######## demux_arbiter ########
<file path="config.mk">
export PLATFORM = sky130hd
export DESIGN_NAME = demux_arbiter
export DESIGN_NICKNAME = d
export VERILOG_FILES = /design/src/rtl/demux_arbiter.sv
export SDC_FILE = /design/constraint.sdc
export NUM_CORES = 1
export LEC_CHECK = 0
export CELL_PAD_IN_SITES_DETAIL_PLACEMENT = 1
export CELL_PAD_IN_SITES_GLOBAL_PLACEMENT = 1
export CORE_MARGIN = 4
export CORE_UTILIZATION = 29
export CTS_BUF_LIST = sky130_fd_sc_hd__clkbuf_4 sky130_fd_sc_hd__clkbuf_8 sky130_fd_sc_hd__clkbuf_16
export DETAILED_ROUTE_END_ITERATION = 6
export PLACE_DENSITY_LB_ADDON = 0.08
export SKIP_CTS_REPAIR_TIMING = 1
export SLEW_MARGIN = 20
export SYNTH_ARGS = -nofsm -noshare
export SYNTH_HDL_FRONTEND = slang
export SYNTH_SLANG_ARGS = --single-unit
</file>
<file path="constraint.sdc">
create_clock -name clk_sys -period 3 [get_ports clk_sys]
set_clock_uncertainty 0.1 [all_clocks]
set_input_delay 0.6 -clock clk_sys [delete_from_list [all_inputs] [get_ports clk_sys]]
set_output_delay 0.6 -clock clk_sys [all_outputs]
set_load 0.01 [all_outputs]
</file>
<file path="src/rtl/demux_arbiter.sv">
// demux_arbiter
// Shares the decryption demux's single input port among three message
// sources (0 = Caesar, 1 = Scytale, 2 = ZigZag). One 4-character word is
// accepted per grant. Its decryptor select code is held for a whole
// serialization slot, so the demux never switches decryptors mid-word.
//
// Build option:
//   DEMUX_ARB_FIXED_PRIO_EN  defined   -> fixed priority 0 > 1 > 2
//                            undefined -> round-robin (default)

module demux_arbiter #(
    parameter int MST_DWIDTH  = 32,
    parameter int SLOT_CYCLES = 4     // legal range 2..15
) (
    input  logic                  clk_sys,
    input  logic                  rst,
    input  logic                  req0_i,
    input  logic                  req1_i,
    input  logic                  req2_i,
    input  logic [MST_DWIDTH-1:0] data0_i,
    input  logic [MST_DWIDTH-1:0] data1_i,
    input  logic [MST_DWIDTH-1:0] data2_i,
    output logic                  gnt0_o,
    output logic                  gnt1_o,
    output logic                  gnt2_o,
    output logic [MST_DWIDTH-1:0] data_o,
    output logic                  valid_o,
    output logic [1:0]            select_o,
    output logic                  busy_o
);

    typedef enum logic [1:0] {
        ST_IDLE = 2'd0,
        ST_SEND = 2'd1,
        ST_HOLD = 2'd2,
        ST_TAIL = 2'd3
    } state_e;

    // 2'b11 tells the demux that no decryptor is selected.
    localparam logic [1:0] SEL_NONE  = 2'b11;
    // HOLD lasts SLOT_CYCLES-1 cycles, TAIL up to SLOT_CYCLES cycles;
    // both count down to zero.
    localparam logic [3:0] HOLD_LOAD = 4'(SLOT_CYCLES - 2);
    localparam logic [3:0] TAIL_LOAD = 4'(SLOT_CYCLES - 1);

    state_e                state_q,  state_d;
    logic [3:0]            cnt_q,    cnt_d;
    logic [MST_DWIDTH-1:0] data_q,   data_d;
    logic                  valid_q,  valid_d;
    logic [1:0]            select_q, select_d;
    logic [2:0]            gnt_q,    gnt_d;
    logic                  busy_q,   busy_d;

    logic [2:0]            req_vec;
    logic                  pick_valid;
    logic [1:0]            pick_idx;
    logic [MST_DWIDTH-1:0] pick_data;
    logic                  arb_en;
    logic                  grant_go;

    assign req_vec = {req2_i, req1_i, req0_i};

`ifdef DEMUX_ARB_FIXED_PRIO_EN

    // Fixed priority: the lowest requesting index wins.
    always_comb begin
        pick_valid = |req_vec;
        pick_idx   = 2'd0;
        if (req_vec[0]) begin
            pick_idx = 2'd0;
        end else if (req_vec[1]) begin
            pick_idx = 2'd1;
        end else if (req_vec[2]) begin
            pick_idx = 2'd2;
        end
    end

`else

    // Index of the most recently granted source; 2 after reset so that
    // source 0 is searched first.
    logic [1:0] last_q, last_d;
    logic [1:0] cand1, cand2;

    // Next index in the circular order 0 -> 1 -> 2 -> 0.
    function automatic logic [1:0] rr_next(input logic [1:0] idx);
        return (idx == 2'd2) ? 2'd0 : 2'(idx + 2'd1);
    endfunction

    assign cand1 = rr_next(last_q);
    assign cand2 = rr_next(cand1);

    // Round-robin search: last+1, then last+2, then last itself.
    always_comb begin
        pick_valid = |req_vec;
        pick_idx   = last_q;
        if (req_vec[cand1]) begin
            pick_idx = cand1;
        end else if (req_vec[cand2]) begin
            pick_idx = cand2;
        end
    end

    // The pointer only moves when a grant is actually issued.
    assign last_d = grant_go ? pick_idx : last_q;

    // Round-robin pointer register.
    always_ff @(posedge clk_sys or posedge rst) begin
        if (rst) begin
            last_q <= 2'd2;
        end else begin
            last_q <= last_d;
        end
    end

`endif

    // Word offered by the source that wins the current arbitration.
    always_comb begin
        case (pick_idx)
            2'd0:    pick_data = data0_i;
            2'd1:    pick_data = data1_i;
            default: pick_data = data2_i;
        endcase
    end

    // Arbitration points: every IDLE and TAIL cycle, and the last HOLD cycle.
    assign arb_en   = (state_q == ST_IDLE) ||
                      (state_q == ST_TAIL) ||
                      ((state_q == ST_HOLD) && (cnt_q == 4'd0));
    assign grant_go = arb_en && pick_valid;

    // Next-state and next-output logic; every output is registered, so the
    // values here describe the cycle after the coming edge.
    always_comb begin
        // NOTE: each signal written here gets a default first; any path
        // that skipped an assignment would otherwise infer a latch.
        state_d  = state_q;
        cnt_d    = cnt_q;
        data_d   = '0;
        valid_d  = 1'b0;
        gnt_d    = 3'b000;
        select_d = select_q;
        busy_d   = 1'b0;

        case (state_q)
            ST_IDLE: begin
                if (grant_go) begin
                    state_d = ST_SEND;
                end
            end
            ST_SEND: begin
                state_d = ST_HOLD;
                cnt_d   = HOLD_LOAD;
            end
            ST_HOLD: begin
                if (cnt_q == 4'd0) begin
                    if (grant_go) begin
                        state_d = ST_SEND;
                    end else begin
                        state_d = ST_TAIL;
                        cnt_d   = TAIL_LOAD;
                    end
                end else begin
                    cnt_d = cnt_q - 4'd1;
                end
            end
            ST_TAIL: begin
                if (grant_go) begin
                    state_d = ST_SEND;
                end else if (cnt_q == 4'd0) begin
                    state_d = ST_IDLE;
                end else begin
                    cnt_d = cnt_q - 4'd1;
                end
            end
            default: begin
                state_d = ST_IDLE;
            end
        endcase

        // Entering SEND: present the word, its select code and the grant.
        if (grant_go) begin
            valid_d         = 1'b1;
            data_d          = pick_data;
            select_d        = pick_idx;
            gnt_d[pick_idx] = 1'b1;
            cnt_d           = 4'd0;
        end

        // Entering IDLE releases the demux.
        if (state_d == ST_IDLE) begin
            select_d = SEL_NONE;
        end

        busy_d = (state_d != ST_IDLE);
    end

    // State, counter and output registers; reset abandons any word in flight.
    always_ff @(posedge clk_sys or posedge rst) begin
        if (rst) begin
            state_q  <= ST_IDLE;
            cnt_q    <= 4'd0;
            data_q   <= '0;
            valid_q  <= 1'b0;
            select_q <= SEL_NONE;
            gnt_q    <= 3'b000;
            busy_q   <= 1'b0;
        end else begin
            // NOTE: non-blocking assignments so every register samples the
            // pre-edge values regardless of statement order.
            state_q  <= state_d;
            cnt_q    <= cnt_d;
            data_q   <= data_d;
            valid_q  <= valid_d;
            select_q <= select_d;
            gnt_q    <= gnt_d;
            busy_q   <= busy_d;
        end
    end

    assign gnt0_o   = gnt_q[0];
    assign gnt1_o   = gnt_q[1];
    assign gnt2_o   = gnt_q[2];
    assign data_o   = data_q;
    assign valid_o  = valid_q;
    assign select_o = select_q;
    assign busy_o   = busy_q;

`ifndef SYNTHESIS
    // Output invariants the demux relies on.
    a_gnt_onehot : assert property (@(posedge clk_sys) disable iff (rst)
        $onehot0(gnt_q));
    a_gnt_with_valid : assert property (@(posedge clk_sys) disable iff (rst)
        (|gnt_q) == valid_q);
    a_no_back_to_back : assert property (@(posedge clk_sys) disable iff (rst)
        valid_q |=> !valid_q);
    a_busy_select : assert property (@(posedge clk_sys) disable iff (rst)
        busy_q == (select_q != SEL_NONE));
`endif

endmodule

</file>
######## fb_write_arbiter ########
--- src/rtl/paint_pkg.sv ---
// Shared definitions for the paint framebuffer (160x120 pixels, 12-bit colour).
// Provides the address/data widths, the pixel count, the pixel and address
// types, and the write-arbiter state encoding.
package paint_pkg;

  localparam int ADDR_W = 15;
  localparam int DATA_W = 12;
  localparam int DEPTH  = 19200;

  typedef logic [DATA_W-1:0] pixel_t;
  typedef logic [ADDR_W-1:0] addr_t;

  typedef enum logic {
    S_RUN   = 1'b0,
    S_CLEAR = 1'b1
  } fbarb_state_t;

  // Highest valid pixel address; the fill counter stops here.
  localparam addr_t LAST_ADDR = addr_t'(DEPTH - 1);

  // True when the address lands inside the visible picture.
  function automatic logic addr_in_range(input addr_t a);
    return a < addr_t'(DEPTH);
  endfunction

endpackage

--- src/rtl/rr_arbiter2.sv ---
// Two-way round-robin picker.
// Ports:
//   clk, reset  - clock and synchronous active-high reset
//   req[1:0]    - request per client
//   en          - a grant is really issued this cycle; only then does the
//                 served-last pointer move
//   pick[1:0]   - one-hot winner (combinational), zero when nobody requests
module rr_arbiter2 (
  input  logic       clk,
  input  logic       reset,
  input  logic [1:0] req,
  input  logic       en,
  output logic [1:0] pick
);

  // Index of the client served last. Resets to 1 so client 0 wins the first tie.
  logic last_q, last_d;

  always_comb begin
    pick = 2'b00;
    case (req)
      2'b01:   pick = 2'b01;
      2'b10:   pick = 2'b10;
      2'b11:   pick = last_q ? 2'b01 : 2'b10;
      default: pick = 2'b00;
    endcase

    last_d = last_q;
    if (en && (req != 2'b00)) begin
      last_d = pick[1];
    end
  end

  always_ff @(posedge clk) begin
    if (reset) begin
      last_q <= 1'b1;
    end else begin
      last_q <= last_d;
    end
  end

endmodule

--- src/rtl/fb_write_arbiter.sv ---
// Owner of the single framebuffer RAM port.
// The display scan-out always wins while screen_on is high; during blanking
// the port is shared round-robin between the cursor painter (client 0) and the
// bulk writer (client 1), or used by the built-in full-screen fill sequencer.
// Ports:
//   clk, reset                 - clock, synchronous active-high reset
//   screen_on, disp_addr       - scan-out active flag and read address
//   req, wr_addr0/1, wr_data0/1 - client write requests
//   gnt                        - one-hot grant, the write happens that cycle
//   clear_start, clear_colour  - start a fill with the given colour
//   clear_busy                 - fill in progress
//   ram_a, ram_we, ram_wd      - RAM port (combinational)
module fb_write_arbiter
  import paint_pkg::*;
(
  input  logic        clk,
  input  logic        reset,
  input  logic        screen_on,
  input  addr_t       disp_addr,
  input  logic [1:0]  req,
  input  addr_t       wr_addr0,
  input  addr_t       wr_addr1,
  input  pixel_t      wr_data0,
  input  pixel_t      wr_data1,
  output logic [1:0]  gnt,
  input  logic        clear_start,
  input  pixel_t      clear_colour,
  output logic        clear_busy,
  output addr_t       ram_a,
  output logic        ram_we,
  output pixel_t      ram_wd
);

  fbarb_state_t state_q, state_d;
  addr_t        clr_cnt_q, clr_cnt_d;
  pixel_t       colour_q, colour_d;

  logic [1:0] pick;
  logic       arb_en;
  logic       we_raw;

  rr_arbiter2 u_rr (
    .clk   (clk),
    .reset (reset),
    .req   (req),
    .en    (arb_en),
    .pick  (pick)
  );

  always_comb begin
    state_d   = state_q;
    clr_cnt_d = clr_cnt_q;
    colour_d  = colour_q;
    ram_a     = disp_addr;
    ram_wd    = '0;
    we_raw    = 1'b0;
    arb_en    = 1'b0;

    case (state_q)
      S_RUN: begin
        // A fill request is taken even during scan-out; it costs the
        // clients this cycle.
        if (clear_start) begin
          colour_d  = clear_colour;
          clr_cnt_d = '0;
          state_d   = S_CLEAR;
        end else if (!screen_on && (req != 2'b00)) begin
          arb_en = !reset;
          ram_a  = pick[1] ? wr_addr1 : wr_addr0;
          ram_wd = pick[1] ? wr_data1 : wr_data0;
          // Out-of-range writes are granted (so the client moves on) but
          // never reach the RAM.
          we_raw = addr_in_range(ram_a);
        end
      end
      S_CLEAR: begin
        if (!screen_on) begin
          ram_a  = clr_cnt_q;
          ram_wd = colour_q;
          we_raw = 1'b1;
          if (clr_cnt_q == LAST_ADDR) begin
            clr_cnt_d = '0;
            state_d   = S_RUN;
          end else begin
            clr_cnt_d = clr_cnt_q + addr_t'(1);
          end
        end
      end
      default: state_d = S_RUN;
    endcase
  end

  assign gnt        = arb_en ? pick : 2'b00;
  assign ram_we     = we_raw && !reset;
  assign clear_busy = (state_q == S_CLEAR);

  always_ff @(posedge clk) begin
    if (reset) begin
      state_q   <= S_RUN;
      clr_cnt_q <= '0;
      colour_q  <= '0;
    end else begin
      state_q   <= state_d;
      clr_cnt_q <= clr_cnt_d;
      colour_q  <= colour_d;
    end
  end

endmodule

--- config.mk ---
export PLATFORM = sky130hd
export DESIGN_NAME = fb_write_arbiter
export DESIGN_NICKNAME = d
export VERILOG_FILES = /design/src/rtl/paint_pkg.sv /design/src/rtl/rr_arbiter2.sv /design/src/rtl/fb_write_arbiter.sv
export SDC_FILE = /design/constraint.sdc
export NUM_CORES = 1
export LEC_CHECK = 0
export ABC_AREA = 1
export CAP_MARGIN = 20
export CORE_ASPECT_RATIO = 1.2
export CORE_MARGIN = 2
export CORE_UTILIZATION = 29
export DETAILED_ROUTE_END_ITERATION = 8
export REMOVE_ABC_BUFFERS = 1
export SYNTH_ARGS = -nofsm -noshare
export SYNTH_HDL_FRONTEND = slang
export SYNTH_HIERARCHICAL = 1
export SYNTH_SLANG_ARGS = --single-unit
--- constraint.sdc ---
create_clock -name clk -period 5.6 [get_ports clk]
set_input_delay 1.68 -clock clk [delete_from_list [all_inputs] [get_ports clk]]
set_output_delay 1.68 -clock clk [all_outputs]
set_load 0.01 [all_outputs]
######## fifo_stream_reader_flat ########
File: config.mk
export PLATFORM = sky130hd
export DESIGN_NAME = fifo_stream_reader_flat
export DESIGN_NICKNAME = d
export VERILOG_FILES = /design/src/rtl/fifo_stream_reader_if.sv /design/src/rtl/fifo_stream_reader.sv /design/src/flat_wrapper.sv
export SDC_FILE = /design/constraint.sdc
export NUM_CORES = 1
export LEC_CHECK = 0
export CORE_MARGIN = 5
export CORE_UTILIZATION = 45
export CTS_BUF_LIST = sky130_fd_sc_hd__clkbuf_8
export CTS_CLUSTER_DIAMETER = 60
export CTS_CLUSTER_SIZE = 25
export DETAILED_ROUTE_END_ITERATION = 10
export PLACE_DENSITY_LB_ADDON = 0.2
export SETUP_SLACK_MARGIN = 0.05
export SLEW_MARGIN = 0
export SYNTH_ARGS = -nofsm -noshare
export SYNTH_HDL_FRONTEND = slang
export SYNTH_SLANG_ARGS = --single-unit
File: constraint.sdc
create_clock -name clk -period 5.2 [get_ports clk]
set_input_delay 1.56 -clock clk [delete_from_list [all_inputs] [get_ports clk]]
set_output_delay 1.56 -clock clk [all_outputs]
set_load 0.1 [all_outputs]
File: src/rtl/fifo_stream_reader_if.sv
// Purpose: bundles the fifo_sync read port and the downstream valid/ready stream.
// Latency: none, wiring only.
// Backpressure: m_ready from the consumer throttles fifo_rd_en inside the reader.
`timescale 1ns/1ps

interface fifo_stream_reader_if #(
  parameter int DATA_WIDTH = 8
);
  // FIFO read port
  logic                  fifo_rd_en;
  logic [DATA_WIDTH-1:0] fifo_data_out;
  logic                  fifo_empty;
  // Output stream
  logic [DATA_WIDTH-1:0] m_data;
  logic                  m_valid;
  logic                  m_ready;
  logic                  m_last;

  // Reader side: pops the FIFO and drives the stream
  modport master (
    output fifo_rd_en,
    input  fifo_data_out,
    input  fifo_empty,
    output m_data,
    output m_valid,
    output m_last,
    input  m_ready
  );

  // FIFO plus consumer side
  modport slave (
    input  fifo_rd_en,
    output fifo_data_out,
    output fifo_empty,
    input  m_data,
    input  m_valid,
    input  m_last,
    output m_ready
  );
endinterface

File: src/rtl/fifo_stream_reader.sv
// Purpose: pops fifo_sync into a 2-entry skid buffer, streams words with burst m_last and a word count.
// Latency: fifo_rd_en in cycle C gives m_valid with that word in cycle C+2 (empty buffer).
// Backpressure: m_ready low stops new pops once buffer plus in-flight reach 2; outputs hold.
`timescale 1ns/1ps

module fifo_stream_reader #(
  parameter int DATA_WIDTH = 8,
  parameter int BURST_LEN  = 4,
  parameter int CNT_WIDTH  = 16
) (
  input  logic                 clk,
  input  logic                 rst_n,
  input  logic                 enable,
  fifo_stream_reader_if.master bus,
  output logic [CNT_WIDTH-1:0] words_read
);

  localparam int BEAT_W = (BURST_LEN > 1) ? $clog2(BURST_LEN) : 1;
  localparam logic [BEAT_W-1:0] LAST_BEAT = BEAT_W'(BURST_LEN - 1);

  // Buffer: r_head is always the word on m_data, r_tail the second entry
  logic [DATA_WIDTH-1:0] r_head;
  logic [DATA_WIDTH-1:0] r_tail;
  logic [1:0]            r_occ;
  logic                  r_infl;
  logic                  r_valid;
  logic                  r_last;
  logic [BEAT_W-1:0]     r_beat;
  logic [CNT_WIDTH-1:0]  r_words;

  logic                  w_pop;
  logic [2:0]            w_level;
  logic [1:0]            w_occ_nxt;
  logic                  w_valid_nxt;
  logic [BEAT_W-1:0]     w_beat_nxt;
  logic [DATA_WIDTH-1:0] w_head_nxt;
  logic [DATA_WIDTH-1:0] w_tail_nxt;

  // Next-state for buffer, occupancy and burst position; the occupancy after
  // this edge doubles as the read-issue headroom test
  always_comb begin
    w_pop       = r_valid & bus.m_ready;
    w_level     = {1'b0, r_occ} + {2'b00, r_infl} - {2'b00, w_pop};
    w_occ_nxt   = w_level[1:0];
    w_valid_nxt = (w_occ_nxt != 2'd0);
    w_head_nxt  = r_head;
    w_tail_nxt  = r_tail;
    if (r_infl) begin
      if ((r_occ == 2'd0) || ((r_occ == 2'd1) && w_pop)) begin
        w_head_nxt = bus.fifo_data_out;
      end else if (r_occ == 2'd1) begin
        w_tail_nxt = bus.fifo_data_out;
      end else begin
        // occ==2 with a capture only happens alongside a pop
        w_head_nxt = r_tail;
        w_tail_nxt = bus.fifo_data_out;
      end
    end else if (w_pop && (r_occ == 2'd2)) begin
      w_head_nxt = r_tail;
    end
    w_beat_nxt = r_beat;
    if (w_pop) begin
      w_beat_nxt = (r_beat == LAST_BEAT) ? '0 : r_beat + BEAT_W'(1);
    end
  end

  // Pop only when the FIFO has data and the buffer can absorb the word;
  // gated by rst_n so nothing is popped while held in reset
  assign bus.fifo_rd_en = rst_n & enable & ~bus.fifo_empty & (w_level < 3'd2);

  // Registered state and outputs; reset drops buffered and in-flight words
  always_ff @(posedge clk or negedge rst_n) begin
    if (!rst_n) begin
      r_head  <= '0;
      r_tail  <= '0;
      r_occ   <= 2'd0;
      r_infl  <= 1'b0;
      r_valid <= 1'b0;
      r_last  <= 1'b0;
      r_beat  <= '0;
      r_words <= '0;
    end else begin
      r_head  <= w_head_nxt;
      r_tail  <= w_tail_nxt;
      r_occ   <= w_occ_nxt;
      r_infl  <= bus.fifo_rd_en;
      r_valid <= w_valid_nxt;
      r_last  <= w_valid_nxt && (w_beat_nxt == LAST_BEAT);
      r_beat  <= w_beat_nxt;
      if (w_pop) begin
        r_words <= r_words + CNT_WIDTH'(1);
      end
    end
  end

  assign bus.m_data  = r_head;
  assign bus.m_valid = r_valid;
  assign bus.m_last  = r_last;
  assign words_read  = r_words;

endmodule

File: src/flat_wrapper.sv
// flat-port wrapper written by rule: the top's interface ports become plain ports
module fifo_stream_reader_flat 
#(
  parameter int DATA_WIDTH = 8,
  parameter int BURST_LEN  = 4,
  parameter int CNT_WIDTH  = 16
)
  (clk, rst_n, enable, words_read, bus_fifo_rd_en, bus_fifo_data_out, bus_fifo_empty, bus_m_data, bus_m_valid, bus_m_last, bus_m_ready);
  fifo_stream_reader_if #(.DATA_WIDTH(DATA_WIDTH)) bus_i ();
  input  logic clk;
  input  logic rst_n;
  input  logic enable;
  output logic [CNT_WIDTH-1:0] words_read;
  output wire logic [$bits(bus_i.fifo_rd_en)-1:0] bus_fifo_rd_en;
  input wire logic [$bits(bus_i.fifo_data_out)-1:0] bus_fifo_data_out;
  input wire logic [$bits(bus_i.fifo_empty)-1:0] bus_fifo_empty;
  output wire logic [$bits(bus_i.m_data)-1:0] bus_m_data;
  output wire logic [$bits(bus_i.m_valid)-1:0] bus_m_valid;
  output wire logic [$bits(bus_i.m_last)-1:0] bus_m_last;
  input wire logic [$bits(bus_i.m_ready)-1:0] bus_m_ready;
  assign bus_fifo_rd_en = bus_i.fifo_rd_en;
  assign bus_i.fifo_data_out = bus_fifo_data_out;
  assign bus_i.fifo_empty = bus_fifo_empty;
  assign bus_m_data = bus_i.m_data;
  assign bus_m_valid = bus_i.m_valid;
  assign bus_m_last = bus_i.m_last;
  assign bus_i.m_ready = bus_m_ready;
  fifo_stream_reader #(.DATA_WIDTH(DATA_WIDTH), .BURST_LEN(BURST_LEN), .CNT_WIDTH(CNT_WIDTH)) u_core (.clk(clk), .rst_n(rst_n), .enable(enable), .bus(bus_i), .words_read(words_read));
endmodule

==> layout pictures side by side <==
Congestion heat map.
picture 1
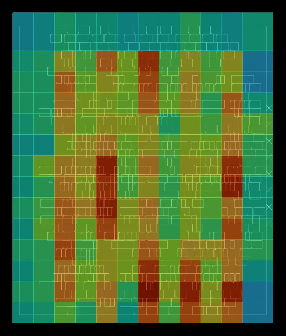
picture 2
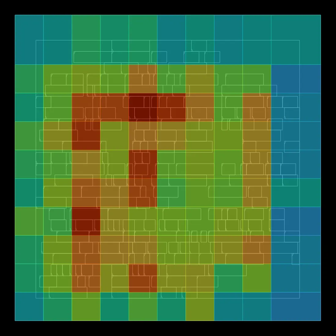
picture 3
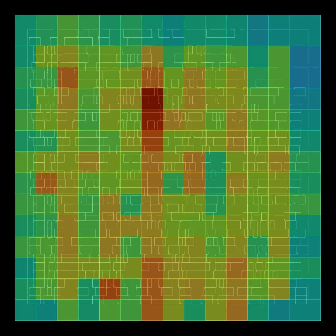
picture 1: fb_write_arbiter
picture 3: demux_arbiter
picture 2: fifo_stream_reader_flat
- highest utilization: picture 2

Fig. 1: fb_write_arbiter, sizing map
The bar under the picture is 20 um long.
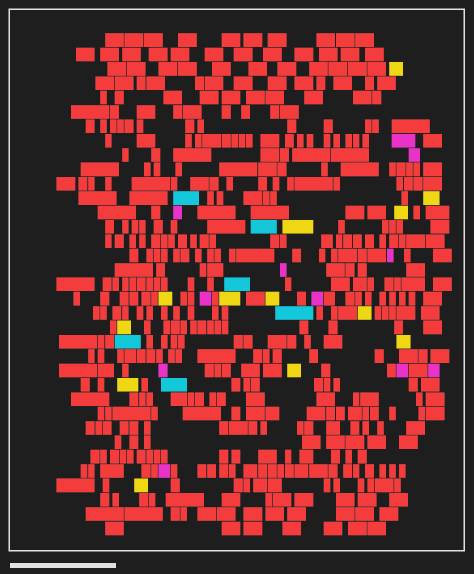
yellow -> x3 and x4  # cells 13, share 2.5%
cyan -> x6 and larger  # cells 6, share 1.2%
red -> x1 and smaller  # cells 481, share 94%
magenta -> x2  # cells 11, share 2.2%

==> flow_summary_export.csv, fb_write_arbiter <==
group,metric,value,unit
run_status,outcome,"finished, violations left",
run_status,violations,"design-rule violations",
layout,fin_nets,598,
grt,grt_pass1_wl,12800,um
critical_path,path_max_fanout,14,
critical_path,cpPeakStageDelay,0.56,ns
clock_tree,cts_buffers,5,
layout,largest_register_ffs,15,
detailed_routing,num_vias,2946,
detailed_routing,drc,8,
clock_tree,clk_path_buf_depth,2,
critical_path,cp_cell_sequence,"clkdlybuf4s50_1 -> nand2_1 -> and2_4 -> inv_2 -> buf_4 -> nor2_1 -> o21ai_1 -> o211ai_1 -> o21ai_0 -> clkdlybuf4s50_1",
logic_synthesis,compound_area_frac,0.255,
logic_synthesis,ys_area,2330,sq um
timing,finalCritPeriodShare,0.971,
layout,fin_cells,603,
floorplanning,io_pins,118,
layout,reg_top3,"clr_cnt_q x15, colour_q x12",
layout,comb_cells,320,
timing,finalSetupViolCount,0,
clock_tree,ctsResizeCount,0,
logic_synthesis,yosys-mux-area-fraction,0.0515,
critical_path,worstSetupEndpointType,"output pin",
grt,grtUsageMet1,0.219,
placed_design,io_buffers,117,
clock_tree,h-tree-depth,2,
detailed_routing,drtPass1Iterations,8,
timing,setup_slack,0.163,ns
floorplanning,design.core.area,7750,sq um
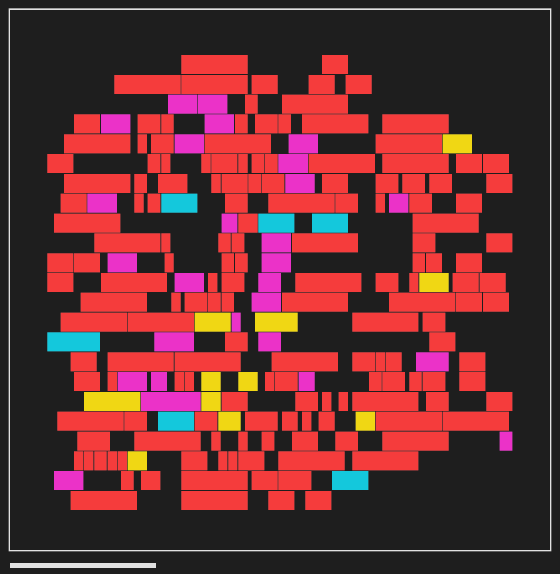
Fig. 2. Sizing map (fifo_stream_reader_flat).
The bar under the picture is 20 um long.
cyan -> x6 and larger  # cells 6, share 2.9%
red -> x1 and smaller  # cells 160, share 78%
yellow -> x3 and x4  # cells 11, share 5.4%
magenta -> x2  # cells 27, share 13%

==> flow_summary_export.csv, fifo_stream_reader_flat <==
group,metric,value,unit
layout,fin_area,2410,sq um
placed_design,io_buffers,39,
critical_path,path_class,"in -> out",
logic_synthesis,ys_ff,39,
logic_synthesis,simple_gate_share,0.154,
clock_tree,ctsResizeCount,1,
timing,slew_viol_final,0,
layout,final_common_cell,"dfrtp_1",
run,warning_count,27,
grt,met3_usage,0.0514,
critical_path,critPathTopFamily,"simple AND/OR/NAND/NOR gates",
power,p_comb,0.948,mW
clock_tree,clk_path_buf_depth,2,
detailed_routing,m1WireLength,1860,um
timing,finalSetupViolCount,0,
placed_design,gp_congestion,0.840,
layout,post_route_cells_drive_above_1_share,0.216,
layout,comb_area,863,sq um
layout,seqCellArea,976,sq um
logic_synthesis,ys_area,1850,sq um
clock_tree,clk_latency,0.28,ns
power,power_clock,0.180,mW
grt,grtUsageMet1,0.211,
run_status,outcome,"completed",
detailed_routing,route.met3.wl,266,um
layout,seqAreaFraction,0.404,
logic_synthesis,compound_area_frac,0.135,
floorplanning,design.core.area,4000,sq um
power,pwr-share-comb,0.572,
critical_path,cp_data_required_time,3.64,ns
clock_tree,cts-root-buf,"clkbuf_8",
layout,nClkBuffers,5,
timing,finalHoldViolCount,0,
detailed_routing,wl,4050,um
layout,fillers,325,
timing,final.min_clock_period,4.82,ns
grt,grt_pass1_vias,1475,
logic_synthesis,most_common_cell,"dfrtp_1",
grt,grt_max_degree,40,
detailed_routing,drtPass1Iterations,4,
hold_path,hold_depth,1,
clock_tree,clock-sinks,39,
floorplanning,chipArea,5490,sq um
detailed_routing,ant_nets,0,
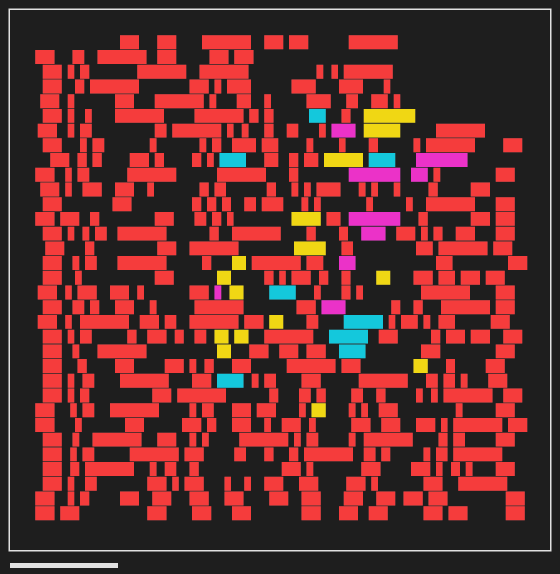
Fig. 3. Sizing map (demux_arbiter).
The bar under the picture is 20 um long.
cyan -> x6 and larger  # cells 8, share 2.0%
yellow -> x3 and x4  # cells 15, share 3.7%
magenta -> x2  # cells 9, share 2.2%
red -> x1 and smaller  # cells 378, share 92%

==> flow_summary_export.csv, demux_arbiter <==
group,metric,value,unit
critical_path,r2r_slack,0.80,ns
layout,comb_share,0.278,
clock_tree,h-tree-depth,2,
logic_synthesis,yosys-mux-area-fraction,0,
logic_synthesis,synth.avg_cell_area,8.92,sq um
power,p_per_area,906,nW/um^2
detailed_routing,viasPerCell,4.82,
power,power_clock,0.407,mW
layout,inverters,9,
logic_synthesis,edf_count,0,
power,p_leak,1.67,nW
power,p_comb,2.24,mW
logic_synthesis,largest_area_cell,"dfrtp_1",
run_status,outcome,"completed",
grt,grt_usage,0.171,
logic_synthesis,most_common_cell,"nand2_1",
critical_path,crit_buf_inv,2,

######## step_pulse_gen ########
Fig. 4: step_pulse_gen, M1 wires
The bar under the picture is 20 um long. Supply wires on this layer in gray. Cells faint in the background.
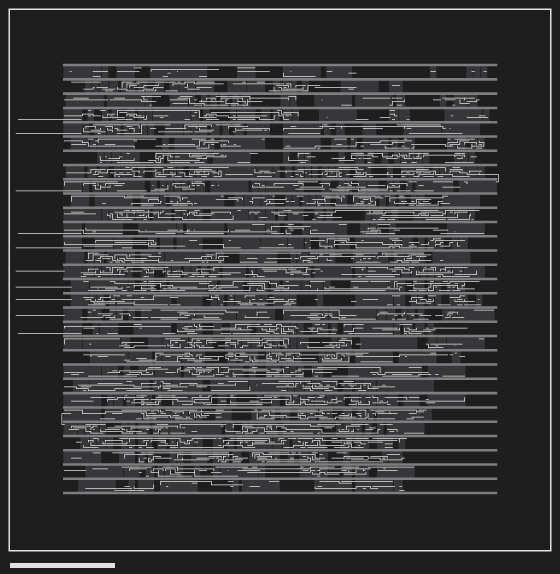

## src/rtl/step_pulse_gen_pkg.sv

```systemverilog
// Shared encodings and helpers for the step pulse generator: mode and hybrid
// segment enums, the segment schedule and the rate-to-period conversion.
package step_pulse_gen_pkg;

  typedef enum logic [1:0] {
    MODE_WALK = 2'b00,
    MODE_JOG  = 2'b01,
    MODE_RUN  = 2'b10,
    MODE_HYB  = 2'b11
  } mode_t;

  typedef enum logic [1:0] {
    SEG_WALK = 2'b00,
    SEG_JOG  = 2'b01,
    SEG_RUN  = 2'b10,
    SEG_JOG2 = 2'b11
  } seg_t;

  function automatic int rate_to_period(input int clk_hz, input int rate_hz);
    return clk_hz / rate_hz;
  endfunction

  // Hybrid schedule: walk -> jog -> run -> jog -> walk ...
  function automatic seg_t seg_after(input seg_t seg);
    case (seg)
      SEG_WALK: return SEG_JOG;
      SEG_JOG:  return SEG_RUN;
      SEG_RUN:  return SEG_JOG2;
      default:  return SEG_WALK;
    endcase
  endfunction

  // Fixed-rate speed actually in effect for a mode (and segment, in hybrid).
  function automatic mode_t speed_of(input mode_t mode, input seg_t seg);
    if (mode != MODE_HYB) return mode;
    case (seg)
      SEG_WALK: return MODE_WALK;
      SEG_RUN:  return MODE_RUN;
      default:  return MODE_JOG;
    endcase
  endfunction

endpackage

```

## src/rtl/step_pulse_gen_period_timer.sv

```systemverilog
// Free-running modulo counter: counts 0..last while enabled and strobes wrap
// in the cycle it sits at last, so one wrap occurs every last+1 cycles.
module step_pulse_gen_period_timer #(
  parameter int W = 8
) (
  input  logic         clk,
  input  logic         rst_n,
  input  logic [W-1:0] last,
  input  logic         restart,
  input  logic         enable,
  output logic         wrap
);

  logic [W-1:0] count;

  assign wrap = enable && (count == last);

  // NOTE: state registers use non-blocking assignments, and the synchronous
  // reset is just the highest-priority branch inside the clocked block.
  always_ff @(posedge clk) begin
    if (!rst_n || restart) begin
      count <= '0;
    end else if (enable) begin
      count <= wrap ? '0 : count + W'(1);
    end
  end

endmodule

```

## src/rtl/step_pulse_gen.sv

```systemverilog
// Step pulse generator: walk/jog/run fixed rates plus a hybrid schedule,
// with arm/disarm control, saturating pulse counter and current-rate status.
module step_pulse_gen
  import step_pulse_gen_pkg::*;
#(
  parameter int CLK_HZ    = 100_000_000,
  parameter int RATE_WALK = 32,
  parameter int RATE_JOG  = 64,
  parameter int RATE_RUN  = 128,
  parameter int SEG_SEC   = 1,
  parameter int CNT_W     = 16
) (
  input  logic             clk100Mhz,
  input  logic             rst,
  input  logic [1:0]       MODE,
  input  logic             START,
  input  logic             STOP,
  input  logic             CLEAR,
  output logic             pulse,
  output logic             running,
  output logic [CNT_W-1:0] pulse_count,
  output logic [7:0]       rate
);

  // The segment timer has the largest terminal count; both timers share its width.
  localparam int TW = $clog2(SEG_SEC * CLK_HZ);

  function automatic logic [7:0] rate_of(input mode_t speed);
    case (speed)
      MODE_WALK: return 8'(RATE_WALK);
      MODE_JOG:  return 8'(RATE_JOG);
      default:   return 8'(RATE_RUN);
    endcase
  endfunction

  function automatic logic [TW-1:0] last_of(input mode_t speed);
    case (speed)
      MODE_WALK: return TW'(rate_to_period(CLK_HZ, RATE_WALK) - 1);
      MODE_JOG:  return TW'(rate_to_period(CLK_HZ, RATE_JOG) - 1);
      default:   return TW'(rate_to_period(CLK_HZ, RATE_RUN) - 1);
    endcase
  endfunction

  mode_t            mode_in, mode_q;
  seg_t             seg_q, seg_d;
  logic             running_d, mode_chg, seg_adv, pulse_d;
  logic             p_wrap, s_wrap, p_restart, s_restart, s_enable;
  logic [TW-1:0]    p_last;
  logic [CNT_W-1:0] count_d;
  logic [7:0]       rate_d;

  assign mode_in = mode_t'(MODE);

  // NOTE: every signal driven here gets a default first, so no path can
  // leave one unassigned and infer a latch.
  always_comb begin
    running_d = running;
    if (STOP)       running_d = 1'b0;
    else if (START) running_d = 1'b1;

    mode_chg = running && (mode_in != mode_q);
    seg_adv  = s_wrap && !mode_chg && !STOP;

    seg_d = seg_q;
    if (!running_d || mode_chg) seg_d = SEG_WALK;
    else if (seg_adv)           seg_d = seg_after(seg_q);

    // A period that completes exactly on a segment boundary still pulses;
    // only a mode change or a stop swallows it.
    pulse_d = p_wrap && !mode_chg && !STOP;

    count_d = pulse_count;
    if (CLEAR)                               count_d = '0;
    else if (pulse_d && (pulse_count != '1)) count_d = pulse_count + CNT_W'(1);

    rate_d    = running_d ? rate_of(speed_of(mode_in, seg_d)) : 8'd0;
    p_last    = last_of(speed_of(mode_q, seg_q));
    p_restart = !running_d || mode_chg || seg_adv;
    s_restart = !running_d || mode_chg;
    s_enable  = running && (mode_q == MODE_HYB);
  end

  step_pulse_gen_period_timer #(.W(TW)) u_step_timer (
    .clk     (clk100Mhz),
    .rst_n   (rst),
    .last    (p_last),
    .restart (p_restart),
    .enable  (running),
    .wrap    (p_wrap)
  );

  step_pulse_gen_period_timer #(.W(TW)) u_seg_timer (
    .clk     (clk100Mhz),
    .rst_n   (rst),
    .last    (TW'(SEG_SEC * CLK_HZ - 1)),
    .restart (s_restart),
    .enable  (s_enable),
    .wrap    (s_wrap)
  );

  always_ff @(posedge clk100Mhz) begin
    if (!rst) begin
      running     <= 1'b0;
      mode_q      <= MODE_WALK;
      seg_q       <= SEG_WALK;
      pulse       <= 1'b0;
      pulse_count <= '0;
      rate        <= 8'd0;
    end else begin
      running     <= running_d;
      mode_q      <= mode_in;
      seg_q       <= seg_d;
      pulse       <= pulse_d;
      pulse_count <= count_d;
      rate        <= rate_d;
    end
  end

endmodule

```

## config.mk

```make
export PLATFORM = sky130hd
export DESIGN_NAME = step_pulse_gen
export DESIGN_NICKNAME = d
export VERILOG_FILES = /design/src/rtl/step_pulse_gen_pkg.sv /design/src/rtl/step_pulse_gen_period_timer.sv /design/src/rtl/step_pulse_gen.sv
export SDC_FILE = /design/constraint.sdc
export NUM_CORES = 1
export LEC_CHECK = 0
export ABC_AREA = 1
export ABC_CLOCK_PERIOD_IN_PS = 3300
export CAP_MARGIN = 20
export CORE_MARGIN = 10
export CORE_UTILIZATION = 63
export CTS_CLUSTER_SIZE = 14
export DETAILED_ROUTE_END_ITERATION = 10
export PLACE_DENSITY = 0.85
export SETUP_SLACK_MARGIN = 0.02
export SLEW_MARGIN = 20
export SYNTH_ARGS = -nofsm -noshare
export SYNTH_HDL_FRONTEND = slang
export SYNTH_SLANG_ARGS = --single-unit
```

## constraint.sdc

```tcl
create_clock -name clk100Mhz -period 3.3 [get_ports clk100Mhz]
set_input_delay 0.495 -clock clk100Mhz [delete_from_list [all_inputs] [get_ports clk100Mhz]]
set_output_delay 0.495 -clock clk100Mhz [all_outputs]
set_load 0.01 [all_outputs]
```

######## des_key_scheduler ########
[src/rtl/des_key_scheduler.sv]
// DES key schedule generator: PC-1 on start, per-round C/D rotation, PC-2 subkey
// presented one round at a time under a valid/ready handshake, encrypt or decrypt order.
module des_key_scheduler (
    input  logic        clk,
    input  logic        rst_n,
    input  logic        start,
    input  logic        decrypt,
    input  logic [63:0] key_in,
    input  logic        abort,
    input  logic        subkey_ready,
    output logic [47:0] subkey,
    output logic        subkey_valid,
    output logic [3:0]  round,
    output logic        busy,
    output logic        done
);

    typedef enum logic [1:0] {
        IDLE  = 2'd0,
        ROUND = 2'd1,
        DONE  = 2'd2
    } state_t;

    // Tables use FIPS 1-based bit numbering; bit 1 is the MSB of the source vector.
    localparam int PC1_TAB [56] = '{
        57, 49, 41, 33, 25, 17,  9,  1, 58, 50, 42, 34, 26, 18,
        10,  2, 59, 51, 43, 35, 27, 19, 11,  3, 60, 52, 44, 36,
        63, 55, 47, 39, 31, 23, 15,  7, 62, 54, 46, 38, 30, 22,
        14,  6, 61, 53, 45, 37, 29, 21, 13,  5, 28, 20, 12,  4
    };

    localparam int PC2_TAB [48] = '{
        14, 17, 11, 24,  1,  5,  3, 28, 15,  6, 21, 10,
        23, 19, 12,  4, 26,  8, 16,  7, 27, 20, 13,  2,
        41, 52, 31, 37, 47, 55, 30, 40, 51, 45, 33, 48,
        44, 49, 39, 56, 34, 53, 46, 42, 50, 36, 29, 32
    };

    function automatic logic [55:0] pc1(input logic [63:0] k);
        logic [55:0] r;
        r = '0;
        for (int i = 0; i < 56; i++) r[55-i] = k[64-PC1_TAB[i]];
        return r;
    endfunction

    function automatic logic [47:0] pc2(input logic [55:0] cd);
        logic [47:0] r;
        r = '0;
        for (int i = 0; i < 48; i++) r[47-i] = cd[56-PC2_TAB[i]];
        return r;
    endfunction

    // Rotation amount for 0-based round index r; decrypt round 0 uses PC-1 unrotated.
    function automatic logic [1:0] shift_amt(input logic [3:0] r, input logic dec);
        if (dec && r == 4'd0)
            return 2'd0;
        else if (r == 4'd0 || r == 4'd1 || r == 4'd8 || r == 4'd15)
            return 2'd1;
        else
            return 2'd2;
    endfunction

    function automatic logic [27:0] rot(input logic [27:0] v, input logic dec, input logic [1:0] amt);
        logic [27:0] r;
        r = v;
        case ({dec, amt})
            3'b001:  r = {v[26:0], v[27]};
            3'b010:  r = {v[25:0], v[27:26]};
            3'b101:  r = {v[0], v[27:1]};
            3'b110:  r = {v[1:0], v[27:2]};
            default: r = v;
        endcase
        return r;
    endfunction

    state_t      state, state_next;
    logic [27:0] c_reg, d_reg, c_next, d_next;
    logic [3:0]  round_next, round_inc;
    logic        dec_reg, dec_next;
    logic [55:0] cd_load;
    logic [1:0]  load_amt, step_amt;
    logic        unused_parity;

    assign cd_load   = pc1(key_in);
    assign load_amt  = shift_amt(4'd0, decrypt);
    assign round_inc = round + 4'd1;
    assign step_amt  = shift_amt(round_inc, dec_reg);
    assign subkey    = pc2({c_reg, d_reg});

    assign unused_parity = ^{key_in[56], key_in[48], key_in[40], key_in[32],
                             key_in[24], key_in[16], key_in[8],  key_in[0]};

    // NOTE: sequential state uses non-blocking assignments so every register samples pre-edge values.
    always_ff @(posedge clk or negedge rst_n) begin
        if (!rst_n) begin
            state   <= IDLE;
            c_reg   <= '0;
            d_reg   <= '0;
            round   <= '0;
            dec_reg <= 1'b0;
        end else begin
            state   <= state_next;
            c_reg   <= c_next;
            d_reg   <= d_next;
            round   <= round_next;
            dec_reg <= dec_next;
        end
    end

    // NOTE: every output of this block gets a default first, so no path can infer a latch.
    always_comb begin
        state_next   = state;
        c_next       = c_reg;
        d_next       = d_reg;
        round_next   = round;
        dec_next     = dec_reg;
        subkey_valid = 1'b0;
        busy         = 1'b0;
        done         = 1'b0;
        case (state)
            IDLE: begin
                if (start) begin
                    c_next     = rot(cd_load[55:28], decrypt, load_amt);
                    d_next     = rot(cd_load[27:0], decrypt, load_amt);
                    dec_next   = decrypt;
                    round_next = 4'd0;
                    state_next = ROUND;
                end
            end
            ROUND: begin
                subkey_valid = 1'b1;
                busy         = 1'b1;
                // Abort wins over a handshake in the same cycle.
                if (abort) begin
                    state_next = IDLE;
                end else if (subkey_ready) begin
                    if (round == 4'd15) begin
                        state_next = DONE;
                    end else begin
                        c_next     = rot(c_reg, dec_reg, step_amt);
                        d_next     = rot(d_reg, dec_reg, step_amt);
                        round_next = round_inc;
                    end
                end
            end
            DONE: begin
                done       = 1'b1;
                state_next = IDLE;
            end
            default: state_next = IDLE;
        endcase
    end

endmodule

[config.mk]
export PLATFORM = sky130hd
export DESIGN_NAME = des_key_scheduler
export DESIGN_NICKNAME = d
export VERILOG_FILES = /design/src/rtl/des_key_scheduler.sv
export SDC_FILE = /design/constraint.sdc
export NUM_CORES = 1
export LEC_CHECK = 0
export CAP_MARGIN = 20
export CORE_ASPECT_RATIO = 1.25
export CORE_MARGIN = 5
export CORE_UTILIZATION = 48
export DETAILED_ROUTE_END_ITERATION = 7
export GPL_ROUTABILITY_DRIVEN = 0
export HOLD_SLACK_MARGIN = 0.1
export PLACE_DENSITY = 0.78
export SYNTH_ARGS = -nofsm -noshare
export SYNTH_HDL_FRONTEND = slang
export SYNTH_SLANG_ARGS = --single-unit
[constraint.sdc]
create_clock -name clk -period 2.2 [get_ports clk]
set_clock_uncertainty 0.1 [all_clocks]
set_input_delay 0.44 -clock clk [delete_from_list [all_inputs] [get_ports clk]]
set_output_delay 0.44 -clock clk [all_outputs]
set_load 0.01 [all_outputs]
######## clk_period_meter ########
`config.mk`:
```
export PLATFORM = sky130hd
export DESIGN_NAME = clk_period_meter
export DESIGN_NICKNAME = d
export VERILOG_FILES = /design/src/rtl/clk_meas_pkg.sv /design/src/rtl/sync_edge_det.sv /design/src/rtl/clk_period_meter.sv
export SDC_FILE = /design/constraint.sdc
export NUM_CORES = 1
export LEC_CHECK = 0
export CAP_MARGIN = 20
export CORE_MARGIN = 2
export CORE_UTILIZATION = 47
export DETAILED_ROUTE_END_ITERATION = 8
export DONT_BUFFER_PORTS = 1
export PLACE_DENSITY = 0.59
export SYNTH_ARGS = -nofsm -noshare
export SYNTH_HDL_FRONTEND = slang
export SYNTH_SLANG_ARGS = --single-unit
```
`constraint.sdc`:
```
create_clock -name clkin -period 7.4 [get_ports clkin]
set_input_delay 0.74 -clock clkin [delete_from_list [all_inputs] [get_ports clkin]]
set_output_delay 0.74 -clock clkin [all_outputs]
set_load 0.01 [all_outputs]
```
`src/rtl/clk_meas_pkg.sv`:
```
// Shared types, default parameters and helpers for the clock period meter.
package clk_meas_pkg;

    localparam int unsigned DEF_CNT_W         = 25;
    localparam int unsigned DEF_EXPECT_PERIOD = 4;
    localparam int unsigned DEF_TOL           = 0;
    localparam int unsigned DEF_LOCK_N        = 3;
    localparam int unsigned DEF_TIMEOUT       = 64;

    // Lock counter only needs to reach LOCK_N (at most 15).
    localparam int unsigned MATCH_W = 4;

    typedef enum logic {
        IDLE    = 1'b0,
        MEASURE = 1'b1
    } meas_state_e;

    // Absolute deviation of a measured period from nominal, computed without wrap.
    function automatic logic period_match(input logic [31:0] cnt,
                                          input logic [31:0] nominal,
                                          input logic [31:0] tol);
        logic [31:0] diff;
        diff = (cnt >= nominal) ? (cnt - nominal) : (nominal - cnt);
        return (diff <= tol);
    endfunction

endpackage

```
`src/rtl/sync_edge_det.sv`:
```
// Two-flop synchroniser with a history flop for rising-edge detection.
module sync_edge_det (
    input  logic clkin,
    input  logic rstn,
    input  logic async_in,
    output logic level,
    output logic rise
);

    logic s1_q, s1_d;
    logic s2_q, s2_d;
    logic s3_q, s3_d;

    // Shift the asynchronous input through the synchroniser and history stage.
    always_comb begin
        s1_d = async_in;
        s2_d = s1_q;
        s3_d = s2_q;
    end

    // Synchroniser and history registers.
    always_ff @(posedge clkin or negedge rstn) begin
        if (!rstn) begin
            s1_q <= 1'b0;
            s2_q <= 1'b0;
            s3_q <= 1'b0;
        end else begin
            s1_q <= s1_d;
            s2_q <= s2_d;
            s3_q <= s3_d;
        end
    end

    assign level = s2_q;
    assign rise  = s2_q & ~s3_q;

endmodule

```
`src/rtl/clk_period_meter.sv`:
```
// Measures period and high time of a slow clock in fast-clock cycles, tracks lock and loss of toggling.
module clk_period_meter
    import clk_meas_pkg::*;
#(
    parameter int unsigned CNT_W         = DEF_CNT_W,
    parameter int unsigned EXPECT_PERIOD = DEF_EXPECT_PERIOD,
    parameter int unsigned TOL           = DEF_TOL,
    parameter int unsigned LOCK_N        = DEF_LOCK_N,
    parameter int unsigned TIMEOUT       = DEF_TIMEOUT
) (
    input  logic             clkin,
    input  logic             rstn,
    input  logic             sig_in,
    output logic [CNT_W-1:0] period,
    output logic [CNT_W-1:0] high_time,
    output logic             period_valid,
    output logic             locked,
    output logic             timeout
);

    localparam logic [CNT_W-1:0]   TIMEOUT_C = CNT_W'(TIMEOUT);
    localparam logic [CNT_W-1:0]   ONE_C     = CNT_W'(1);
    localparam logic [MATCH_W-1:0] LOCK_C    = MATCH_W'(LOCK_N);

    logic                level;
    logic                rise;
    logic                at_limit;
    logic                in_tol;

    meas_state_e         state_q, state_d;
    logic [CNT_W-1:0]    cnt_q, cnt_d;
    logic [CNT_W-1:0]    hcnt_q, hcnt_d;
    logic [CNT_W-1:0]    period_q, period_d;
    logic [CNT_W-1:0]    high_time_q, high_time_d;
    logic [MATCH_W-1:0]  match_cnt_q, match_cnt_d;
    logic                period_valid_q, period_valid_d;
    logic                locked_q, locked_d;
    logic                timeout_q, timeout_d;

    sync_edge_det u_sync (
        .clkin    (clkin),
        .rstn     (rstn),
        .async_in (sig_in),
        .level    (level),
        .rise     (rise)
    );

    // Timeout is only raised when no edge arrives in the cycle the count saturates.
    assign at_limit = (cnt_q == TIMEOUT_C) && !rise;
    assign in_tol   = period_match(32'(cnt_q), 32'(EXPECT_PERIOD), 32'(TOL));

    // Period and high-time counters, restarted on every edge and saturating at the timeout.
    always_comb begin
        cnt_d  = cnt_q;
        hcnt_d = hcnt_q;
        if (rise) begin
            cnt_d  = ONE_C;
            hcnt_d = ONE_C;
        end else begin
            if (cnt_q != TIMEOUT_C) begin
                cnt_d = cnt_q + ONE_C;
            end
            if (level && (hcnt_q != TIMEOUT_C)) begin
                hcnt_d = hcnt_q + ONE_C;
            end
        end
    end

    // Measurement FSM: next state, period report, lock tracking and timeout.
    always_comb begin
        state_d        = state_q;
        period_d       = period_q;
        high_time_d    = high_time_q;
        match_cnt_d    = match_cnt_q;
        period_valid_d = 1'b0;
        locked_d       = locked_q;
        timeout_d      = timeout_q;

        case (state_q)
            IDLE: begin
                if (rise) begin
                    state_d   = MEASURE;
                    timeout_d = 1'b0;
                end else if (at_limit) begin
                    timeout_d = 1'b1;
                end
            end
            MEASURE: begin
                if (rise) begin
                    period_d       = cnt_q;
                    high_time_d    = hcnt_q;
                    period_valid_d = 1'b1;
                    if (in_tol) begin
                        match_cnt_d = (match_cnt_q >= LOCK_C) ? LOCK_C
                                                              : match_cnt_q + MATCH_W'(1);
                        locked_d    = (match_cnt_d == LOCK_C);
                    end else begin
                        match_cnt_d = '0;
                        locked_d    = 1'b0;
                    end
                end else if (at_limit) begin
                    timeout_d   = 1'b1;
                    locked_d    = 1'b0;
                    match_cnt_d = '0;
                    state_d     = IDLE;
                end
            end
            default: begin
                state_d = IDLE;
            end
        endcase
    end

    // State and output registers.
    always_ff @(posedge clkin or negedge rstn) begin
        if (!rstn) begin
            state_q        <= IDLE;
            cnt_q          <= '0;
            hcnt_q         <= '0;
            period_q       <= '0;
            high_time_q    <= '0;
            match_cnt_q    <= '0;
            period_valid_q <= 1'b0;
            locked_q       <= 1'b0;
            timeout_q      <= 1'b0;
        end else begin
            state_q        <= state_d;
            cnt_q          <= cnt_d;
            hcnt_q         <= hcnt_d;
            period_q       <= period_d;
            high_time_q    <= high_time_d;
            match_cnt_q    <= match_cnt_d;
            period_valid_q <= period_valid_d;
            locked_q       <= locked_d;
            timeout_q      <= timeout_d;
        end
    end

    assign period       = period_q;
    assign high_time    = high_time_q;
    assign period_valid = period_valid_q;
    assign locked       = locked_q;
    assign timeout      = timeout_q;

endmodule

```
######## branch_predict_resolve ########
### src/rtl/branch_predict_resolve.sv
// Branch resolution unit with a direct-mapped BTB and saturating direction counters.
// Fetch gets a same-cycle prediction. EX resolution and the redirect are registered.
module branch_predict_resolve #(
  parameter int XLEN        = 32,
  parameter int BTB_ENTRIES = 16,
  parameter int CNT_BITS    = 2
) (
  input  logic            clk,
  input  logic            rst,
  input  logic [XLEN-1:0] f_pc,
  output logic            f_pred_taken,
  output logic [XLEN-1:0] f_pred_pc,
  input  logic            ex_valid,
  input  logic            ex_flush,
  input  logic [XLEN-1:0] ex_pc,
  input  logic [6:0]      opcode,
  input  logic [2:0]      func_3,
  input  logic [11:0]     imm_12_i,
  input  logic [11:0]     imm_12_b,
  input  logic [19:0]     imm_20,
  input  logic [XLEN-1:0] rs_1,
  input  logic [XLEN-1:0] rs_2,
  input  logic            ex_pred_taken,
  input  logic [XLEN-1:0] ex_pred_pc,
  output logic            b_valid,
  output logic            b_taken,
  output logic [XLEN-1:0] b_pc,
  output logic [XLEN-1:0] b_link,
  output logic            mispredict,
  output logic [XLEN-1:0] redirect_pc
);

  localparam int IDX   = $clog2(BTB_ENTRIES);
  localparam int TAG_W = XLEN - IDX - 2;

  localparam int CNT_WT_I  = 1 << (CNT_BITS - 1);
  localparam int CNT_WNT_I = CNT_WT_I - 1;
  localparam logic [CNT_BITS-1:0] CNT_WT  = CNT_WT_I[CNT_BITS-1:0];
  localparam logic [CNT_BITS-1:0] CNT_WNT = CNT_WNT_I[CNT_BITS-1:0];
  localparam logic [CNT_BITS-1:0] CNT_MAX = '1;
  localparam logic [CNT_BITS-1:0] CNT_MIN = '0;
  localparam logic [CNT_BITS-1:0] CNT_ONE = CNT_BITS'(1);
  localparam logic [XLEN-1:0]     FOUR    = XLEN'(4);

  localparam logic [6:0] OP_BRANCH = 7'b1100011;
  localparam logic [6:0] OP_JAL    = 7'b1101111;
  localparam logic [6:0] OP_JALR   = 7'b1100111;

  // EX handshake: ex_valid qualifies one instruction per cycle, there is no
  // back-pressure, and ex_flush (or rst) kills the instruction in that cycle.

  logic                btb_valid   [BTB_ENTRIES];
  logic [TAG_W-1:0]    btb_tag     [BTB_ENTRIES];
  logic [XLEN-1:0]     btb_target  [BTB_ENTRIES];
  logic                btb_is_jump [BTB_ENTRIES];
  logic [CNT_BITS-1:0] btb_cnt     [BTB_ENTRIES];

  // Fetch-side lookup
  logic [IDX-1:0] f_idx;
  logic           f_hit;

  assign f_idx        = f_pc[IDX+1:2];
  assign f_hit        = btb_valid[f_idx] && (btb_tag[f_idx] == f_pc[XLEN-1:IDX+2]);
  assign f_pred_taken = f_hit && (btb_is_jump[f_idx] || btb_cnt[f_idx][CNT_BITS-1]);
  assign f_pred_pc    = f_pred_taken ? btb_target[f_idx] : '0;

  wire unused_bits = &{1'b0, f_pc[1:0]};

  // EX-side decode and resolution
  logic                acc;
  logic                is_br, is_jal, is_jalr, is_ctrl, br_known;
  logic                taken;
  logic [XLEN-1:0]     target, link;
  logic [XLEN-1:0]     sext_i, sext_b, sext_j, jalr_sum;
  logic                mis;
  logic [IDX-1:0]      e_idx;
  logic                e_hit;
  logic                btb_upd, btb_inval;
  logic [CNT_BITS-1:0] cnt_next;

  assign acc     = ex_valid && !ex_flush && !rst;
  assign is_br   = (opcode == OP_BRANCH);
  assign is_jal  = (opcode == OP_JAL);
  assign is_jalr = (opcode == OP_JALR);
  assign is_ctrl = is_br || is_jal || is_jalr;

  assign sext_i   = {{(XLEN-12){imm_12_i[11]}}, imm_12_i};
  assign sext_b   = {{(XLEN-13){imm_12_b[11]}}, imm_12_b, 1'b0};
  assign sext_j   = {{(XLEN-21){imm_20[19]}}, imm_20, 1'b0};
  assign jalr_sum = rs_1 + sext_i;
  assign link     = ex_pc + FOUR;

  always_comb begin
    taken    = 1'b0;
    target   = ex_pc + sext_b;
    br_known = 1'b1;
    if (is_jal) begin
      target = ex_pc + sext_j;
      taken  = 1'b1;
    end else if (is_jalr) begin
      target = {jalr_sum[XLEN-1:1], 1'b0};
      taken  = 1'b1;
    end else if (is_br) begin
      case (func_3)
        3'b000:  taken = (rs_1 == rs_2);
        3'b001:  taken = (rs_1 != rs_2);
        3'b100:  taken = ($signed(rs_1) <  $signed(rs_2));
        3'b101:  taken = ($signed(rs_1) >= $signed(rs_2));
        3'b110:  taken = (rs_1 <  rs_2);
        3'b111:  taken = (rs_1 >= rs_2);
        default: br_known = 1'b0;
      endcase
    end
  end

  assign mis = (taken != ex_pred_taken) || (taken && ex_pred_taken && (target != ex_pred_pc));

  assign e_idx     = ex_pc[IDX+1:2];
  assign e_hit     = btb_valid[e_idx] && (btb_tag[e_idx] == ex_pc[XLEN-1:IDX+2]);
  assign btb_upd   = acc && (is_jal || is_jalr || (is_br && br_known));
  assign btb_inval = acc && !is_ctrl && ex_pred_taken;

  always_comb begin
    cnt_next = btb_cnt[e_idx];
    if (taken) begin
      if (btb_cnt[e_idx] != CNT_MAX) cnt_next = btb_cnt[e_idx] + CNT_ONE;
    end else begin
      if (btb_cnt[e_idx] != CNT_MIN) cnt_next = btb_cnt[e_idx] - CNT_ONE;
    end
  end

  always_ff @(posedge clk) begin
    if (rst) begin
      for (int i = 0; i < BTB_ENTRIES; i++) begin
        btb_valid[i]   <= 1'b0;
        btb_tag[i]     <= '0;
        btb_target[i]  <= '0;
        btb_is_jump[i] <= 1'b0;
        btb_cnt[i]     <= CNT_WNT;
      end
      b_valid     <= 1'b0;
      b_taken     <= 1'b0;
      b_pc        <= '0;
      b_link      <= '0;
      mispredict  <= 1'b0;
      redirect_pc <= '0;
    end else begin
      b_valid    <= 1'b0;
      b_taken    <= 1'b0;
      mispredict <= 1'b0;
      if (acc) begin
        if (is_ctrl) begin
          b_valid     <= 1'b1;
          b_taken     <= taken;
          b_pc        <= target;
          b_link      <= link;
          mispredict  <= mis;
          redirect_pc <= taken ? target : link;
        end else if (ex_pred_taken) begin
          // Fetch predicted a jump on something that is not a control op.
          mispredict  <= 1'b1;
          redirect_pc <= link;
        end
      end
      if (btb_upd) begin
        if (e_hit) begin
          btb_cnt[e_idx]     <= cnt_next;
          btb_target[e_idx]  <= target;
          btb_is_jump[e_idx] <= is_jal || is_jalr;
        end else if (taken) begin
          btb_valid[e_idx]   <= 1'b1;
          btb_tag[e_idx]     <= ex_pc[XLEN-1:IDX+2];
          btb_target[e_idx]  <= target;
          btb_is_jump[e_idx] <= is_jal || is_jalr;
          btb_cnt[e_idx]     <= CNT_WT;
        end
      end
      if (btb_inval) btb_valid[e_idx] <= 1'b0;
    end
  end

endmodule
### config.mk
export PLATFORM = sky130hd
export DESIGN_NAME = branch_predict_resolve
export DESIGN_NICKNAME = d
export VERILOG_FILES = /design/src/rtl/branch_predict_resolve.sv
export SDC_FILE = /design/constraint.sdc
export NUM_CORES = 2
export LEC_CHECK = 0
export CAP_MARGIN = 40
export CORE_MARGIN = 3
export CORE_UTILIZATION = 25
export CTS_BUF_LIST = sky130_fd_sc_hd__clkbuf_8
export DETAILED_ROUTE_END_ITERATION = 7
export GPL_ROUTABILITY_DRIVEN = 0
export GPL_TIMING_DRIVEN = 0
export HOLD_SLACK_MARGIN = 0.15
export SYNTH_ARGS = -nofsm -noshare
export SYNTH_HDL_FRONTEND = slang
export SYNTH_SLANG_ARGS = --single-unit
### constraint.sdc
create_clock -name clk -period 9.3 [get_ports clk]
set_input_delay 2.79 -clock clk [delete_from_list [all_inputs] [get_ports clk]]
set_output_delay 2.79 -clock clk [all_outputs]
set_load 0.03 [all_outputs]
Fig. 5: clk_period_meter, M1 wires
The bar under the picture is 20 um long. Supply wires on this layer in gray. Cells faint in the background.
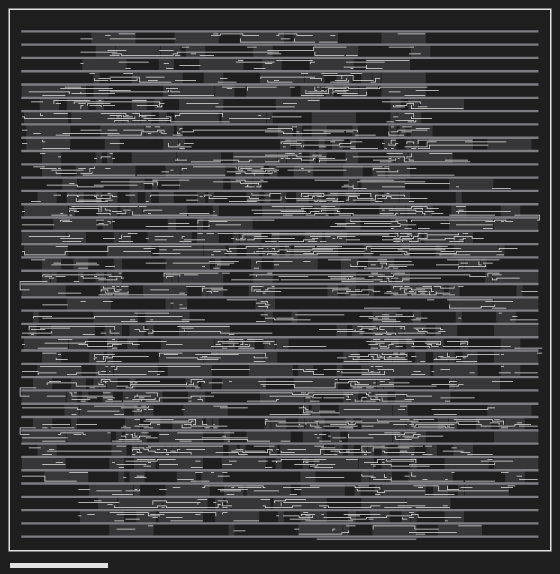
share of all routed wire = 45%
nets with wire on the layer = 474
main direction = horizontal
wire length on this layer = 5,220 um
longest straight run = 36.8 um

==> flow_summary_export.csv, clk_period_meter <==
group,metric,value,unit
detailed_routing,drtIter0Drc,226,
grt,antenna_found_initial,0,
power,p_leak,2.65,nW
logic_synthesis,ys_area,5330,sq um
timing,slew_viol_final,0,
logic_synthesis,synthCells,509,
run_status,outcome,"completed",
critical_path,cp.arrival,3.15,ns
detailed_routing,viasPerCell,5.73,
run,warning_count,33,
timing,setup_slack,4.50,ns
power,p_total,1.46,mW
logic_synthesis,synthArstFlopShare,1.00,
grt,grt.busiest_layer,"met2",
detailed_routing,m1WireLength,5220,um
logic_synthesis,yosysUniqueCellTypes,51,
grt,gr-total-overflow,0,
critical_path,cp_cell_sequence,"inv_1 -> ha_1 -> or4b_2 -> nor4_1 -> o21ai_0 -> nor4b_1 -> a32oi_1 -> o31ai_1",
power,p_per_area,254,nW/um^2
timing,worstMarginPinSlew,0.728,ns
timing,clock_skew,0.00670,ns
timing,finalHoldViolCount,0,
critical_path,crit_slowest_cell,"or4b_2",
layout,final-clk-cell-share,0.0572,
layout,post_route_cells_drive_above_1_share,0.133,
timing,slew_headroom,0.514,
run,maxCapViolations,0,
layout,final_common_cell,"dfrtp_1",
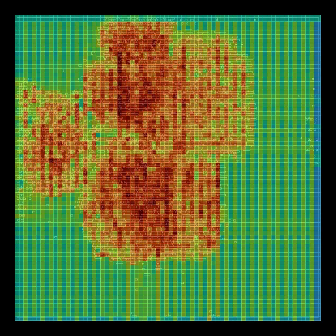
Fig. 6. Congestion heat map (branch_predict_resolve).
M2 GR Usage: 0.298
Total GRT Usage: 0.195
busiest grt layer: met2
post-layout util: 0.308
met1 Use GR: 0.243

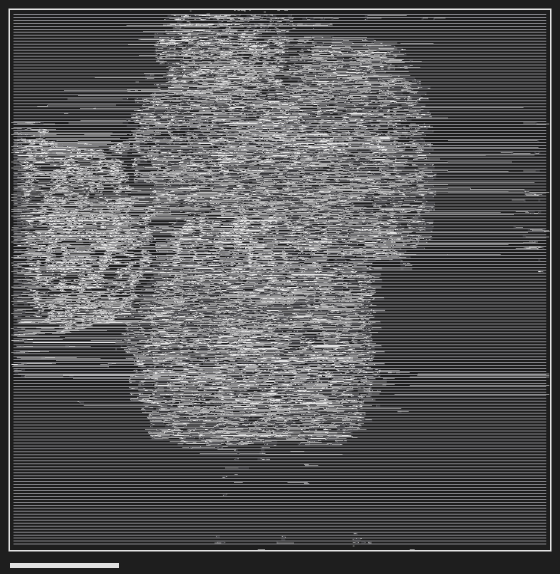
Fig. 7. M1 wires (branch_predict_resolve).
The bar under the picture is 100 um long. Supply wires on this layer in gray. Cells faint in the background.
wire length on this layer = 88.9 mm
nets with wire on the layer = 5,472
share of all routed wire = 36%
longest straight run = 156 um
main direction = horizontal

==> flow_summary_export.csv, branch_predict_resolve <==
group,metric,value,unit
layout,fin_area,72700,sq um
layout,nClkBuffers,175,
critical_path,cp_data_required_time,6.51,ns
layout,inverters,76,
power,power_frac_seq,0.479,
run,maxCapViolations,0,
critical_path,cpPeakStageDelay,0.53,ns
timing,tns,0,ns
layout,post_route_cells_drive_above_1_share,0.193,
clock_tree,clk_latency,0.93,ns
critical_path,path_max_fanout,10,
run_status,outcome,"completed",
power,swShare,0.298,
run,warning_count,32,
floorplanning,design.core.area,236000,sq um
logic_synthesis,ys_top_cells_by_count,"992 x edfxtp_1, 673 x nor2_1, 436 x mux4_2",
clock_tree,clock-sinks,1091,
critical_path,path_class,"in -> out",
layout,fillers,23464,
layout,diodes,22,
layout,flop-count,1091,
detailed_routing,num_vias,46136,
clock_tree,cts_tree,"built",
detailed_routing,top_layer_used,"met5",
critical_path,critPathTopFamily,"buffers and inverters",
hold_path,min_to,"b_link[6]$_SDFFE_PP0P_",
timing,fmax,108,MHz
layout,comb_cells,3094,
clock_tree,ctsResizeCount,202,
logic_synthesis,yosysUniqueCellTypes,86,
layout,comb_area,26100,sq um
floorplanning,core.rowCount,178,
power,power.group.top,"registers",
placed_design,pre_cts_slack,-1.73,ns
layout,buf_share,0.101,
timing,slew_viol_final,0,
detailed_routing,viasPerCell,5.35,
power,p_per_area,162,nW/um^2
critical_path,r2r_cells,10,
layout,most-common-layout-cells,"992 x edfxtp_1, 671 x nor2_1, 436 x mux4_2, 366 x and2_1, 309 x clkdlybuf4s50_1",
logic_synthesis,most_common_cell,"edfxtp_1",
logic_synthesis,top_logic_kind,"multiplexers",
placed_design,dpl.hpwl,186000,um
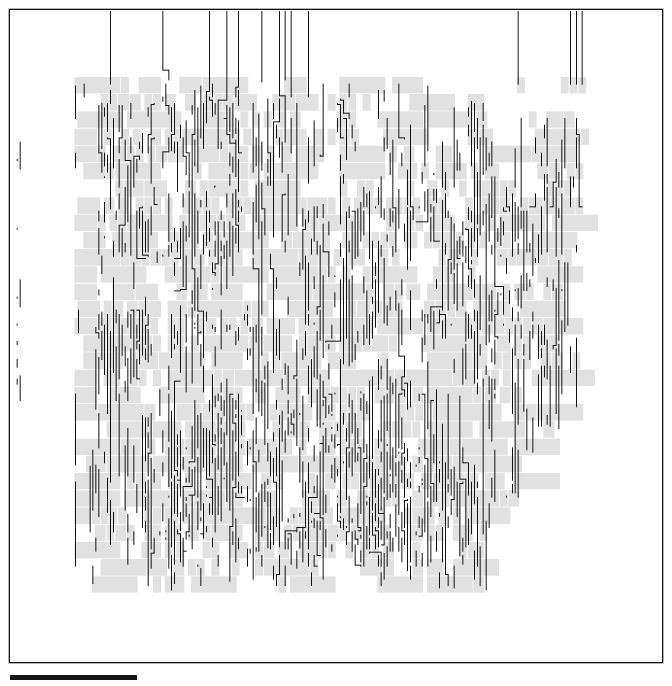
Fig. 8. Met2 routing (step_pulse_gen).
The bar under the picture is 20 um long. Cells faint in the background.
longest straight run = 24.5 um
wire length on this layer = 4,600 um
main direction = vertical

About Fig. 4:
longest straight run = 23.5 um
main direction = horizontal
wire length on this layer = 4,700 um

==> flow_summary_export.csv, step_pulse_gen <==
group,metric,value,unit
layout,fin_util,0.722,
detailed_routing,viasPerCell,5.61,
hold_path,min_path_type,"reg -> reg",
logic_synthesis,top_area_frac,0.364,
layout,final_common_cell,"nand2_1",
grt,grt_max_degree,20,
floorplanning,design.core.area,6760,sq um
layout,comb_share,0.482,
grt,grt_usage,0.198,
layout,seqCellArea,1580,sq um
run_status,outcome,"completed",
detailed_routing,route.met3.wl,840,um
placed_design,pre_cts_slack,0.422,ns
detailed_routing,drtPass1Iterations,7,
floorplanning,core.rowCount,30,
critical_path,crit_slowest_cell,"dfxtp_1",
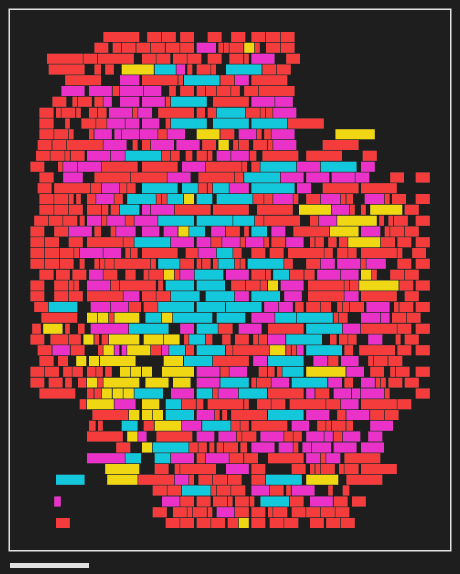
Fig. 9. Sizing map (des_key_scheduler).
The bar under the picture is 20 um long.
red -> x1 and smaller  # cells 487, share 63%
cyan -> x6 and larger  # cells 75, share 9.7%
yellow -> x3 and x4  # cells 56, share 7.2%
magenta -> x2  # cells 159, share 20%

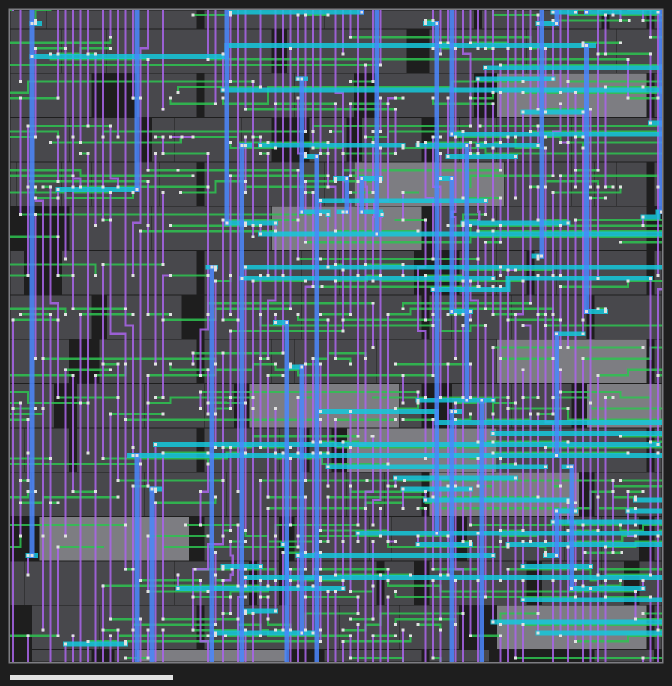
Fig. 10. Close-up of the layout (des_key_scheduler).
The bar under the picture is 10 um long. Region (35, 21) to (75, 61) um. Cells in gray, sequential cells in the stronger gray; small squares are vias.
cyan -> M3
purple -> M2
green -> M1
blue -> M4
most frequent = nor2_1 (13), and3_1 (12), dfrtp_1 (10)
netlist names of flops here include = d_reg (10)
cells with their middle in the window = 108
sequential cells in the window = 10

==> flow_summary_export.csv, des_key_scheduler <==
group,metric,value,unit
power,p_comb,5.90,mW
timing,final.min_clock_period,2.50,ns
detailed_routing,route.met3.wl,2990,um
critical_path,worstSetupEndpointType,"flip-flop",
timing,worstMarginPinSlew,0.443,ns
grt,grt_pass1_vias,5990,
power,p_per_area,1080,nW/um^2
floorplanning,io_pins,125,
critical_path,worst-path-stages,10,
run_status,outcome,"finished, violations left",
placed_design,dpl.hpwl,11800,um
clock_tree,cts-root-buf,"clkbuf_16",
run_status,violations,"negative setup slack",
detailed_routing,drt-wirelength-per-cell,27.8,um
grt,met3_usage,0.0463,
timing,holdWs,0.497,ns
logic_synthesis,yosysWarnings,0,
detailed_routing,drtIter0Drc,772,
logic_synthesis,edf_count,0,
clock_tree,cts-hold-fix-buffers,1,
hold_path,min_to,"state[0]$_DFFE_PN0P_",
timing,finalSetupViolCount,56,
logic_synthesis,top_area_frac,0.259,
layout,area_growth,50.7,%
timing,finalHoldViolCount,0,
power,ir_drop,590,uV
layout,final_common_cell,"clkdlybuf4s50_1",
grt,grt_max_degree,64,
grt,grt.busiest_layer,"met2",
timing,setup_slack,-0.304,ns
layout,fillers,748,
critical_path,reg2reg_from,"round[0]$_DFFE_PN0P_",
floorplanning,die_h,136,um
logic_synthesis,synthCells,673,
critical_path,r2r_end,"d_reg[14]$_DFFE_PN0P_",
critical_path,path_max_fanout,8,
layout,signal_buffers,205,
timing,rsz0062_at_grt,"yes",
clock_tree,cts_tree,"built",
layout,dominant_cells,"logic gates",


==> screenshots <==
Close-up of the layout.
panel A
The bar under the picture is 10 um long. Region (31, 11) to (71, 51) um. Cells in gray, sequential cells in the stronger gray; small squares are vias.
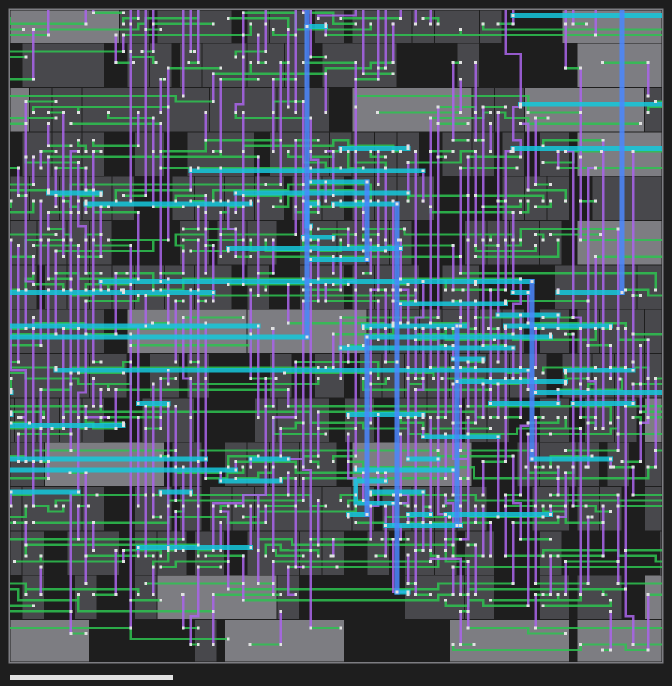
panel B
The bar under the picture is 10 um long. Region (35, 13) to (75, 53) um. Cells in gray, sequential cells in the stronger gray; small squares are vias.
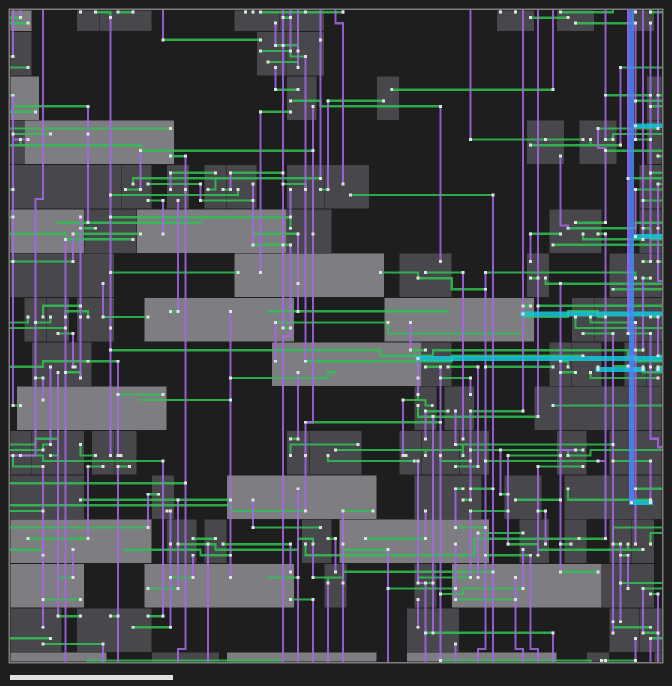
panel C
The bar under the picture is 10 um long. Region (17, 2) to (57, 42) um. Cells in gray, sequential cells in the stronger gray; small squares are vias.
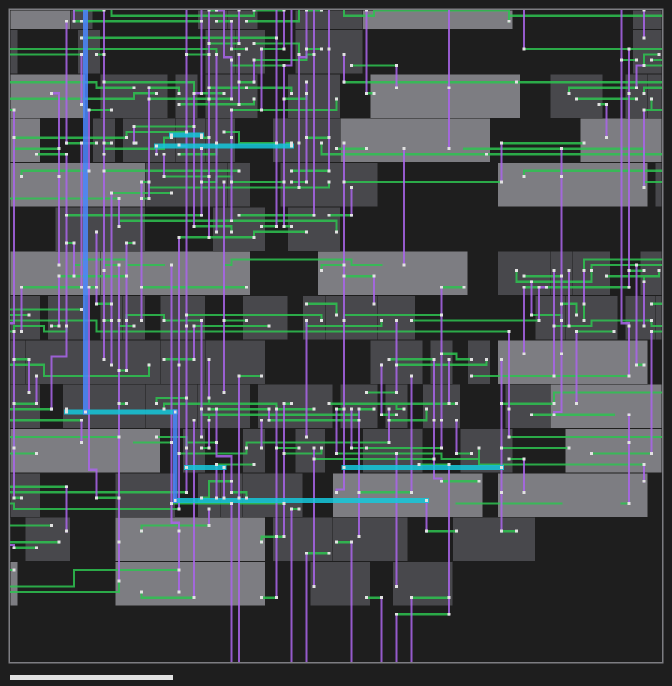
panel D
The bar under the picture is 10 um long. Region (227, 128) to (267, 168) um. Cells in gray, sequential cells in the stronger gray; small squares are vias.
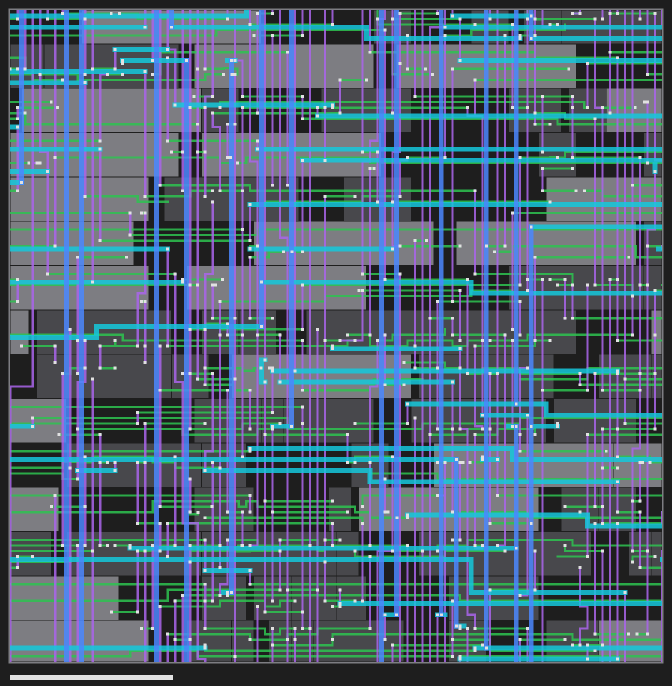
panel E
The bar under the picture is 10 um long. Region (30, 10) to (70, 50) um. Cells in gray, sequential cells in the stronger gray; small squares are vias.
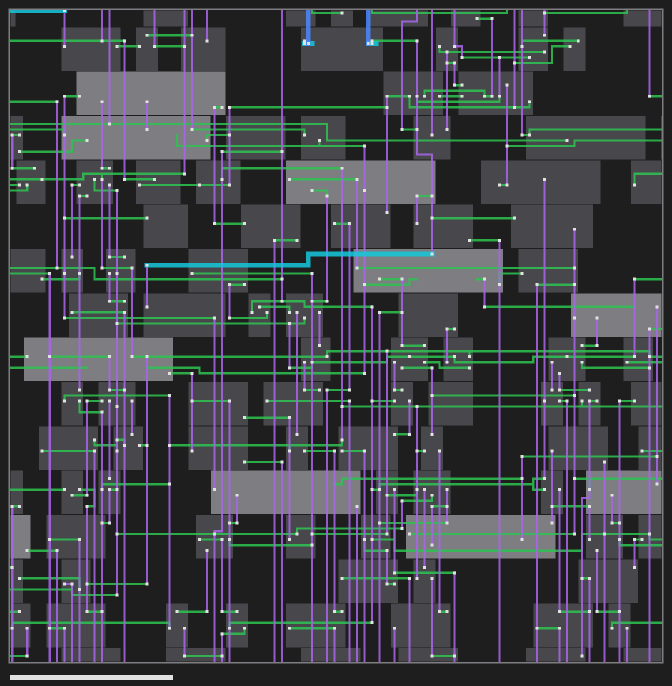
panel F
The bar under the picture is 10 um long. Region (23, 11) to (63, 51) um. Cells in gray, sequential cells in the stronger gray; small squares are vias.
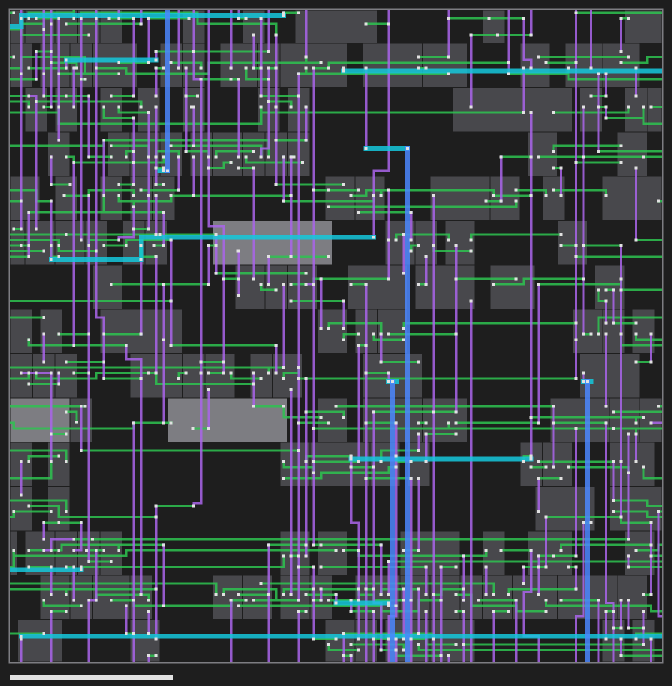
Panel F comes from fb_write_arbiter.
Panel A comes from step_pulse_gen.
Panel C comes from fifo_stream_reader_flat.
Panel D comes from branch_predict_resolve.
Panel E comes from demux_arbiter.
Panel B comes from clk_period_meter.

Key to panel A:
green -> M1
blue -> M4
cyan -> M3
purple -> M2
most frequent = nand2_1 (46), nor2_1 (24), inv_1 (22)
netlist names of flops here include = u_step_timer.count (13), u_seg_timer.count (2)
sequential cells in the window = 16
cells with their middle in the window = 196


==> notes/layouts.md <==
Pictures saved along the way, in no particular order.

Congestion heat map.
Plate I
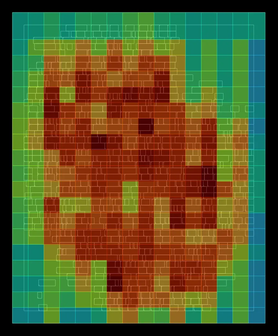
Plate II
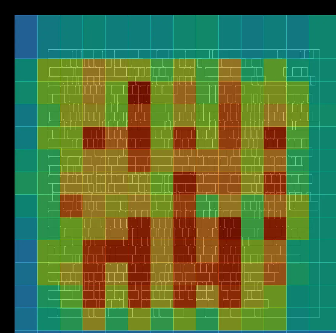
Plate III
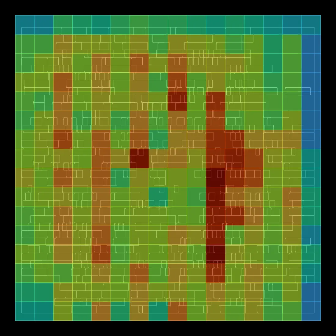
Plate II: step_pulse_gen
Plate I: des_key_scheduler
Plate III: clk_period_meter
- least wire per cell: Plate II

Power is estimated from default activity; no workload was simulated.
